# block 1

### src/rtl/fetch_unit.sv
// -----------------------------------------------------------------------------
// fetch_unit
//
// Instruction fetch stage in front of the single-port 32-bit instruction/data
// RAM. It issues sequential word reads, catches the read data one cycle later
// in a small show-ahead prefetch FIFO, and presents {instruction, word address}
// to decode over a valid/ready handshake. A redirect pulse from branch/jump
// resolution flushes everything buffered or in flight and restarts fetch at
// the target address.
//
// Optional feature macro: FETCH_PERF_CNT_EN
//   defined   -> stall_cnt counts cycles where inst_valid=1 and inst_ready=0
//                (saturating at 16'hFFFF, cleared only by reset)
//   undefined -> stall_cnt is tied to zero and no counter exists
//
// Ports
//   clock           in   system clock, all logic on posedge
//   reset_n         in   asynchronous active-low reset
//   fetch_en        in   permits new RAM reads while high
//   redirect_valid  in   one-cycle pulse: flush and restart at redirect_pc
//   redirect_pc     in   redirect target word address
//   mem_addr        out  RAM word address (registered)
//   mem_rd          out  RAM read strobe (registered)
//   mem_rdata       in   RAM read data, valid the cycle after mem_rd
//   inst_valid      out  FIFO head holds an instruction
//   inst_ready      in   decode accepts the head this cycle
//   inst_data       out  head instruction (zero when empty)
//   inst_pc         out  head word address (zero when empty)
//   stall_cnt       out  decode back-pressure counter (see macro above)
// -----------------------------------------------------------------------------
module fetch_unit #(
    parameter int ADDR_W   = 9,
    parameter int DATA_W   = 32,
    parameter int DEPTH    = 4,
    parameter int RESET_PC = 0
) (
    input  logic              clock,
    input  logic              reset_n,
    input  logic              fetch_en,
    input  logic              redirect_valid,
    input  logic [ADDR_W-1:0] redirect_pc,
    output logic [ADDR_W-1:0] mem_addr,
    output logic              mem_rd,
    input  logic [DATA_W-1:0] mem_rdata,
    output logic              inst_valid,
    input  logic              inst_ready,
    output logic [DATA_W-1:0] inst_data,
    output logic [ADDR_W-1:0] inst_pc,
    output logic [15:0]       stall_cnt
);

    localparam int PTR_W = (DEPTH > 1) ? $clog2(DEPTH) : 1;
    localparam int CNT_W = PTR_W + 1;
    localparam logic [CNT_W:0]  DEPTH_V = (CNT_W + 1)'(DEPTH);
    localparam logic [ADDR_W-1:0] RESET_ADDR = ADDR_W'(RESET_PC);

    // Fetch / RAM-port state
    logic [ADDR_W-1:0] r_pc;
    logic [ADDR_W-1:0] r_mem_addr;
    logic [ADDR_W-1:0] r_issued_addr;
    logic              r_mem_rd;

    // Prefetch FIFO
    logic [DATA_W-1:0] r_fifo_data [DEPTH];
    logic [ADDR_W-1:0] r_fifo_pc   [DEPTH];
    logic [PTR_W-1:0]  r_wr_ptr;
    logic [PTR_W-1:0]  r_rd_ptr;
    logic [CNT_W-1:0]  r_count;

    logic              w_valid;
    logic              w_push;
    logic              w_pop;
    logic              w_issue;
    logic [CNT_W:0]    w_occ;

    assign w_valid = (r_count != '0);

    // A redirect discards the word returning this cycle and ignores any pop.
    assign w_push = r_mem_rd && !redirect_valid;
    assign w_pop  = w_valid && inst_ready && !redirect_valid;

    // Reserve a slot for the read still in flight; counting occupancy before
    // this edge's pop keeps the FIFO from ever overflowing.
    assign w_occ   = {1'b0, r_count} + {{CNT_W{1'b0}}, r_mem_rd};
    assign w_issue = fetch_en && !redirect_valid && (w_occ < DEPTH_V);

    // ------------------------------------------------------------------
    // RAM read issue
    // ------------------------------------------------------------------
    always_ff @(posedge clock or negedge reset_n) begin
        if (!reset_n) begin
            r_pc          <= RESET_ADDR;
            r_mem_addr    <= RESET_ADDR;
            r_issued_addr <= RESET_ADDR;
            r_mem_rd      <= 1'b0;
        end else if (redirect_valid) begin
            r_pc     <= redirect_pc;
            r_mem_rd <= 1'b0;
        end else if (w_issue) begin
            r_mem_addr    <= r_pc;
            r_issued_addr <= r_pc;
            r_mem_rd      <= 1'b1;
            r_pc          <= r_pc + ADDR_W'(1);   // wraps modulo 2^ADDR_W
        end else begin
            r_mem_rd <= 1'b0;
        end
    end

    // ------------------------------------------------------------------
    // FIFO pointers and occupancy
    // ------------------------------------------------------------------
    always_ff @(posedge clock or negedge reset_n) begin
        if (!reset_n) begin
            r_wr_ptr <= '0;
            r_rd_ptr <= '0;
            r_count  <= '0;
        end else if (redirect_valid) begin
            r_wr_ptr <= '0;
            r_rd_ptr <= '0;
            r_count  <= '0;
        end else begin
            if (w_push) begin
                r_wr_ptr <= r_wr_ptr + PTR_W'(1);
            end
            if (w_pop) begin
                r_rd_ptr <= r_rd_ptr + PTR_W'(1);
            end
            case ({w_push, w_pop})
                2'b10:   r_count <= r_count + CNT_W'(1);
                2'b01:   r_count <= r_count - CNT_W'(1);
                default: r_count <= r_count;
            endcase
        end
    end

    // FIFO storage carries no reset; the outputs are masked while empty.
    always_ff @(posedge clock) begin
        if (w_push) begin
            r_fifo_data[r_wr_ptr] <= mem_rdata;
            r_fifo_pc[r_wr_ptr]   <= r_issued_addr;
        end
    end

    // ------------------------------------------------------------------
    // Outputs
    // ------------------------------------------------------------------
    assign mem_addr   = r_mem_addr;
    assign mem_rd     = r_mem_rd;
    assign inst_valid = w_valid;
    assign inst_data  = w_valid ? r_fifo_data[r_rd_ptr] : '0;
    assign inst_pc    = w_valid ? r_fifo_pc[r_rd_ptr]   : '0;

`ifdef FETCH_PERF_CNT_EN
    logic [15:0] r_stall_cnt;

    always_ff @(posedge clock or negedge reset_n) begin
        if (!reset_n) begin
            r_stall_cnt <= 16'h0000;
        end else if (w_valid && !inst_ready && (r_stall_cnt != 16'hFFFF)) begin
            r_stall_cnt <= r_stall_cnt + 16'd1;
        end
    end

    assign stall_cnt = r_stall_cnt;
`else
    assign stall_cnt = 16'h0000;
`endif

endmodule

### config.mk
export PLATFORM = sky130hd
export DESIGN_NAME = fetch_unit
export DESIGN_NICKNAME = d
export VERILOG_FILES = /design/src/rtl/fetch_unit.sv
export SDC_FILE = /design/constraint.sdc
export NUM_CORES = 1
export LEC_CHECK = 0
export CAP_MARGIN = 0
export CORE_ASPECT_RATIO = 0.9
export CORE_MARGIN = 2
export CORE_UTILIZATION = 60
export CTS_BUF_LIST = sky130_fd_sc_hd__clkbuf_4 sky130_fd_sc_hd__clkbuf_8
export DETAILED_ROUTE_END_ITERATION = 7
export PLACE_DENSITY = 0.91
export SLEW_MARGIN = 40
export SYNTH_ARGS = -nofsm -noshare
export SYNTH_HDL_FRONTEND = slang
export SYNTH_SLANG_ARGS = --single-unit
export TNS_END_PERCENT = 30
### constraint.sdc
create_clock -name clock -period 5 [get_ports clock]
set_input_delay 1 -clock clock [delete_from_list [all_inputs] [get_ports clock]]
set_output_delay 1 -clock clock [all_outputs]
set_load 0.01 [all_outputs]
Block 1, metal 4:
The bar under the picture is 20 um long.
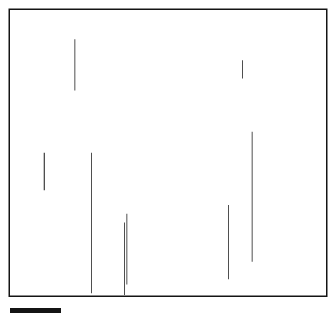
7 nets have wire on it. The wires run mostly vertical. The layer holds 1.7% of the routed length. The layer carries 229 um of wire. The longest straight run is 54.4 um.

==> impl_metrics.env <==
# implementation run metrics
export IMPL_status="complete, no violations"
export IMPL_p_leak_nw=3.07
export IMPL_ctsHoldBuffers=0
export IMPL_slew_headroom=0.582
export IMPL_drc=0
export IMPL_final_instance_count_excl_fill=675
export IMPL_buffers_excl_clock=101
export IMPL_dieHeight_um=111
export IMPL_routed_wl_mm=13.5
export IMPL_cts_setup_buffers=0
export IMPL_grt_total_usage=0.211
export IMPL_tool_warnings=29
export IMPL_synth_async_reset_ratio=0.137
export IMPL_met2_wirelength_mm=7.07
export IMPL_rsz0062_at_grt="false"
export IMPL_antenna_found_initial=0
export IMPL_ys_area_um2=7650
export IMPL_syn_inst=399
export IMPL_ys_top_cells_by_area="edfxtp_1, mux4_2, dfrtp_1"
export IMPL_firstDrtPassIters=5
export IMPL_clk_pin_slew_worst_paths_ns=0.09
export IMPL_setup_viol=0
export IMPL_path_buffers=2
export IMPL_port_buffers=97
export IMPL_final_cell_mix="edfxtp_1, clkdlybuf4s50_1, and2_1, mux4_2, dfrtp_1"
export IMPL_top_cell_area_share=0.643
## registers in the layout (all words and copies together) (netlist names)
register and cells:
mem_rd 1, r_count 3, r_fifo_data 128, r_fifo_pc 36, r_issued_addr 9, r_pc 9, r_rd_ptr 2, r_wr_ptr 2
## final timing paths
check,to,slack [ns],depth (start not counted)
worst max-delay path,inst_data[27],1.20,4
worst min-delay path,r_issued_addr[8],0.55,2
worst max register to register,r_count[2],2.91,6
worst min register to register,r_issued_addr[8],0.55,2
min in group asynchronous,r_issued_addr[5],0.91,2
max in group asynchronous,r_rd_ptr[1],3.81,2

# block 2

File: src/rtl/pcs_rx_decoder_pkg.sv
// ---------------------------------------------------------------------------
// pcs_rx_decoder_pkg
//
// Shared definitions for the receive-side 64b/66b block decoder:
//   - sync header values
//   - block type field values
//   - 7-bit control codes carried inside control blocks
//   - XGMII control characters and canned 64-bit lane patterns
//   - receive state machine and block class enumerations
//   - helpers that check and translate a single 7-bit control code
// ---------------------------------------------------------------------------
package pcs_rx_decoder_pkg;

  localparam logic [1:0] SH_DATA = 2'b01;
  localparam logic [1:0] SH_CTRL = 2'b10;

  localparam logic [7:0] BT_C  = 8'h1E;
  localparam logic [7:0] BT_S0 = 8'h78;
  localparam logic [7:0] BT_S4 = 8'h33;
  localparam logic [7:0] BT_T0 = 8'h87;
  localparam logic [7:0] BT_T1 = 8'h99;
  localparam logic [7:0] BT_T2 = 8'hAA;
  localparam logic [7:0] BT_T3 = 8'hB4;
  localparam logic [7:0] BT_T4 = 8'hCC;
  localparam logic [7:0] BT_T5 = 8'hD2;
  localparam logic [7:0] BT_T6 = 8'hE1;
  localparam logic [7:0] BT_T7 = 8'hFF;

  localparam logic [6:0] CC_IDLE = 7'h00;
  localparam logic [6:0] CC_ERR  = 7'h1E;

  localparam logic [7:0] XG_IDLE  = 8'h07;
  localparam logic [7:0] XG_START = 8'hFB;
  localparam logic [7:0] XG_TERM  = 8'hFD;
  localparam logic [7:0] XG_ERROR = 8'hFE;
  localparam logic [7:0] XG_SEQ   = 8'h9C;

  localparam logic [63:0] XG_IDLE_BLOCK = {8{XG_IDLE}};
  localparam logic [63:0] XG_ERR_BLOCK  = {8{XG_ERROR}};
  localparam logic [7:0]  XC_ALL_CTRL   = 8'hFF;

  // Local-fault ordered set in both halves, reported while block lock is lost.
  localparam logic [63:0] XG_LBLOCK = {8'h01, 8'h00, 8'h00, XG_SEQ,
                                       8'h01, 8'h00, 8'h00, XG_SEQ};
  localparam logic [7:0]  XC_LBLOCK = 8'h11;

  typedef enum logic [1:0] {
    ST_INIT,
    ST_C,
    ST_D,
    ST_E
  } rx_state_e;

  typedef enum logic [2:0] {
    BLK_C,
    BLK_S,
    BLK_T,
    BLK_D,
    BLK_E
  } blk_class_e;

  // Only idle and error codes are legal inside control and terminate blocks.
  function automatic logic code_is_valid(input logic [6:0] code);
    return (code == CC_IDLE) || (code == CC_ERR);
  endfunction

  // Anything that is not an idle code is reported as an XGMII error character.
  function automatic logic [7:0] code_to_char(input logic [6:0] code);
    return (code == CC_IDLE) ? XG_IDLE : XG_ERROR;
  endfunction

endpackage

File: src/rtl/pcs_rx_block_decode.sv
// ---------------------------------------------------------------------------
// pcs_rx_block_decode
//
// Purely combinational classification and raw decode of one 66-bit block.
// No knowledge of frame context: the caller decides whether the block is
// legal in the current state and substitutes /E/ when it is not.
//
// Ports:
//   header    in   2  sync header (01 data, 10 control, others invalid)
//   data      in  64  descrambled payload, block type in [7:0]
//   blk_class out  3  block class, values from blk_class_e
//   rxd       out 64  decoded XGMII lanes, lane n in [8n+7:8n]
//   rxc       out  8  per-lane control flags
// ---------------------------------------------------------------------------
module pcs_rx_block_decode
  import pcs_rx_decoder_pkg::*;
(
  input  logic [1:0]  header,
  input  logic [63:0] data,
  output logic [2:0]  blk_class,
  output logic [63:0] rxd,
  output logic [7:0]  rxc
);

  logic [63:0] payload;
  logic [7:0]  code_ok;
  logic [63:0] code_rxd;
  logic [63:0] term_rxd;
  logic        is_term;
  logic        term_ok;
  int          term_k;

  // Payload bytes shifted down by one so that lane j of an S0 or Tk block is
  // simply byte j of this vector.
  assign payload = {8'h00, data[63:8]};

  // Map the terminate block type onto the lane that carries /T/.
  always_comb begin
    is_term = 1'b0;
    term_k  = 0;
    case (data[7:0])
      BT_T0: begin is_term = 1'b1; term_k = 0; end
      BT_T1: begin is_term = 1'b1; term_k = 1; end
      BT_T2: begin is_term = 1'b1; term_k = 2; end
      BT_T3: begin is_term = 1'b1; term_k = 3; end
      BT_T4: begin is_term = 1'b1; term_k = 4; end
      BT_T5: begin is_term = 1'b1; term_k = 5; end
      BT_T6: begin is_term = 1'b1; term_k = 6; end
      BT_T7: begin is_term = 1'b1; term_k = 7; end
      default: begin is_term = 1'b0; term_k = 0; end
    endcase
  end

  // In every control block format the 7-bit code for lane j sits at bit 8+7j,
  // so one set of code decoders serves C, S4 and all Tk layouts. Terminate
  // lanes before /T/ take data bytes, lanes after it take codes.
  always_comb begin
    code_ok  = '0;
    code_rxd = '0;
    term_rxd = '0;
    term_ok  = 1'b1;
    for (int j = 0; j < 8; j++) begin
      code_ok[j]         = code_is_valid(data[8+7*j +: 7]);
      code_rxd[8*j +: 8] = code_to_char(data[8+7*j +: 7]);
      if (j < term_k) begin
        term_rxd[8*j +: 8] = payload[8*j +: 8];
      end else if (j == term_k) begin
        term_rxd[8*j +: 8] = XG_TERM;
      end else begin
        term_rxd[8*j +: 8] = code_rxd[8*j +: 8];
        if (!code_ok[j]) begin
          term_ok = 1'b0;
        end
      end
    end
  end

  // Classify the block and produce its raw lanes; anything unrecognised or
  // carrying an illegal code falls through to the /E/ default.
  always_comb begin
    blk_class = BLK_E;
    rxd       = XG_ERR_BLOCK;
    rxc       = XC_ALL_CTRL;
    if (header == SH_DATA) begin
      blk_class = BLK_D;
      rxd       = data;
      rxc       = 8'h00;
    end else if (header == SH_CTRL) begin
      case (data[7:0])
        BT_C: begin
          if (&code_ok) begin
            blk_class = BLK_C;
            rxd       = code_rxd;
            rxc       = XC_ALL_CTRL;
          end
        end
        BT_S0: begin
          blk_class = BLK_S;
          rxd       = {data[63:8], XG_START};
          rxc       = 8'h01;
        end
        BT_S4: begin
          blk_class = BLK_S;
          rxd       = {data[63:40], XG_START, code_rxd[31:0]};
          rxc       = 8'h1F;
        end
        default: begin
          if (is_term && term_ok) begin
            blk_class = BLK_T;
            rxd       = term_rxd;
            rxc       = XC_ALL_CTRL << term_k;
          end
        end
      endcase
    end
  end

endmodule

File: src/rtl/pcs_rx_decoder.sv
// ---------------------------------------------------------------------------
// pcs_rx_decoder
//
// Receive 64b/66b decoder: turns one valid 66-bit block per cycle into one
// registered XGMII beat, enforcing the receive state machine. Blocks that are
// illegal in the current state are replaced by /E/ and counted.
//
// Ports:
//   i_clk         in   1  PCS receive clock
//   i_reset_n     in   1  asynchronous active-low reset
//   i_header      in   2  sync header
//   i_data        in  64  descrambled payload, block type in [7:0]
//   i_valid       in   1  block present this cycle
//   i_block_lock  in   1  block lock status
//   i_err_clear   in   1  synchronous clear of o_err_count
//   xgmii_rxd     out 64  decoded lanes
//   xgmii_rxc     out  8  per-lane control flags
//   o_valid       out  1  outputs updated this cycle
//   o_err_count   out  W  saturating count of /E/ blocks emitted
// ---------------------------------------------------------------------------
module pcs_rx_decoder
  import pcs_rx_decoder_pkg::*;
#(
  parameter int ERR_CNT_WIDTH = 16
) (
  input  logic                     i_clk,
  input  logic                     i_reset_n,
  input  logic [1:0]               i_header,
  input  logic [63:0]              i_data,
  input  logic                     i_valid,
  input  logic                     i_block_lock,
  input  logic                     i_err_clear,
  output logic [63:0]              xgmii_rxd,
  output logic [7:0]               xgmii_rxc,
  output logic                     o_valid,
  output logic [ERR_CNT_WIDTH-1:0] o_err_count
);

  localparam logic [ERR_CNT_WIDTH-1:0] CNT_MAX = '1;
  localparam logic [ERR_CNT_WIDTH-1:0] CNT_ONE = ERR_CNT_WIDTH'(1);

  logic [2:0]  blk_class;
  logic [63:0] dec_rxd;
  logic [7:0]  dec_rxc;
  rx_state_e   state;
  rx_state_e   next_state;
  logic        emit_error;
  logic        err_event;

  pcs_rx_block_decode u_block_decode (
    .header    (i_header),
    .data      (i_data),
    .blk_class (blk_class),
    .rxd       (dec_rxd),
    .rxc       (dec_rxc)
  );

  // Legality of the incoming block given where we are in the frame. INIT and
  // C behave identically; E accepts any recognised block so the link can
  // resynchronise without waiting for a fresh start.
  always_comb begin
    next_state = state;
    emit_error = 1'b0;
    case (state)
      ST_INIT, ST_C: begin
        case (blk_class)
          BLK_C:   next_state = ST_C;
          BLK_S:   next_state = ST_D;
          default: begin next_state = ST_E; emit_error = 1'b1; end
        endcase
      end
      ST_D: begin
        case (blk_class)
          BLK_D:   next_state = ST_D;
          BLK_T:   next_state = ST_C;
          default: begin next_state = ST_E; emit_error = 1'b1; end
        endcase
      end
      ST_E: begin
        case (blk_class)
          BLK_C:   next_state = ST_C;
          BLK_S:   next_state = ST_D;
          BLK_D:   next_state = ST_D;
          BLK_T:   next_state = ST_C;
          default: begin next_state = ST_E; emit_error = 1'b1; end
        endcase
      end
      default: begin next_state = ST_E; emit_error = 1'b1; end
    endcase
  end

  // Only a block that is actually presented while locked can be counted;
  // lock loss produces a local-fault beat, not an error.
  assign err_event = i_valid && i_block_lock && emit_error;

  // State and output register. Pause cycles hold everything and only drop
  // o_valid; losing lock forces INIT so the next frame needs a start block.
  always_ff @(posedge i_clk or negedge i_reset_n) begin
    if (!i_reset_n) begin
      state     <= ST_INIT;
      xgmii_rxd <= XG_IDLE_BLOCK;
      xgmii_rxc <= XC_ALL_CTRL;
      o_valid   <= 1'b0;
    end else begin
      o_valid <= i_valid;
      if (i_valid) begin
        if (!i_block_lock) begin
          state     <= ST_INIT;
          xgmii_rxd <= XG_LBLOCK;
          xgmii_rxc <= XC_LBLOCK;
        end else begin
          state <= next_state;
          if (emit_error) begin
            xgmii_rxd <= XG_ERR_BLOCK;
            xgmii_rxc <= XC_ALL_CTRL;
          end else begin
            xgmii_rxd <= dec_rxd;
            xgmii_rxc <= dec_rxc;
          end
        end
      end
    end
  end

  // Saturating error counter; a clear wins over a simultaneous increment.
  always_ff @(posedge i_clk or negedge i_reset_n) begin
    if (!i_reset_n) begin
      o_err_count <= '0;
    end else if (i_err_clear) begin
      o_err_count <= '0;
    end else if (err_event && (o_err_count != CNT_MAX)) begin
      o_err_count <= o_err_count + CNT_ONE;
    end
  end

endmodule

File: config.mk
export PLATFORM = sky130hd
export DESIGN_NAME = pcs_rx_decoder
export DESIGN_NICKNAME = d
export VERILOG_FILES = /design/src/rtl/pcs_rx_decoder_pkg.sv /design/src/rtl/pcs_rx_block_decode.sv /design/src/rtl/pcs_rx_decoder.sv
export SDC_FILE = /design/constraint.sdc
export NUM_CORES = 1
export LEC_CHECK = 0
export CAP_MARGIN = 10
export CELL_PAD_IN_SITES_DETAIL_PLACEMENT = 1
export CELL_PAD_IN_SITES_GLOBAL_PLACEMENT = 1
export CORE_ASPECT_RATIO = 0.5
export CORE_MARGIN = 2
export CORE_UTILIZATION = 39
export DETAILED_ROUTE_END_ITERATION = 10
export PLACE_DENSITY = 0.84
export SLEW_MARGIN = 20
export SYNTH_ARGS = -nofsm -noshare
export SYNTH_HDL_FRONTEND = slang
export SYNTH_SLANG_ARGS = --single-unit
File: constraint.sdc
create_clock -name i_clk -period 6.2 [get_ports i_clk]
set_input_delay 1.24 -clock i_clk [delete_from_list [all_inputs] [get_ports i_clk]]
set_output_delay 1.24 -clock i_clk [all_outputs]
set_load 0.05 [all_outputs]
Block 2, metal layers overlaid:
The bar under the picture is 50 um long.
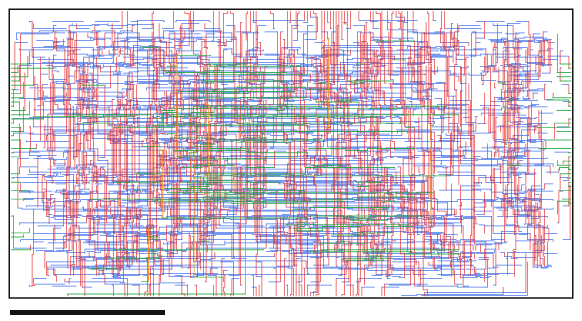
Key: red = met2 [wire length 12100 um]; blue = met1 [wire length 13100 um]; orange = met4 [wire length 338 um]; green = met3 [wire length 2590 um]

==> impl_metrics.env <==
# implementation run metrics
export IMPL_antenna_found_initial=0
export IMPL_status="complete, no violations"
export IMPL_hold_path_class="reg2reg"
export IMPL_viasPerCell=6.37
export IMPL_power_density_nw_per_um2=213
export IMPL_p_leak_nw=2.95
export IMPL_swShare=0.370
export IMPL_inverters=12
export IMPL_synth_edff_count=0
export IMPL_ys_types=73
export IMPL_ff2ff_setup_slack_ns=3.75
export IMPL_p_comb_uw=497
export IMPL_crit_cells=10
export IMPL_met3WireLength_mm=2.59
export IMPL_io_pins=160
export IMPL_routed_wl_mm=28.1
export IMPL_worstSetupStartpoint="i_data[16]"
export IMPL_power_frac_clock=0.327
export IMPL_post_dp_hpwl_mm=21.1
export IMPL_final_cell_mix="clkdlybuf4s50_1, o21ai_0, nor2_1, a21oi_1, nand2_1"
export IMPL_synth_area_per_cell_um2=8.07
export IMPL_end_kind="flip-flop"
registers in the layout (all words and copies together), names as in the netlist:
register     cells
xgmii_rxc        8
state            2
o_valid          1
o_err_count     16
xgmii_rxd       64
cell families (layout without fill, tap and decap cells):
logic type	Yosys count	in the layout	synth area share
xor gates and xnor gates	1	1	0.00143
and+or+nand+nor	304	304	0.253
muxes	1	1	0.00164
AOI/OAI and AO/OA	295	295	0.318
DFF	91	91	0.379
buffers and inverters	65	207	0.0458
adders and majority gates	1	1	0.00204

# block 3

===== config.mk =====
export PLATFORM = sky130hd
export DESIGN_NAME = mtc_mi2pcie_rq
export DESIGN_NICKNAME = d
export VERILOG_FILES = /design/src/rtl/mtc_mi2pcie_rq.sv
export SDC_FILE = /design/constraint.sdc
export NUM_CORES = 1
export LEC_CHECK = 0
export ABC_AREA = 1
export CAP_MARGIN = 15
export CORE_AREA = 2 2 144 146
export CTS_CLUSTER_SIZE = 10
export DETAILED_ROUTE_END_ITERATION = 12
export DIE_AREA = 0 0 146 148
export PLACE_DENSITY = 0.74
export REMOVE_ABC_BUFFERS = 1
export SYNTH_ARGS = -nofsm -noshare
export SYNTH_HDL_FRONTEND = slang
export SYNTH_SLANG_ARGS = --single-unit
export TNS_END_PERCENT = 5

===== constraint.sdc =====
create_clock -name clk_i -period 2.5 [get_ports clk_i]
set_clock_uncertainty 0.1 [all_clocks]
set_input_delay 0.375 -clock clk_i [delete_from_list [all_inputs] [get_ports clk_i]]
set_output_delay 0.375 -clock clk_i [all_outputs]
set_load 0.05 [all_outputs]

===== src/rtl/mtc_mi2pcie_rq.sv =====
// MI-to-PCIe requester bridge: turns single-DWORD MI accesses into 3DW MWr/MRd TLPs on the
// RQ stream and returns the matching CplD data from the RC stream. One read in flight at a time.
module mtc_mi2pcie_rq #(
    parameter int unsigned MI_WIDTH     = 32,  // TLP layout below assumes 32
    parameter logic [15:0] REQUESTER_ID = 16'h0000,
    parameter int unsigned TIMEOUT      = 1024
) (
    input  logic                clk_i,
    input  logic                rst_ni,
    input  logic [MI_WIDTH-1:0] mi_dwr_i,
    input  logic [MI_WIDTH-1:0] mi_addr_i,
    input  logic [3:0]          mi_be_i,
    input  logic                mi_rd_i,
    input  logic                mi_wr_i,
    output logic                mi_ardy_o,
    output logic [MI_WIDTH-1:0] mi_drd_o,
    output logic                mi_drdy_o,
    output logic [127:0]        rq_data_o,
    output logic                rq_valid_o,
    input  logic                rq_ready_i,
    input  logic [127:0]        rc_data_i,
    input  logic                rc_valid_i,
    output logic                err_cpl_o,
    output logic                err_unexp_o
);

    localparam logic [2:0] ST_IDLE     = 3'd0;
    localparam logic [2:0] ST_SEND_WR  = 3'd1;
    localparam logic [2:0] ST_SEND_RD  = 3'd2;
    localparam logic [2:0] ST_WAIT_CPL = 3'd3;
    localparam logic [2:0] ST_RESP     = 3'd4;

    localparam logic [15:0] TMO_LAST = 16'(TIMEOUT - 1);

    logic [2:0]   state_q, state_d;
    logic [127:0] rq_data_q, rq_data_d;
    logic         rq_valid_q, rq_valid_d;
    logic [7:0]   tag_cnt_q, tag_cnt_d;
    logic [7:0]   tag_q, tag_d;
    logic [15:0]  tmo_q, tmo_d;
    logic [31:0]  drd_q, drd_d;
    logic         drdy_q, drdy_d;
    logic         err_cpl_q, err_cpl_d;
    logic         err_unexp_q, err_unexp_d;
    logic         ardy;

    // Completion field decode
    logic [2:0]  rc_fmt;
    logic [4:0]  rc_type;
    logic [2:0]  rc_status;
    logic [15:0] rc_req_id;
    logic [7:0]  rc_tag;
    logic [31:0] rc_payload;
    logic        cpl_match;
    logic        cpl_good;

    assign rc_fmt     = rc_data_i[31:29];
    assign rc_type    = rc_data_i[28:24];
    assign rc_status  = rc_data_i[47:45];
    assign rc_req_id  = rc_data_i[95:80];
    assign rc_tag     = rc_data_i[79:72];
    assign rc_payload = rc_data_i[127:96];

    // Match only counts while a read is actually outstanding
    assign cpl_match = rc_valid_i && (state_q == ST_WAIT_CPL) && (rc_type == 5'b01010) &&
                       (rc_req_id == REQUESTER_ID) && (rc_tag == tag_q);
    assign cpl_good  = (rc_status == 3'b000) && (rc_fmt == 3'b010);

    logic unused_rc;
    assign unused_rc = ^{rc_data_i[23:0], rc_data_i[44:32], rc_data_i[63:48], rc_data_i[71:64],
                         mi_addr_i[1:0]};

    // Next-state logic: request acceptance, TLP handshake, completion match and timeout
    always_comb begin
        state_d     = state_q;
        rq_data_d   = rq_data_q;
        rq_valid_d  = rq_valid_q;
        tag_cnt_d   = tag_cnt_q;
        tag_d       = tag_q;
        tmo_d       = tmo_q;
        drd_d       = drd_q;
        drdy_d      = 1'b0;
        err_cpl_d   = 1'b0;
        err_unexp_d = rc_valid_i && !cpl_match;
        ardy        = 1'b0;

        case (state_q)
            ST_IDLE: begin
                // Write wins when both strobes are high; the read is simply not acknowledged
                if (mi_wr_i) begin
                    ardy       = 1'b1;
                    rq_valid_d = 1'b1;
                    rq_data_d  = {mi_dwr_i, mi_addr_i[31:2], 2'b00,
                                  REQUESTER_ID, 8'h00, 4'h0, mi_be_i,
                                  3'b010, 5'b00000, 14'h0, 10'd1};
                    state_d    = ST_SEND_WR;
                end else if (mi_rd_i) begin
                    ardy       = 1'b1;
                    rq_valid_d = 1'b1;
                    rq_data_d  = {32'h0, mi_addr_i[31:2], 2'b00,
                                  REQUESTER_ID, tag_cnt_q, 4'h0, mi_be_i,
                                  3'b000, 5'b00000, 14'h0, 10'd1};
                    state_d    = ST_SEND_RD;
                end
            end
            ST_SEND_WR: begin
                if (rq_ready_i) begin
                    rq_valid_d = 1'b0;
                    state_d    = ST_IDLE;
                end
            end
            ST_SEND_RD: begin
                if (rq_ready_i) begin
                    rq_valid_d = 1'b0;
                    tag_d      = tag_cnt_q;
                    tag_cnt_d  = tag_cnt_q + 8'd1;
                    tmo_d      = '0;
                    state_d    = ST_WAIT_CPL;
                end
            end
            ST_WAIT_CPL: begin
                if (cpl_match) begin
                    drd_d     = cpl_good ? rc_payload : 32'hFFFF_FFFF;
                    err_cpl_d = !cpl_good;
                    drdy_d    = 1'b1;
                    state_d   = ST_RESP;
                end else if (tmo_q == TMO_LAST) begin
                    drd_d     = 32'hFFFF_FFFF;
                    err_cpl_d = 1'b1;
                    drdy_d    = 1'b1;
                    state_d   = ST_RESP;
                end else begin
                    tmo_d = tmo_q + 16'd1;
                end
            end
            ST_RESP: begin
                state_d = ST_IDLE;
            end
            default: begin
                state_d = ST_IDLE;
            end
        endcase
    end

    // State registers; reset aborts any transaction in flight
    always_ff @(posedge clk_i or negedge rst_ni) begin
        if (!rst_ni) begin
            state_q     <= ST_IDLE;
            rq_data_q   <= '0;
            rq_valid_q  <= 1'b0;
            tag_cnt_q   <= '0;
            tag_q       <= '0;
            tmo_q       <= '0;
            drd_q       <= '0;
            drdy_q      <= 1'b0;
            err_cpl_q   <= 1'b0;
            err_unexp_q <= 1'b0;
        end else begin
            state_q     <= state_d;
            rq_data_q   <= rq_data_d;
            rq_valid_q  <= rq_valid_d;
            tag_cnt_q   <= tag_cnt_d;
            tag_q       <= tag_d;
            tmo_q       <= tmo_d;
            drd_q       <= drd_d;
            drdy_q      <= drdy_d;
            err_cpl_q   <= err_cpl_d;
            err_unexp_q <= err_unexp_d;
        end
    end

    assign mi_ardy_o   = ardy;
    assign mi_drd_o    = drd_q;
    assign mi_drdy_o   = drdy_q;
    assign rq_data_o   = rq_data_q;
    assign rq_valid_o  = rq_valid_q;
    assign err_cpl_o   = err_cpl_q;
    assign err_unexp_o = err_unexp_q;

endmodule


Block 3, placement by cell class:
The bar under the picture is 50 um long. Fill, decap, tap and diode cells in grey.
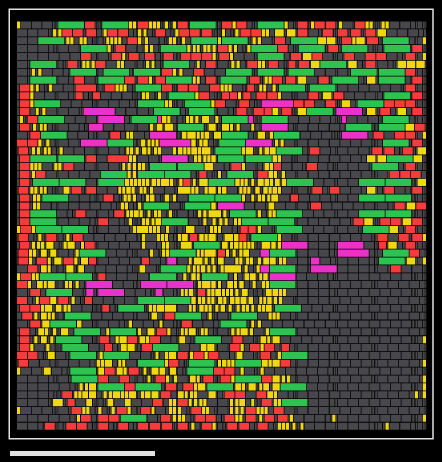
Key: magenta = clock drivers and dummy loads [cells 31, share of their area 6.0%]; red = other buffers and delay cells [cells 280, share of their area 27%]; green = flip-flops [cells 147, share of their area 36%]; yellow = all other logic [cells 699, share of their area 32%]

Block 3, metal 4:
The bar under the picture is 50 um long.
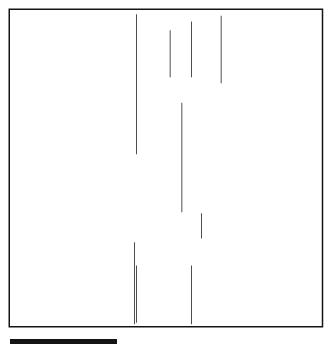
The layer holds 1.5% of the routed length. 9 nets have wire on it. The layer carries 299 um of wire. The longest straight run is 65.3 um.

==> impl_metrics.env <==
# implementation run metrics
export IMPL_status="complete, no violations"
export IMPL_clk_pin_slew_worst_paths_ns=0.06
export IMPL_sh_comb_area=0.265
export IMPL_path_class="reg2out"
export IMPL_synth_adder_area_share=0.00342
export IMPL_met3WireLength_mm=1.08
export IMPL_cts_made_buffers=17
export IMPL_setup_viol=0
export IMPL_synth_async_reset_ratio=1.00
export IMPL_r2r_end="mi_drd_o[16]"
export IMPL_critPathMaxStageDelay_ns=0.41
export IMPL_diodes=0
export IMPL_syn2layout_area_growth_pct=45.6
export IMPL_peakVddDrop_mv=0.665
export IMPL_fmax_ghz=0.441
export IMPL_synth_area_um2=7320
export IMPL_port_buffers=251
export IMPL_viasPerCell=4.55
export IMPL_synth_top_cell_by_count="nand2_1"
export IMPL_cts_setup_buffers=0
export IMPL_finalInstanceArea_um2=10700
export IMPL_drv_slew=0
export IMPL_fin_crit_ns=2.27
export IMPL_row_count=52
export IMPL_buf_share=0.259
export IMPL_rr_worst_depth=8
Block 3, metal layers overlaid:
The bar under the picture is 50 um long.
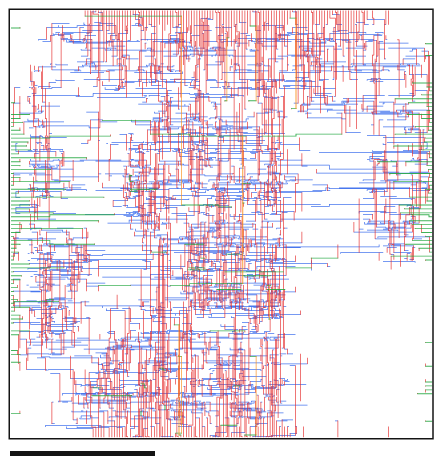
Key: green = met3 [wire length 1080 um]; blue = met1 [wire length 8360 um]; red = met2 [wire length 9660 um]; orange = met4 [wire length 299 um]

worst reg2reg max path, cell delays in order (launching register included):
cell and delay, ns:
dfrtp_1 0.42, inv_2 0.08, nor3_4 0.29, nand2_2 0.12, nor2_4 0.14, nand2_2 0.43, nand3b_1 0.27, nand2_1 0.08
inv_1 0.05
report_power, final:
| part | leakage (nW) | internal (mW) | total, mW | switching (mW) |
|---|---|---|---|---|
| logic | 3.02 | 1.75 | 5.29 | 3.54 |
| clock network | 0.300 | 1.70 | 2.69 | 0.997 |
| registers | 1.75 | 3.07 | 3.49 | 0.416 |

# block 4

File: config.mk
export PLATFORM = sky130hd
export DESIGN_NAME = count_burst_sched
export DESIGN_NICKNAME = d
export VERILOG_FILES = /design/src/rtl/count_burst_sched_pkg.sv /design/src/rtl/count_burst_sched_en_delay_line.sv /design/src/rtl/count_burst_sched.sv
export SDC_FILE = /design/constraint.sdc
export NUM_CORES = 1
export LEC_CHECK = 0
export ABC_CLOCK_PERIOD_IN_PS = 2900
export CAP_MARGIN = 20
export CORE_UTILIZATION = 45
export CTS_CLUSTER_DIAMETER = 60
export DETAILED_ROUTE_END_ITERATION = 10
export HOLD_SLACK_MARGIN = 0.05
export PLACE_DENSITY = 0.73
export SYNTH_ARGS = -nofsm -noshare
export SYNTH_HDL_FRONTEND = slang
export SYNTH_SLANG_ARGS = --single-unit
File: constraint.sdc
create_clock -name clk -period 2.9 [get_ports clk]
set_clock_uncertainty 0.2 [all_clocks]
set_input_delay 0.58 -clock clk [delete_from_list [all_inputs] [get_ports clk]]
set_output_delay 0.58 -clock clk [all_outputs]
set_load 0.05 [all_outputs]
File: src/rtl/count_burst_sched_pkg.sv
// Shared types and defaults for the count burst scheduler.
package count_burst_sched_pkg;

  localparam int unsigned DEF_MOD  = 6;
  localparam int unsigned DEF_CNTW = 4;

  typedef enum logic [1:0] {
    ST_IDLE  = 2'd0,
    ST_RUN   = 2'd1,
    ST_DRAIN = 2'd2,
    ST_DONE  = 2'd3
  } state_e;

endpackage

File: src/rtl/count_burst_sched_en_delay_line.sv
// DELAY-stage enable shift register; collapses to a wire when DELAY is 0.
module count_burst_sched_en_delay_line #(
  parameter int unsigned DELAY = 2
) (
  input  logic clk,
  input  logic rst,
  input  logic in_i,
  output logic out_o
);

  generate
    if (DELAY == 0) begin : g_wire
      assign out_o = in_i;
    end else begin : g_sr
      logic [DELAY-1:0] sr_q;
      logic [DELAY-1:0] sr_d;

      always_comb begin
        sr_d    = sr_q;
        sr_d[0] = in_i;
        for (int i = 1; i < int'(DELAY); i++) begin
          sr_d[i] = sr_q[i-1];
        end
      end

      always_ff @(posedge clk or posedge rst) begin
        if (rst) begin
          sr_q <= '0;
        end else begin
          sr_q <= sr_d;
        end
      end

      assign out_o = sr_q[DELAY-1];
    end
  endgenerate

endmodule

File: src/rtl/count_burst_sched.sv
// Round-robin burst scheduler driving a shared mod-MOD enable counter,
// with a shadow copy of the count taken after the enable pipeline.
module count_burst_sched
  import count_burst_sched_pkg::*;
#(
  parameter int unsigned NREQ  = 4,
  parameter int unsigned LENW  = 4,
  parameter int unsigned MOD   = DEF_MOD,
  parameter int unsigned CNTW  = DEF_CNTW,
  parameter int unsigned DELAY = 2
) (
  input  logic                 clk,
  input  logic                 rst,
  input  logic [NREQ-1:0]      req_i,
  input  logic [NREQ*LENW-1:0] len_i,
  output logic [NREQ-1:0]      gnt_o,
  output logic [NREQ-1:0]      done_o,
  output logic                 busy_o,
  output logic                 en_o,
  output logic [CNTW-1:0]      count_o,
  output logic                 wrap_o
);

  localparam int unsigned IDXW = (NREQ > 1) ? $clog2(NREQ) : 1;
  localparam int unsigned DLYW = ($clog2(DELAY + 1) > 0) ? $clog2(DELAY + 1) : 1;

  state_e            state_q, state_d;
  logic [IDXW-1:0]   rr_q, rr_d;
  logic [IDXW-1:0]   gidx_q, gidx_d;
  logic [LENW-1:0]   rem_q, rem_d;
  logic [DLYW-1:0]   dly_q, dly_d;
  logic [NREQ-1:0]   gnt_q, gnt_d;
  logic [NREQ-1:0]   done_q, done_d;
  logic              busy_q, busy_d;
  logic              en_q, en_d;
  logic [CNTW-1:0]   count_q, count_d;
  logic              wrap_q, wrap_d;

  logic              pick_found;
  logic [IDXW-1:0]   pick_idx;
  logic [LENW-1:0]   pick_len;
  logic              en_dly;

  // First requester at or after the rr pointer, wrapping.
  always_comb begin
    pick_found = 1'b0;
    pick_idx   = '0;
    for (int off = 0; off < int'(NREQ); off++) begin
      if (!pick_found && req_i[(int'(rr_q) + off) % int'(NREQ)]) begin
        pick_found = 1'b1;
        pick_idx   = IDXW'((int'(rr_q) + off) % int'(NREQ));
      end
    end
  end

  assign pick_len = len_i[int'(pick_idx)*int'(LENW) +: LENW];

  always_comb begin
    state_d = state_q;
    rr_d    = rr_q;
    gidx_d  = gidx_q;
    rem_d   = rem_q;
    dly_d   = dly_q;
    gnt_d   = gnt_q;
    done_d  = '0;
    en_d    = 1'b0;
    case (state_q)
      ST_IDLE: begin
        if (pick_found) begin
          gidx_d = pick_idx;
          gnt_d  = NREQ'(1) << pick_idx;
          rem_d  = pick_len;
          if (pick_len == '0) begin
            state_d = ST_DRAIN;
            dly_d   = DLYW'(DELAY);
          end else begin
            state_d = ST_RUN;
          end
        end
      end
      ST_RUN: begin
        en_d  = 1'b1;
        rem_d = rem_q - LENW'(1);
        if (rem_q == LENW'(1)) begin
          state_d = ST_DRAIN;
          dly_d   = DLYW'(DELAY);
        end
      end
      ST_DRAIN: begin
        // Last enable leaves en_o the cycle DRAIN starts; wait DELAY more.
        if (dly_q == '0) begin
          state_d = ST_DONE;
          done_d  = gnt_q;
        end else begin
          dly_d = dly_q - DLYW'(1);
        end
      end
      ST_DONE: begin
        state_d = ST_IDLE;
        gnt_d   = '0;
        rr_d    = (gidx_q == IDXW'(NREQ - 1)) ? '0 : gidx_q + IDXW'(1);
      end
      default: begin
        state_d = ST_IDLE;
        gnt_d   = '0;
      end
    endcase
    busy_d = (state_d != ST_IDLE);
  end

  count_burst_sched_en_delay_line #(
    .DELAY (DELAY)
  ) u_en_delay (
    .clk   (clk),
    .rst   (rst),
    .in_i  (en_q),
    .out_o (en_dly)
  );

  // Shadow counter steps on enables as they emerge from the pipeline.
  always_comb begin
    count_d = count_q;
    wrap_d  = 1'b0;
    if (en_dly) begin
      if (count_q == CNTW'(MOD - 1)) begin
        count_d = '0;
        wrap_d  = 1'b1;
      end else begin
        count_d = count_q + CNTW'(1);
      end
    end
  end

  always_ff @(posedge clk or posedge rst) begin
    if (rst) begin
      state_q <= ST_IDLE;
      rr_q    <= '0;
      gidx_q  <= '0;
      rem_q   <= '0;
      dly_q   <= '0;
      gnt_q   <= '0;
      done_q  <= '0;
      busy_q  <= 1'b0;
      en_q    <= 1'b0;
      count_q <= '0;
      wrap_q  <= 1'b0;
    end else begin
      state_q <= state_d;
      rr_q    <= rr_d;
      gidx_q  <= gidx_d;
      rem_q   <= rem_d;
      dly_q   <= dly_d;
      gnt_q   <= gnt_d;
      done_q  <= done_d;
      busy_q  <= busy_d;
      en_q    <= en_d;
      count_q <= count_d;
      wrap_q  <= wrap_d;
    end
  end

  assign gnt_o   = gnt_q;
  assign done_o  = done_q;
  assign busy_o  = busy_q;
  assign en_o    = en_q;
  assign count_o = count_q;
  assign wrap_o  = wrap_q;

endmodule

Block 4, gate families picked out:
The bar under the picture is 20 um long.
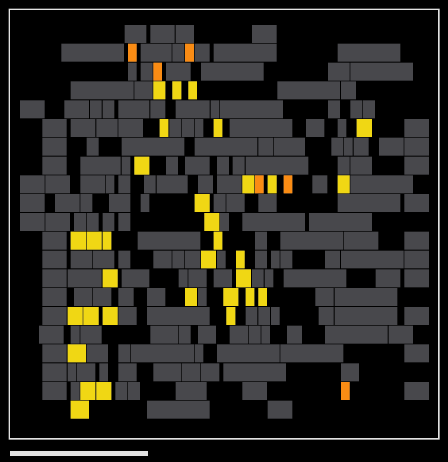
Key: orange = inverters [cells 6]; yellow = NOR gates [cells 32]

==> impl_metrics.env <==
# implementation run metrics
export IMPL_status="complete, no violations"
export IMPL_fp_utilization=0.477
export IMPL_cts_htree_levels=2
export IMPL_xor_share=0.0108
export IMPL_synthTopCellsByCount="dfrtp_1, nand2_1, a21oi_1, o21ai_0"
export IMPL_clock_root_buffer="clkbuf_4"
export IMPL_r2r_start="rr_q[1]"
export IMPL_clk_pin_slew_worst_paths_ns=0.09
export IMPL_power_frac_clock=0.129
export IMPL_dieHeight_um=62.0
export IMPL_layout_top_cell="clkdlybuf4s50_1"
export IMPL_peakVddDrop_mv=0.380
export IMPL_hp_start="u_en_delay.g_sr.sr_q[0]"
export IMPL_yosys_warnings=0
export IMPL_grt_total_usage=0.213
Block 4, placement by cell class:
The bar under the picture is 20 um long. Fill, decap, tap and diode cells in grey.
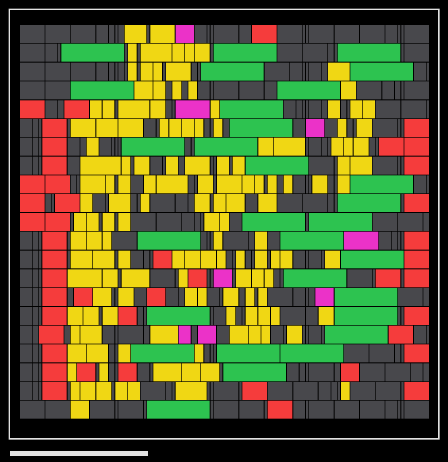
Key: red = other buffers and delay cells [cells 44, share of their area 20%]; magenta = clock drivers and dummy loads [cells 8, share of their area 3.4%]; yellow = all other logic [cells 139, share of their area 41%]; green = flip-flops [cells 29, share of their area 35%]

==> power by group through the flow <==
stage / logic (mW) / clock network, mW / registers (mW)
final: 1.15 / 0.283 / 0.758
after global routing: 1.27 / 0.309 / 0.790
after CTS: 1.15 / 0.293 / 0.757
after detailed placement: 1.15 / 0 / 0.767
after global placement: 1.11 / 0 / 0.749
after floorplan: 0.707 / 0 / 0.885
==> per-layer routing <==
layer	wire length [um]	GRT usage
met5	0	0
met1	1460	0.226
met4	137	0.137
met3	216	0.0642
met2	1780	0.366

# block 5

Block 5, metal layers overlaid:
The bar under the picture is 20 um long.
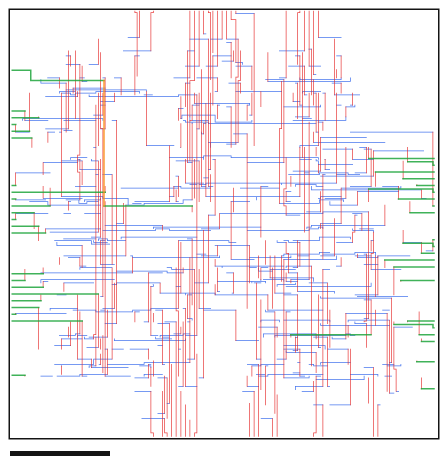
Block 5, placement view:
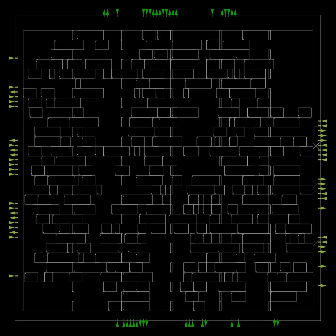
Block 5, placement by cell class:
The bar under the picture is 20 um long. Fill, decap, tap and diode cells in grey.
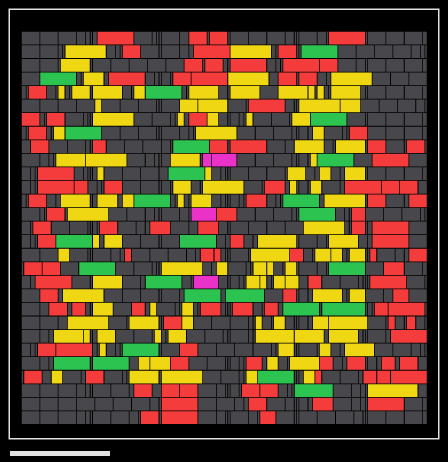
===== src/rtl/wb_forward_unit.sv =====
// Two-stage (M, W) writeback pipeline with ID-operand forwarding and hazard stall.
// FWD_EN=1 bypasses from M/W and stalls only on load-use; FWD_EN=0 stalls on any M/W hazard.
module wb_forward_unit #(
    parameter int FWD_EN = 1,
    parameter int DATA_W = 8
) (
    input  logic              clk,
    input  logic              reset,
    input  logic              ex_valid,
    input  logic [2:0]        ex_dest,
    input  logic [DATA_W-1:0] ex_result,
    input  logic              ex_is_load,
    input  logic [DATA_W-1:0] mem_rdata,
    input  logic [2:0]        id_src1,
    input  logic [2:0]        id_src2,
    input  logic              id_use1,
    input  logic              id_use2,
    input  logic [DATA_W-1:0] rf_rdata1,
    input  logic [DATA_W-1:0] rf_rdata2,
    output logic [2:0]        rf_srcreg1,
    output logic [2:0]        rf_srcreg2,
    output logic              rf_write,
    output logic [2:0]        rf_destreg,
    output logic [DATA_W-1:0] rf_wrtData,
    output logic [DATA_W-1:0] opnd1,
    output logic [DATA_W-1:0] opnd2,
    output logic              stall
);

    logic              vld_p1;
    logic              is_load_p1;
    logic [2:0]        dest_p1;
    logic [DATA_W-1:0] result_p1;

    logic              vld_p2;
    logic [2:0]        dest_p2;
    logic [DATA_W-1:0] data_p2;

    logic m_hit1, m_hit2, w_hit1, w_hit2;

    // A load's M-stage result is not known yet, so it is never a bypass source.
    function automatic logic [DATA_W-1:0] resolve_opnd(
        input logic              m_hit,
        input logic              m_load,
        input logic              w_hit,
        input logic [DATA_W-1:0] m_val,
        input logic [DATA_W-1:0] w_val,
        input logic [DATA_W-1:0] rf_val
    );
        if (m_hit && !m_load)
            return m_val;
        else if (w_hit)
            return w_val;
        else
            return rf_val;
    endfunction

    // EX -> M stage boundary
    always_ff @(posedge clk) begin
        if (reset) begin
            vld_p1     <= 1'b0;
            is_load_p1 <= 1'b0;
            dest_p1    <= '0;
            result_p1  <= '0;
        end else begin
            vld_p1     <= ex_valid;
            is_load_p1 <= ex_valid & ex_is_load;
            dest_p1    <= ex_dest;
            result_p1  <= ex_result;
        end
    end

    // M -> W stage boundary
    always_ff @(posedge clk) begin
        if (reset) begin
            vld_p2  <= 1'b0;
            dest_p2 <= '0;
            data_p2 <= '0;
        end else begin
            vld_p2  <= vld_p1;
            dest_p2 <= dest_p1;
            data_p2 <= is_load_p1 ? mem_rdata : result_p1;
        end
    end

    assign rf_write   = vld_p2;
    assign rf_destreg = dest_p2;
    assign rf_wrtData = data_p2;

    assign rf_srcreg1 = id_src1;
    assign rf_srcreg2 = id_src2;

    assign m_hit1 = id_use1 & vld_p1 & (dest_p1 == id_src1);
    assign m_hit2 = id_use2 & vld_p1 & (dest_p1 == id_src2);
    assign w_hit1 = id_use1 & vld_p2 & (dest_p2 == id_src1);
    assign w_hit2 = id_use2 & vld_p2 & (dest_p2 == id_src2);

    generate
        if (FWD_EN != 0) begin : g_fwd
            assign opnd1 = resolve_opnd(m_hit1, is_load_p1, w_hit1, result_p1, data_p2, rf_rdata1);
            assign opnd2 = resolve_opnd(m_hit2, is_load_p1, w_hit2, result_p1, data_p2, rf_rdata2);
            assign stall = (m_hit1 | m_hit2) & is_load_p1;
        end else begin : g_nofwd
            assign opnd1 = rf_rdata1;
            assign opnd2 = rf_rdata2;
            assign stall = m_hit1 | m_hit2 | w_hit1 | w_hit2;
        end
    endgenerate

endmodule


===== config.mk =====
export PLATFORM = sky130hd
export DESIGN_NAME = wb_forward_unit
export DESIGN_NICKNAME = d
export VERILOG_FILES = /design/src/rtl/wb_forward_unit.sv
export SDC_FILE = /design/constraint.sdc
export NUM_CORES = 1
export LEC_CHECK = 0
export CAP_MARGIN = 0
export CELL_PAD_IN_SITES_DETAIL_PLACEMENT = 0
export CELL_PAD_IN_SITES_GLOBAL_PLACEMENT = 2
export CORE_MARGIN = 2
export CORE_UTILIZATION = 20
export DETAILED_ROUTE_END_ITERATION = 8
export PLACE_DENSITY_LB_ADDON = 0.1
export RECOVER_POWER = 100
export SLEW_MARGIN = 10
export SYNTH_ARGS = -nofsm -noshare
export SYNTH_HDL_FRONTEND = slang
export SYNTH_SLANG_ARGS = --single-unit

===== constraint.sdc =====
create_clock -name clk -period 2.3 [get_ports clk]
set_input_delay 0.46 -clock clk [delete_from_list [all_inputs] [get_ports clk]]
set_output_delay 0.46 -clock clk [all_outputs]
set_load 0.05 [all_outputs]

==> impl_metrics.env <==
# implementation run metrics
export IMPL_failed_checks="design-rule violations, negative setup slack"
export IMPL_ys_flops=25
export IMPL_fin_ws_ns=-0.0777
export IMPL_finalInstanceArea_um2=3170
export IMPL_synth_nets=189
export IMPL_worst_path_max_delay_cell="dfxtp_4"
export IMPL_synth_top_cell_by_count="dfxtp_1"
export IMPL_viasPerCell=4.25
export IMPL_cts_buffer_depth=2
export IMPL_cts_sink_count=25
export IMPL_setup_viol=16
export IMPL_die_area_um2=7380
export IMPL_drt_initial_drc_count=43
export IMPL_firstDrtPassIters=8
export IMPL_grt_busiest_layer="met2"
export IMPL_fillCellCount=599
export IMPL_port_buffers=81
export IMPL_grt_util_met2=0.259
export IMPL_cp_max_fo=4
export IMPL_drc=4
export IMPL_start_kind="flip-flop"
export IMPL_finalPower_mw=1.26
export IMPL_seq_area_um2=507
export IMPL_synthSimpleGateAreaFrac=0.235
export IMPL_pg_seq_uw=486
export IMPL_core_area_um2=6420
export IMPL_ys_cells=142
export IMPL_cts_made_buffers=3
export IMPL_status="complete, but fails checks"
export IMPL_first_global_vias=1591
About 'metal layers overlaid' of block 5:
Key: red = met2 [wire length 2520 um]; blue = met1 [wire length 1910 um]; green = met3 [wire length 302 um]; orange = met4 [wire length 25.2 um]

About 'placement view' of block 5:
fin util: 0.493
flop count: 25

About 'placement by cell class' of block 5:
Key: red = other buffers and delay cells [cells 109, share of their area 41%]; yellow = all other logic [cells 106, share of their area 41%]; green = flip-flops [cells 25, share of their area 16%]; magenta = clock drivers and dummy loads [cells 4, share of their area 1.5%]

worst paths after layout:
path,start,endpoint,slack [ns],cells past startpoint
worst min register to register,vld_p1,rf_write,0.51,1
worst max register to register,is_load_p1,rf_wrtData[5],1.33,3
worst min-delay path,vld_p1,rf_write,0.51,1
worst max-delay path,rf_destreg[2],opnd1[6],-0.08,6
cell type report:
type	count	share of cell area
clock inverters	1	0.00158
well taps	77	0.0304
flip-flops and latches	25	0.160
repair buffers	109	0.398
clock buffers	3	0.0130
multi-input cells	106	0.397

# block 6

Block 6, placement by cell class:
The bar under the picture is 50 um long. Fill, decap, tap and diode cells in grey.
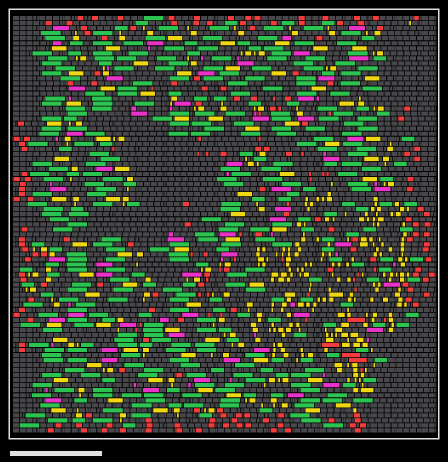
Block 6, placement view:
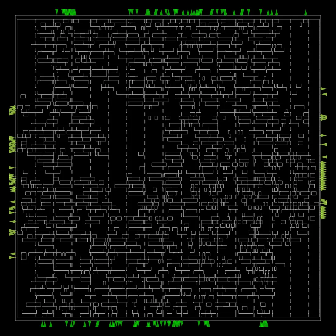
$ cat src/rtl/decode_pipe.sv
// decode_pipe: instruction queue followed by a registered decoder stage.
// Instructions enter a DEPTH-entry FIFO, are decoded from the FIFO head and
// land in an output register. A one-cycle load-use interlock holds back the
// instruction after a register-writing lw when that instruction reads the
// loaded register.
//
// Handshake (both ports): a transfer happens on a rising clk edge where
// valid && ready are both high. in_ready depends only on the queue fill
// level (never on out_ready). While out_valid && !out_ready, every out_*
// signal holds its value.
module decode_pipe #(
  parameter int DEPTH     = 4,
  parameter int HAZARD_EN = 1,
  parameter int CNTW      = 16
) (
  input  logic            clk,
  input  logic            reset,
  input  logic            flush,
  input  logic            in_valid,
  output logic            in_ready,
  input  logic [31:0]     in_inst,
  input  logic [31:0]     in_pc,
  output logic            out_valid,
  input  logic            out_ready,
  output logic [31:0]     out_inst,
  output logic [31:0]     out_pc,
  output logic [1:0]      out_reg_src,
  output logic            out_reg_dst,
  output logic            out_reg_wr,
  output logic            out_alu_src,
  output logic            out_ram_wr,
  output logic            out_jmp,
  output logic [5:0]      out_alu_op,
  output logic            out_illegal,
  output logic [CNTW-1:0] stall_cnt
);

  localparam int AW = (DEPTH > 1) ? $clog2(DEPTH) : 1;
  localparam int CW = $clog2(DEPTH + 1);

  localparam logic [5:0] OP_R    = 6'd0;
  localparam logic [5:0] OP_J    = 6'd2;
  localparam logic [5:0] OP_BEQ  = 6'd4;
  localparam logic [5:0] OP_BNE  = 6'd5;
  localparam logic [5:0] OP_ADDI = 6'd8;
  localparam logic [5:0] OP_LW   = 6'd35;
  localparam logic [5:0] OP_SW   = 6'd43;

  logic [31:0]   mem_inst [DEPTH];
  logic [31:0]   mem_pc   [DEPTH];
  logic [AW-1:0] wr_ptr;
  logic [AW-1:0] rd_ptr;
  logic [CW-1:0] count;

  logic          ld_pend;
  logic [4:0]    ld_rt;

  logic [31:0]   head_inst;
  logic [31:0]   head_pc;
  logic [5:0]    head_op;
  logic [4:0]    head_rs;
  logic [4:0]    head_rt;

  logic [1:0]    dec_reg_src;
  logic          dec_reg_dst;
  logic          dec_reg_wr;
  logic          dec_alu_src;
  logic          dec_ram_wr;
  logic          dec_jmp;
  logic [5:0]    dec_alu_op;
  logic          dec_illegal;
  logic          uses_rs;
  logic          uses_rt;

  logic          push;
  logic          want_load;
  logic          hazard;
  logic          blocked;
  logic          load;
  logic          set_ld_pend;

  assign head_inst = mem_inst[rd_ptr];
  assign head_pc   = mem_pc[rd_ptr];
  assign head_op   = head_inst[31:26];
  assign head_rs   = head_inst[25:21];
  assign head_rt   = head_inst[20:16];

  assign in_ready  = (count < CW'(DEPTH));
  assign push      = in_valid && in_ready;

  // The output register can take a new word when it is empty or being drained.
  assign want_load = (count != '0) && (!out_valid || out_ready);
  assign hazard    = (HAZARD_EN != 0) && ld_pend &&
                     ((uses_rs && (head_rs == ld_rt)) ||
                      (uses_rt && (head_rt == ld_rt)));
  assign blocked   = want_load && hazard;
  assign load      = want_load && !hazard;

  // A register-writing lw entering the output register arms the interlock
  // for exactly the following cycle.
  assign set_ld_pend = (HAZARD_EN != 0) && load &&
                       (head_op == OP_LW) && (head_rt != 5'd0);

  // Decode the FIFO head and note which source registers it reads.
  always_comb begin
    dec_reg_src = 2'd0;
    dec_reg_dst = 1'b0;
    dec_reg_wr  = 1'b0;
    dec_alu_src = 1'b0;
    dec_ram_wr  = 1'b0;
    dec_jmp     = 1'b0;
    dec_alu_op  = 6'd0;
    dec_illegal = 1'b0;
    uses_rs     = 1'b0;
    uses_rt     = 1'b0;
    case (head_op)
      OP_R: begin
        dec_reg_dst = 1'b1;
        dec_reg_wr  = 1'b1;
        dec_alu_op  = head_inst[5:0];
        uses_rs     = 1'b1;
        uses_rt     = 1'b1;
      end
      OP_BEQ, OP_BNE: begin
        dec_alu_op  = 6'h22;
        dec_jmp     = 1'b1;
        uses_rs     = 1'b1;
        uses_rt     = 1'b1;
      end
      OP_ADDI: begin
        dec_reg_wr  = 1'b1;
        dec_alu_op  = 6'h20;
        dec_alu_src = 1'b1;
        uses_rs     = 1'b1;
      end
      OP_LW: begin
        dec_reg_src = 2'd1;
        dec_reg_wr  = 1'b1;
        dec_alu_op  = 6'h20;
        dec_alu_src = 1'b1;
        uses_rs     = 1'b1;
      end
      OP_SW: begin
        dec_alu_op  = 6'h20;
        dec_alu_src = 1'b1;
        dec_ram_wr  = 1'b1;
        uses_rs     = 1'b1;
        uses_rt     = 1'b1;
      end
      OP_J: begin
        dec_jmp     = 1'b1;
      end
      default: begin
        dec_illegal = 1'b1;
      end
    endcase
  end

  // Queue storage; contents need no reset because count gates every read.
  always_ff @(posedge clk) begin
    if (push && !flush && !reset) begin
      mem_inst[wr_ptr] <= in_inst;
      mem_pc[wr_ptr]   <= in_pc;
    end
  end

  // Queue pointers and fill level; reset beats flush beats traffic.
  always_ff @(posedge clk) begin
    if (reset || flush) begin
      wr_ptr <= '0;
      rd_ptr <= '0;
      count  <= '0;
    end else begin
      if (push) wr_ptr <= wr_ptr + AW'(1);
      if (load) rd_ptr <= rd_ptr + AW'(1);
      count <= count + CW'(push) - CW'(load);
    end
  end

  // Output register: loads a decoded head, empties when accepted.
  always_ff @(posedge clk) begin
    if (reset) begin
      out_valid   <= 1'b0;
      out_inst    <= 32'd0;
      out_pc      <= 32'd0;
      out_reg_src <= 2'd0;
      out_reg_dst <= 1'b0;
      out_reg_wr  <= 1'b0;
      out_alu_src <= 1'b0;
      out_ram_wr  <= 1'b0;
      out_jmp     <= 1'b0;
      out_alu_op  <= 6'd0;
      out_illegal <= 1'b0;
    end else if (flush) begin
      out_valid   <= 1'b0;
    end else if (load) begin
      out_valid   <= 1'b1;
      out_inst    <= head_inst;
      out_pc      <= head_pc;
      out_reg_src <= dec_reg_src;
      out_reg_dst <= dec_reg_dst;
      out_reg_wr  <= dec_reg_wr;
      out_alu_src <= dec_alu_src;
      out_ram_wr  <= dec_ram_wr;
      out_jmp     <= dec_jmp;
      out_alu_op  <= dec_alu_op;
      out_illegal <= dec_illegal;
    end else if (out_ready) begin
      out_valid   <= 1'b0;
    end
  end

  // Load-use interlock state: pending flag lives for one cycle only.
  always_ff @(posedge clk) begin
    if (reset || flush) begin
      ld_pend <= 1'b0;
      ld_rt   <= 5'd0;
    end else begin
      ld_pend <= set_ld_pend;
      if (set_ld_pend) ld_rt <= head_rt;
    end
  end

  // Bubble counter: one per cycle a ready load is held back, saturating.
  always_ff @(posedge clk) begin
    if (reset) begin
      stall_cnt <= '0;
    end else if (!flush && blocked && (stall_cnt != {CNTW{1'b1}})) begin
      stall_cnt <= stall_cnt + CNTW'(1);
    end
  end

endmodule

$ cat config.mk
export PLATFORM = sky130hd
export DESIGN_NAME = decode_pipe
export DESIGN_NICKNAME = d
export VERILOG_FILES = /design/src/rtl/decode_pipe.sv
export SDC_FILE = /design/constraint.sdc
export NUM_CORES = 1
export LEC_CHECK = 0
export ABC_CLOCK_PERIOD_IN_PS = 7300
export CAP_MARGIN = 20
export CELL_PAD_IN_SITES_DETAIL_PLACEMENT = 1
export CELL_PAD_IN_SITES_GLOBAL_PLACEMENT = 1
export CORE_UTILIZATION = 26
export DETAILED_ROUTE_END_ITERATION = 7
export GPL_TIMING_DRIVEN = 0
export PLACE_DENSITY_LB_ADDON = 0.1
export SLEW_MARGIN = 5
export SYNTH_ARGS = -nofsm -noshare
export SYNTH_HDL_FRONTEND = slang
export SYNTH_SLANG_ARGS = --single-unit
$ cat constraint.sdc
create_clock -name clk -period 7.3 [get_ports clk]
set_input_delay 1.46 -clock clk [delete_from_list [all_inputs] [get_ports clk]]
set_output_delay 1.46 -clock clk [all_outputs]
set_load 0.01 [all_outputs]
==> impl_metrics.env <==
# implementation run metrics
export IMPL_status="complete, no violations"
export IMPL_comb_area_um2=3640
export IMPL_buf_share=0.108
export IMPL_clockNetworkAreaShare=0.0817
export IMPL_dpl_cell_area_um2=16300
export IMPL_ff_type="edfxtp_1"
export IMPL_drive_gt1_frac=0.160
export IMPL_swShare=0.286
export IMPL_ff_count=365
export IMPL_syn2layout_area_growth_pct=29.7
export IMPL_top_cell_area_share=0.561
export IMPL_routed_wl_mm=36.3
export IMPL_crit_arrival_ns=4.79
export IMPL_hp_start="out_alu_op[3]"
export IMPL_ctsHoldBuffers=0
export IMPL_vias=7804
export IMPL_synth_async_reset_ratio=0
export IMPL_drt_initial_drc_count=306
export IMPL_fmax_ghz=0.230
export IMPL_post_synth_top_area_cell="edfxtp_1"
export IMPL_power_frac_clock=0.343
export IMPL_drc=0
export IMPL_cts_htree_levels=2
export IMPL_buffers_excl_clock=206
export IMPL_port_buffers=163
export IMPL_end_kind="flip-flop"
Notes on 'placement by cell class' of block 6 above:
Key: yellow = all other logic [cells 400, share of their area 22%]; green = flip-flops [cells 365, share of their area 58%]; magenta = clock drivers and dummy loads [cells 82, share of their area 8.6%]; red = other buffers and delay cells [cells 206, share of their area 11%]

Notes on 'placement view' of block 6 above:
row count: 83
fin util: 0.343
Core ar.: 51700 um2
Post-Layout Cell Count: 1733

layer usage:
metal	global-route usage	vias up	part of all wire
li1	-	3553	-
met1	0.176	4042	0.45
met2	0.229	141	0.49
met3	0.0331	62	0.041
met4	0.0424	6	0.022
met5	0	-	0.0011
critical path, stage by stage (launching register included):
cell,delay [ns]
dfxtp_1,0.47
buf_2,0.40
buf_1,0.62
mux4_2,0.47
xnor2_1,0.17
nand4_1,0.19
nor2_2,0.34
o21ai_1,0.25
nand2_1,0.19
xnor2_1,0.14
ha_1,0.18
inv_1,0.05
fa_1,0.38
xnor2_1,0.20
xnor2_1,0.14
nor2_1,0.05

# block 7

Block 7, placement view:
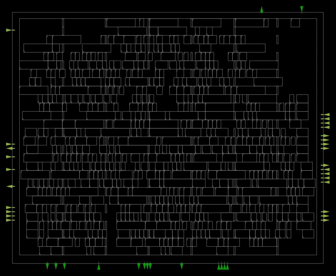
## config.mk

```make
export PLATFORM = sky130hd
export DESIGN_NAME = timer_bcd_counter
export DESIGN_NICKNAME = d
export VERILOG_FILES = /design/src/rtl/timer_bcd_counter_pkg.sv /design/src/rtl/timer_bcd_counter_digit.sv /design/src/rtl/timer_bcd_counter.sv
export SDC_FILE = /design/constraint.sdc
export NUM_CORES = 1
export LEC_CHECK = 0
export ABC_AREA = 1
export CAP_MARGIN = 20
export CORE_ASPECT_RATIO = 0.8
export CORE_MARGIN = 2
export CORE_UTILIZATION = 54
export CTS_BUF_LIST = sky130_fd_sc_hd__clkbuf_4 sky130_fd_sc_hd__clkbuf_8
export DETAILED_ROUTE_END_ITERATION = 8
export PLACE_DENSITY = 0.79
export SLEW_MARGIN = 30
export SYNTH_ARGS = -nofsm -noshare
export SYNTH_HDL_FRONTEND = slang
export SYNTH_HIERARCHICAL = 1
export SYNTH_SLANG_ARGS = --single-unit
```

## constraint.sdc

```tcl
create_clock -name clk -period 4.2 [get_ports clk]
set_clock_uncertainty 0.1 [all_clocks]
set_input_delay 1.26 -clock clk [delete_from_list [all_inputs] [get_ports clk]]
set_output_delay 1.26 -clock clk [all_outputs]
set_load 0.02 [all_outputs]
```

## src/rtl/timer_bcd_counter_pkg.sv

```systemverilog
// timer_bcd_counter_pkg: state encodings, mode values and BCD digit limits
// shared by the MM:SS timer and its digit counters.
package timer_bcd_counter_pkg;
   localparam logic [1:0] ST_IDLE    = 2'd0;
   localparam logic [1:0] ST_RUN     = 2'd1;
   localparam logic [1:0] ST_PAUSE   = 2'd2;
   localparam logic [1:0] ST_EXPIRED = 2'd3;
   localparam logic MODE_UP   = 1'b0;
   localparam logic MODE_DOWN = 1'b1;
   localparam logic [3:0] DIGIT_MAX    = 4'd9;
   localparam logic [3:0] SEC_TENS_MAX = 4'd5;
   function automatic logic [3:0] bcd_clamp(input logic [3:0] v, input logic [3:0] max);
      return (v > max) ? max : v;
   endfunction
endpackage

```

## src/rtl/timer_bcd_counter_digit.sv

```systemverilog
// timer_bcd_counter_digit: one BCD digit, 0..MAX_DIGIT, with inc/dec enables,
// carry/borrow out, sync clear/load (load clamped to MAX_DIGIT).
module timer_bcd_counter_digit
   import timer_bcd_counter_pkg::*;
#(
   parameter logic [3:0] MAX_DIGIT = DIGIT_MAX
) (
   input  logic       clk,
   input  logic       rst_n,
   input  logic       i_clr,
   input  logic       i_load,
   input  logic [3:0] i_load_val,
   input  logic       i_inc,
   input  logic       i_dec,
   input  logic       i_hold,
   output logic [3:0] o_val,
   output logic       o_co
);
   logic [3:0] r_val;
   always_ff @(posedge clk or negedge rst_n)
      if (!rst_n) r_val <= '0;
      else if (i_clr) r_val <= '0;
      else if (i_load) r_val <= bcd_clamp(i_load_val, MAX_DIGIT);
      else if (i_inc && !i_hold) r_val <= (r_val == MAX_DIGIT) ? 4'd0 : r_val + 4'd1;
      else if (i_dec && !i_hold) r_val <= (r_val == 4'd0) ? MAX_DIGIT : r_val - 4'd1;
   assign o_val = r_val;
   assign o_co  = (i_inc && r_val == MAX_DIGIT) || (i_dec && r_val == 4'd0);
endmodule

```

## src/rtl/timer_bcd_counter.sv

```systemverilog
// timer_bcd_counter: MM:SS BCD stopwatch/countdown time base with run/pause FSM
// and tick prescaler; TIMER_ALARM_EN adds a post-expiry alarm held ALARM_SECS ticks.
module timer_bcd_counter
   import timer_bcd_counter_pkg::*;
#(
   parameter int CLK_HZ  = 50_000_000,
   parameter int TICK_HZ = 1
`ifdef TIMER_ALARM_EN
   , parameter int ALARM_SECS = 5
`endif
) (
   input  logic        clk,
   input  logic        rst_n,
   input  logic        mode,
   input  logic        start_stop,
   input  logic        clear,
   input  logic        load,
   input  logic [15:0] load_bcd,
   output logic [3:0]  bcd_m1,
   output logic [3:0]  bcd_m0,
   output logic [3:0]  bcd_s1,
   output logic [3:0]  bcd_s0,
   output logic        running,
   output logic        done,
   output logic        alarm
);
   localparam int TERM = CLK_HZ / TICK_HZ - 1;
   localparam int PW = (TERM > 0) ? $clog2(TERM + 1) : 1;
   localparam logic [PW-1:0] PTERM = PW'(TERM);
   logic [1:0]    r_state;
   logic          r_mode;
   logic          r_done;
   logic [PW-1:0] r_presc;
   logic [1:0]    w_next;
   logic [3:0]    w_co;
   logic [15:0]   w_bcd;
   logic          w_zero, w_load_acc, w_start, w_cnt_en, w_tick, w_dtick, w_expire, w_alarm;
   logic          w_up, w_dn;
   assign w_bcd      = {bcd_m1, bcd_m0, bcd_s1, bcd_s0};
   assign w_zero     = w_bcd == 16'h0000;
   assign w_load_acc = load && !clear && r_state != ST_RUN;
   assign w_start    = start_stop && !clear && !load && r_state == ST_IDLE &&
                       !(mode == MODE_DOWN && w_zero);
   assign w_cnt_en   = r_state == ST_RUN || (r_state == ST_EXPIRED && w_alarm);
   assign w_tick     = w_cnt_en && r_presc == PTERM;
   assign w_dtick    = w_tick && r_state == ST_RUN && !clear;
   assign w_up       = r_mode == MODE_UP;
   assign w_dn       = r_mode == MODE_DOWN;
   // Up expiry is the carry out of M1, which also freezes the chain at 99:59
   assign w_expire   = w_dtick && (w_up ? w_co[3] : w_bcd == 16'h0001);
   assign w_next = (clear || w_load_acc)                     ? ST_IDLE :
                   w_expire                                  ? ST_EXPIRED :
                   w_start                                   ? ST_RUN :
                   (start_stop && r_state == ST_RUN)         ? ST_PAUSE :
                   (start_stop && r_state == ST_PAUSE)       ? ST_RUN : r_state;
   always_ff @(posedge clk or negedge rst_n)
      if (!rst_n) begin
         r_state <= ST_IDLE;
         r_mode  <= MODE_UP;
         r_done  <= 1'b0;
         r_presc <= '0;
      end else begin
         r_state <= w_next;
         r_done  <= w_expire;
         if (w_start) r_mode <= mode;
         if (clear || w_load_acc) r_presc <= '0;
         else if (w_cnt_en) r_presc <= w_tick ? '0 : r_presc + PW'(1);
      end
   timer_bcd_counter_digit #(.MAX_DIGIT(DIGIT_MAX)) u_s0 (
      .clk(clk), .rst_n(rst_n), .i_clr(clear), .i_load(w_load_acc), .i_load_val(load_bcd[3:0]),
      .i_inc(w_dtick && w_up), .i_dec(w_dtick && w_dn), .i_hold(w_co[3]),
      .o_val(bcd_s0), .o_co(w_co[0]));
   timer_bcd_counter_digit #(.MAX_DIGIT(SEC_TENS_MAX)) u_s1 (
      .clk(clk), .rst_n(rst_n), .i_clr(clear), .i_load(w_load_acc), .i_load_val(load_bcd[7:4]),
      .i_inc(w_co[0] && w_up), .i_dec(w_co[0] && w_dn), .i_hold(w_co[3]),
      .o_val(bcd_s1), .o_co(w_co[1]));
   timer_bcd_counter_digit #(.MAX_DIGIT(DIGIT_MAX)) u_m0 (
      .clk(clk), .rst_n(rst_n), .i_clr(clear), .i_load(w_load_acc), .i_load_val(load_bcd[11:8]),
      .i_inc(w_co[1] && w_up), .i_dec(w_co[1] && w_dn), .i_hold(w_co[3]),
      .o_val(bcd_m0), .o_co(w_co[2]));
   timer_bcd_counter_digit #(.MAX_DIGIT(DIGIT_MAX)) u_m1 (
      .clk(clk), .rst_n(rst_n), .i_clr(clear), .i_load(w_load_acc), .i_load_val(load_bcd[15:12]),
      .i_inc(w_co[2] && w_up), .i_dec(w_co[2] && w_dn), .i_hold(w_co[3]),
      .o_val(bcd_m1), .o_co(w_co[3]));
`ifdef TIMER_ALARM_EN
   localparam int AW = (ALARM_SECS > 1) ? $clog2(ALARM_SECS + 1) : 1;
   logic          r_alarm;
   logic [AW-1:0] r_alarm_cnt;
   always_ff @(posedge clk or negedge rst_n)
      if (!rst_n) begin
         r_alarm     <= 1'b0;
         r_alarm_cnt <= '0;
      end else if (w_expire) begin
         r_alarm     <= 1'b1;
         r_alarm_cnt <= AW'(ALARM_SECS);
      end else if (clear || load || start_stop) r_alarm <= 1'b0;
      else if (w_tick && r_alarm) begin
         r_alarm     <= r_alarm_cnt != AW'(1);
         r_alarm_cnt <= r_alarm_cnt - AW'(1);
      end
   assign w_alarm = r_alarm;
`else
   assign w_alarm = 1'b0;
`endif
   assign running = r_state == ST_RUN;
   assign done    = r_done;
   assign alarm   = w_alarm;
endmodule

```

==> impl_metrics.env <==
# implementation run metrics
export IMPL_setup_viol=0
export IMPL_power_density_nw_per_um2=297
export IMPL_crit_arrival_ns=4.13
export IMPL_hold_path_class="reg2reg"
export IMPL_fp_utilization=0.548
export IMPL_antenna_found_initial=0
export IMPL_worstSetupStartpoint="clear"
export IMPL_layout_top_cell="nand2_1"
export IMPL_dpl_cell_area_um2=4570
export IMPL_synthTopCellsByCount="nand2_1, nor2_1, inv_1"
export IMPL_cts_htree_levels=2
export IMPL_p_leak_nw=2.22
export IMPL_fin_setup_tns_ns=0
export IMPL_cts_tree="built"
export IMPL_cp_max_fo=5
export IMPL_grt_total_usage=0.250
export IMPL_status="complete, no violations"
export IMPL_top_cell_area_share=0.288
About 'placement view' of block 7:
flop count: 46
Core ar.: 7290 um2
flop share of the area: 0.241

[report_power, final]
part,total [mW],internal (mW),leakage (nW),switching [mW]
registers,0.575,0.479,0.620,0.0963
clock network,0.277,0.117,0.0441,0.160
logic,0.568,0.236,1.55,0.332
[cell type report]
type / count / area, um2
Sequential cell: 46 / 1150
Multi-Input combinational cell: 480 / 2510
Fill cell: 666 / 2510
Inverter: 88 / 330
Clock buffer: 5 / 68.8
Tap cell: 90 / 113
Clock inverter: 3 / 21.3
Timing Repair Buffer: 59 / 581

# block 8

Block 8, placement by cell class:
The bar under the picture is 100 um long. Fill, decap, tap and diode cells in grey.
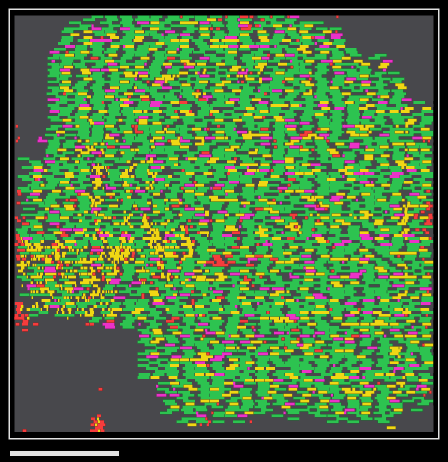
Block 8, placement view:
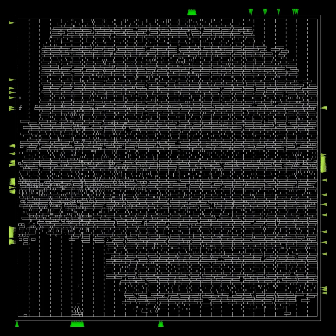
==> config.mk <==
export PLATFORM = sky130hd
export DESIGN_NAME = instr_load_mem
export DESIGN_NICKNAME = d
export VERILOG_FILES = /design/src/rtl/instr_load_mem.sv
export SDC_FILE = /design/constraint.sdc
export NUM_CORES = 2
export LEC_CHECK = 0
export CORE_MARGIN = 4
export CORE_UTILIZATION = 55
export CTS_BUF_LIST = sky130_fd_sc_hd__clkbuf_16
export CTS_CLUSTER_DIAMETER = 80
export DETAILED_ROUTE_END_ITERATION = 8
export HOLD_SLACK_MARGIN = 0.02
export PLACE_DENSITY = 0.71
export SYNTH_ARGS = -nofsm -noshare
export SYNTH_HDL_FRONTEND = slang
export SYNTH_SLANG_ARGS = --single-unit
==> constraint.sdc <==
create_clock -name clk -period 5.25 [get_ports clk]
set_clock_uncertainty 0.15 [all_clocks]
set_input_delay 0.525 -clock clk [delete_from_list [all_inputs] [get_ports clk]]
set_output_delay 0.525 -clock clk [all_outputs]
set_load 0.02 [all_outputs]
==> src/rtl/instr_load_mem.sv <==
// Instruction memory fed by the serial program-load stream.
// It serves the fetch port and returns NOP for words that were never loaded.
module instr_load_mem #(
  parameter int          DEPTH    = 64,
  parameter int          ADDR_W   = 6,
  parameter logic [31:0] NOP_WORD = 32'h0000_0000
) (
  input  logic              clk,
  input  logic              Reset_n,
  input  logic              LoadInstructions,
  input  logic [31:0]       Instruction,
  input  logic [31:0]       PC,
  output logic [31:0]       Instr_out,
  output logic [ADDR_W:0]   load_count,
  output logic              load_done,
  output logic              overflow
);

  typedef enum logic [1:0] {IDLE, LOAD, READY} state_e;

  localparam logic [ADDR_W:0] FULL = (ADDR_W+1)'(DEPTH);

  state_e            state_q;
  logic [ADDR_W:0]   ptr_q;
  logic [DEPTH-1:0]  valid_q;
  logic              ovf_q;
  logic              done_q;
  logic [31:0]       mem_q [DEPTH];

  logic              start;
  logic              wr_en;
  logic [ADDR_W-1:0] wr_idx;
  logic [ADDR_W-1:0] rd_idx;
  logic              pc_hi;
  logic              unused_pc;

  // A load beat outside LOAD always opens a fresh session at word 0
  assign start  = LoadInstructions && (state_q != LOAD);
  assign wr_en  = start ||
                  (LoadInstructions && (state_q == LOAD) && (ptr_q != FULL));
  assign wr_idx = start ? '0 : ptr_q[ADDR_W-1:0];

  always_ff @(posedge clk) begin
    if (wr_en) mem_q[wr_idx] <= Instruction;
  end

  always_ff @(posedge clk or negedge Reset_n) begin
    if (!Reset_n) begin
      state_q <= IDLE;
      ptr_q   <= '0;
      valid_q <= '0;
      ovf_q   <= 1'b0;
      done_q  <= 1'b0;
    end else begin
      unique case (state_q)
        IDLE, READY: begin
          if (LoadInstructions) begin
            valid_q <= {{(DEPTH-1){1'b0}}, 1'b1};
            ptr_q   <= (ADDR_W+1)'(1);
            ovf_q   <= 1'b0;
            done_q  <= 1'b0;
            state_q <= LOAD;
          end
        end
        LOAD: begin
          if (LoadInstructions) begin
            if (ptr_q != FULL) begin
              valid_q[ptr_q[ADDR_W-1:0]] <= 1'b1;
              ptr_q <= ptr_q + 1'b1;
            end else begin
              ovf_q <= 1'b1;
            end
          end else begin
            done_q  <= 1'b1;
            state_q <= READY;
          end
        end
        default: state_q <= IDLE;
      endcase
    end
  end

  assign rd_idx    = PC[ADDR_W+1:2];
  assign pc_hi     = |PC[31:ADDR_W+2];
  assign unused_pc = ^PC[1:0];

  // A partial program is never exposed while loading
  always_comb begin
    Instr_out = NOP_WORD;
    if ((state_q != LOAD) && !pc_hi && valid_q[rd_idx])
      Instr_out = mem_q[rd_idx];
  end

  assign load_count = ptr_q;
  assign load_done  = done_q;
  assign overflow   = ovf_q;

endmodule

==> impl_metrics.env <==
# implementation run metrics
export IMPL_grtUsageMet3=0.0614
export IMPL_dpl_cell_area_um2=86600
export IMPL_worst_path_max_delay_cell="clkdlybuf4s50_1"
export IMPL_whs_ns=0.222
export IMPL_cts_buffer_depth=3
export IMPL_grt_util_met2=0.417
export IMPL_cts_sink_count=2123
export IMPL_diodes=2
export IMPL_power_frac_clock=0.414
export IMPL_yosys_stat_seqShare=0.774
export IMPL_viasPerCell=6.77
export IMPL_xor_share=0.000641
export IMPL_overflow=0
export IMPL_layout_top_cell="edfxtp_1"
export IMPL_synth_async_reset_ratio=0.0353
export IMPL_cts_made_buffers=204
export IMPL_crit_chain="clkdlybuf4s50_1 -> clkinv_1 -> a41oi_1 -> o21ai_4 -> buf_4 -> a22oi_1 -> clkdlybuf4s50_1"
export IMPL_firstDrtPassIters=8
export IMPL_wl_per_cell_um=34.8
export IMPL_buffers_excl_clock=302
export IMPL_ys_flops=2123
export IMPL_fp_utilization=0.554
export IMPL_ant_nets=0
export IMPL_tool_warnings=30
export IMPL_drt_initial_drc_count=5434
export IMPL_hold_path_class="in2reg"
export IMPL_status="complete, no violations"
export IMPL_worstSkewPairLatency_ns=0.86
export IMPL_sh_comb_area=0.191
Notes on 'placement by cell class' of block 8 above:
Key: green = flip-flops [cells 2123, share of their area 70%]; red = other buffers and delay cells [cells 302, share of their area 3.3%]; magenta = clock drivers and dummy loads [cells 372, share of their area 7.4%]; yellow = all other logic [cells 1196, share of their area 20%]

Notes on 'placement view' of block 8 above:
# fillers: 9542
row count: 141

==> state kept, by name (all words and copies together) (netlist names) <==
name and flops:
load_count 7, load_done 1, mem_q 2048, overflow 1, state_q 2, valid_q 64
==> power groups by stage <==
| stage | registers (mW) | logic (mW) | clock network [mW] |
|---|---|---|---|
| final | 18.8 | 1.99 | 14.7 |
| after global routing | 18.8 | 2.09 | 15.6 |
| after floorplan | 19.1 | 1.09 | 0 |
| after global placement | 19.1 | 1.95 | 0 |
| after detailed placement | 19.1 | 1.98 | 0 |
| after CTS | 18.8 | 1.99 | 14.9 |

# block 9

Block 9, metal layers overlaid:
The bar under the picture is 20 um long.
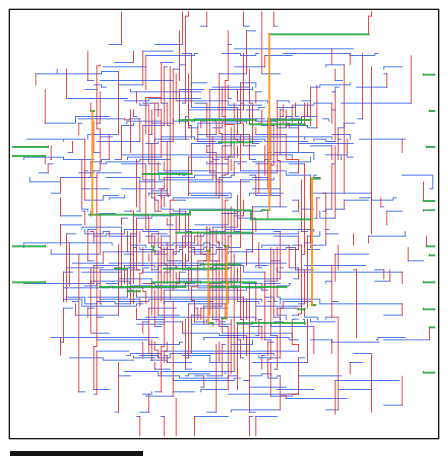
Block 9, placement view:
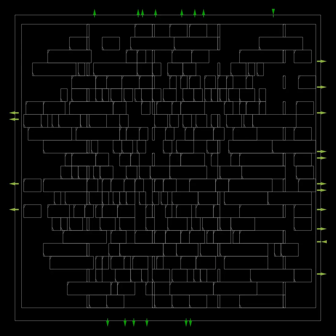
File: src/rtl/vga_timing_gen.sv
// vga_timing_gen: raster counter and sync generator for a VGA-style display.
// Counts pixel_x/pixel_y across the full line/frame including blanking, and
// derives active-video, per-line and per-frame strobes plus hsync/vsync.
// Every decoded output is registered from the *next* count, so it lines up
// with the pixel_x/pixel_y value in the same cycle. The monitor-facing syncs
// and blank_n go through a PIPE_DELAY-stage shift register so they can be
// aligned with a downstream pixel pipeline of that depth.
module vga_timing_gen #(
    parameter int   H_ACTIVE   = 800,
    parameter int   H_FP       = 56,
    parameter int   H_SYNC     = 120,
    parameter int   H_BP       = 64,
    parameter int   V_ACTIVE   = 600,
    parameter int   V_FP       = 37,
    parameter int   V_SYNC     = 6,
    parameter int   V_BP       = 23,
    parameter logic SYNC_POL   = 1'b1,
    parameter int   PIPE_DELAY = 2
) (
    input  logic        clk,
    input  logic        reset,
    output logic [10:0] pixel_x,
    output logic [9:0]  pixel_y,
    output logic        videoEnable,
    output logic        frame_tick,
    output logic        line_tick,
    output logic        vga_hsync,
    output logic        vga_vsync,
    output logic        vga_blank_n
);

    localparam int H_TOTAL = H_ACTIVE + H_FP + H_SYNC + H_BP;
    localparam int V_TOTAL = V_ACTIVE + V_FP + V_SYNC + V_BP;

    // Sized copies of the boundaries so every compare is width-matched.
    localparam logic [10:0] H_LAST     = 11'(H_TOTAL - 1);
    localparam logic [10:0] H_ACT      = 11'(H_ACTIVE);
    localparam logic [10:0] H_ACT_LAST = 11'(H_ACTIVE - 1);
    localparam logic [10:0] HS_START   = 11'(H_ACTIVE + H_FP);
    localparam logic [10:0] HS_END     = 11'(H_ACTIVE + H_FP + H_SYNC);
    localparam logic [9:0]  V_LAST     = 10'(V_TOTAL - 1);
    localparam logic [9:0]  V_ACT      = 10'(V_ACTIVE);
    localparam logic [9:0]  V_ACT_LAST = 10'(V_ACTIVE - 1);
    localparam logic [9:0]  VS_START   = 10'(V_ACTIVE + V_FP);
    localparam logic [9:0]  VS_END     = 10'(V_ACTIVE + V_FP + V_SYNC);

    // Idle value of one delay-line stage: {hsync, vsync, blank_n}.
    localparam logic [2:0] STAGE_IDLE = {~SYNC_POL, ~SYNC_POL, 1'b0};

    logic        x_wrap;
    logic [10:0] x_next;
    logic [9:0]  y_next;
    logic        ve_next;
    logic        ft_next;
    logic        lt_next;
    logic        hs_next;
    logic        vs_next;
    logic        hsync_int;
    logic        vsync_int;

    // Next raster position: x wraps at the end of the line, y advances on that wrap.
    always_comb begin
        x_wrap = (pixel_x == H_LAST);
        x_next = x_wrap ? 11'd0 : pixel_x + 11'd1;
        y_next = pixel_y;
        if (x_wrap) begin
            y_next = (pixel_y == V_LAST) ? 10'd0 : pixel_y + 10'd1;
        end
    end

    // Decode from the next position so the registered flags match the registered counts.
    always_comb begin
        ve_next = (x_next < H_ACT) && (y_next < V_ACT);
        ft_next = (x_next == H_ACT_LAST) && (y_next == V_ACT_LAST);
        lt_next = (x_next == H_LAST);
        hs_next = ((x_next >= HS_START) && (x_next < HS_END)) ? SYNC_POL : ~SYNC_POL;
        vs_next = ((y_next >= VS_START) && (y_next < VS_END)) ? SYNC_POL : ~SYNC_POL;
    end

    // Raster counters. Reset parks at (0,0), so the first edge afterwards shows (1,0).
    always_ff @(posedge clk or posedge reset) begin
        if (reset) begin
            pixel_x <= 11'd0;
            pixel_y <= 10'd0;
        end else begin
            pixel_x <= x_next;
            pixel_y <= y_next;
        end
    end

    // Zero-skew status flags and internal syncs. videoEnable resets low, which
    // blanks pixel (0,0) of the first frame after reset only.
    always_ff @(posedge clk or posedge reset) begin
        if (reset) begin
            videoEnable <= 1'b0;
            frame_tick  <= 1'b0;
            line_tick   <= 1'b0;
            hsync_int   <= ~SYNC_POL;
            vsync_int   <= ~SYNC_POL;
        end else begin
            videoEnable <= ve_next;
            frame_tick  <= ft_next;
            line_tick   <= lt_next;
            hsync_int   <= hs_next;
            vsync_int   <= vs_next;
        end
    end

    generate
        if (PIPE_DELAY == 0) begin : g_direct
            assign vga_hsync   = hsync_int;
            assign vga_vsync   = vsync_int;
            assign vga_blank_n = videoEnable;
        end else begin : g_delay
            logic [2:0] stage [PIPE_DELAY];

            // Delay line for the monitor outputs; reset clears every stage to idle
            // so nothing stale leaks out after a mid-frame reset.
            always_ff @(posedge clk or posedge reset) begin
                if (reset) begin
                    for (int i = 0; i < PIPE_DELAY; i++) begin
                        stage[i] <= STAGE_IDLE;
                    end
                end else begin
                    stage[0] <= {hsync_int, vsync_int, videoEnable};
                    for (int i = 1; i < PIPE_DELAY; i++) begin
                        stage[i] <= stage[i-1];
                    end
                end
            end

            assign {vga_hsync, vga_vsync, vga_blank_n} = stage[PIPE_DELAY-1];
        end
    endgenerate

endmodule

File: config.mk
export PLATFORM = sky130hd
export DESIGN_NAME = vga_timing_gen
export DESIGN_NICKNAME = d
export VERILOG_FILES = /design/src/rtl/vga_timing_gen.sv
export SDC_FILE = /design/constraint.sdc
export NUM_CORES = 1
export LEC_CHECK = 0
export CAP_MARGIN = 30
export CORE_UTILIZATION = 48
export DETAILED_ROUTE_END_ITERATION = 10
export GPL_TIMING_DRIVEN = 0
export MAX_ROUTING_LAYER = met4
export PLACE_DENSITY = 0.76
export SYNTH_ARGS = -nofsm -noshare
export SYNTH_HDL_FRONTEND = slang
export SYNTH_SLANG_ARGS = --single-unit
File: constraint.sdc
create_clock -name clk -period 5.05 [get_ports clk]
set_input_delay 0.7575 -clock clk [delete_from_list [all_inputs] [get_ports clk]]
set_output_delay 0.7575 -clock clk [all_outputs]
set_load 0.005 [all_outputs]
==> impl_metrics.env <==
# implementation run metrics
export IMPL_status="complete, no violations"
export IMPL_die_w_um=64.5
export IMPL_seq_area_um2=801
export IMPL_final_cell_mix="dfrtp_1, clkdlybuf4s50_1, nand2_1, nand3_1"
export IMPL_finalPower_uw=441
export IMPL_cts_setup_buffers=0
export IMPL_power_frac_clock=0.400
export IMPL_dieHeight_um=64.5
export IMPL_finalInstanceArea_um2=2320
export IMPL_worstSkewPairLatency_ns=0.28
export IMPL_hold_viol_final=0
export IMPL_p_clk_uw=176
export IMPL_power_switching_uw=88.1
export IMPL_tightest_slew_ns=0.797
export IMPL_die_area_um2=4160
export IMPL_clock_root_buffer="clkbuf_8"
export IMPL_drv_slew=0
Notes on 'metal layers overlaid' of block 9 above:
Key: blue = met1 [wire length 1950 um]; orange = met4 [wire length 83.0 um]; green = met3 [wire length 210 um]; red = met2 [wire length 1750 um]

Notes on 'placement view' of block 9 above:
flop count: 32
Core ar.: 3720 um2

==> kinds of logic after synthesis <==
logic type,share of synthesized area
buffers and inverters,0.0634
adders and majority gates,0.0267
DFF,0.427
xor gates and xnor gates,0.0514
AOI/OAI and AO/OA,0.139
muxes,0.0107
and+or+nand+nor,0.282
==> synthesized netlist by cell type, drive strengths merged (5+ instances only) <==
library cell  instances  area share
nor2                 13       0.030
nand2                17       0.034
nor4                  7       0.035
inv                  12       0.024
and3                  6       0.021
dfrtp                32        0.43
clkbuf               10       0.021
o21ai                 8       0.021
nand3                13       0.035
nor3                  5       0.013
nand4                 5       0.017
xnor2                 7       0.033


==> layout pictures side by side <==
Metal layers overlaid.
image #1
The bar under the picture is 20 um long.
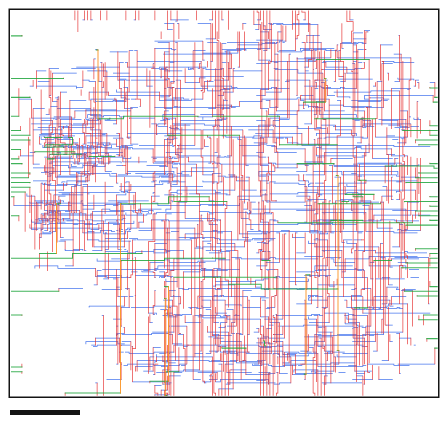
image #2
The bar under the picture is 20 um long.
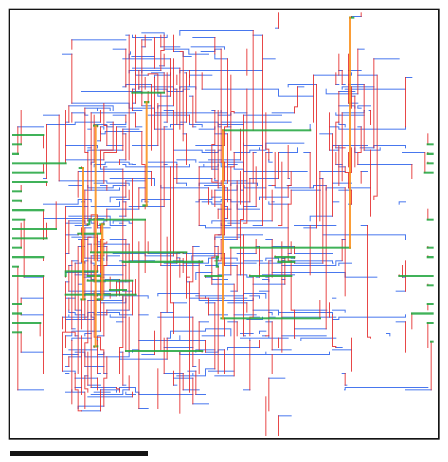
image #3
The bar under the picture is 20 um long.
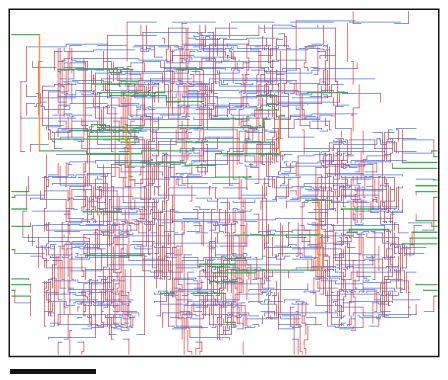
image #4
The bar under the picture is 100 um long.
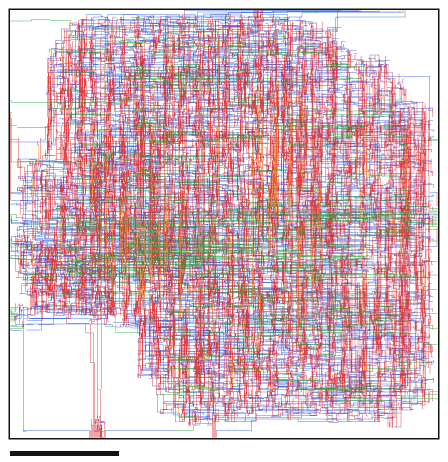
image #5
The bar under the picture is 50 um long.
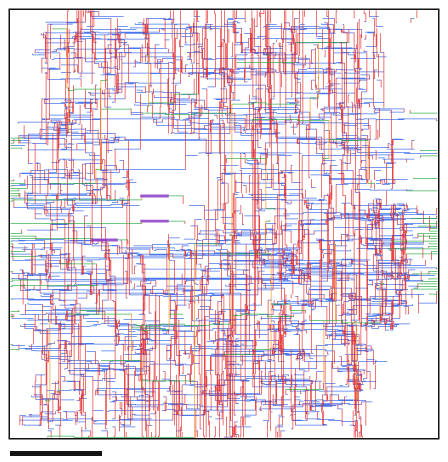
| from | picture |
|---|---|
| block 8 | image #4 |
| block 6 | image #5 |
| block 7 | image #3 |
| block 1 | image #1 |
| block 4 | image #2 |


==> gallery <==
Placement view.
(a)
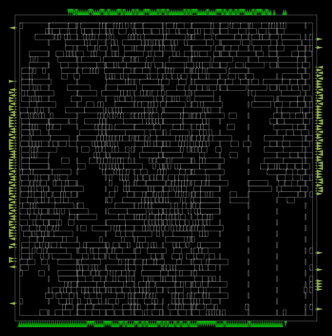
(b)
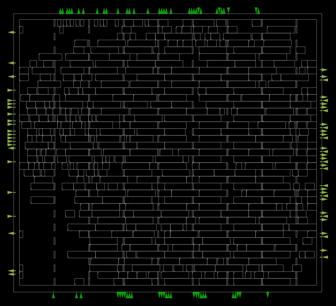
(c)
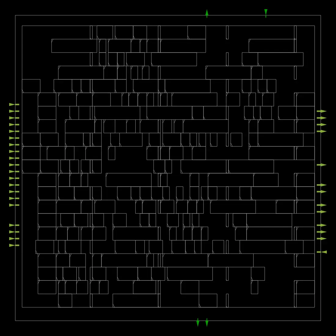
(d)
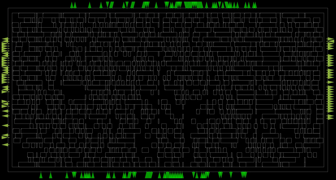
| picture | from |
|---|---|
| (a) | block 3 |
| (c) | block 4 |
| (d) | block 2 |
| (b) | block 1 |
Of these, highest utilization: (b)
Of these, most sequential cells: (b)

Power and IR drop assume default switching activity.
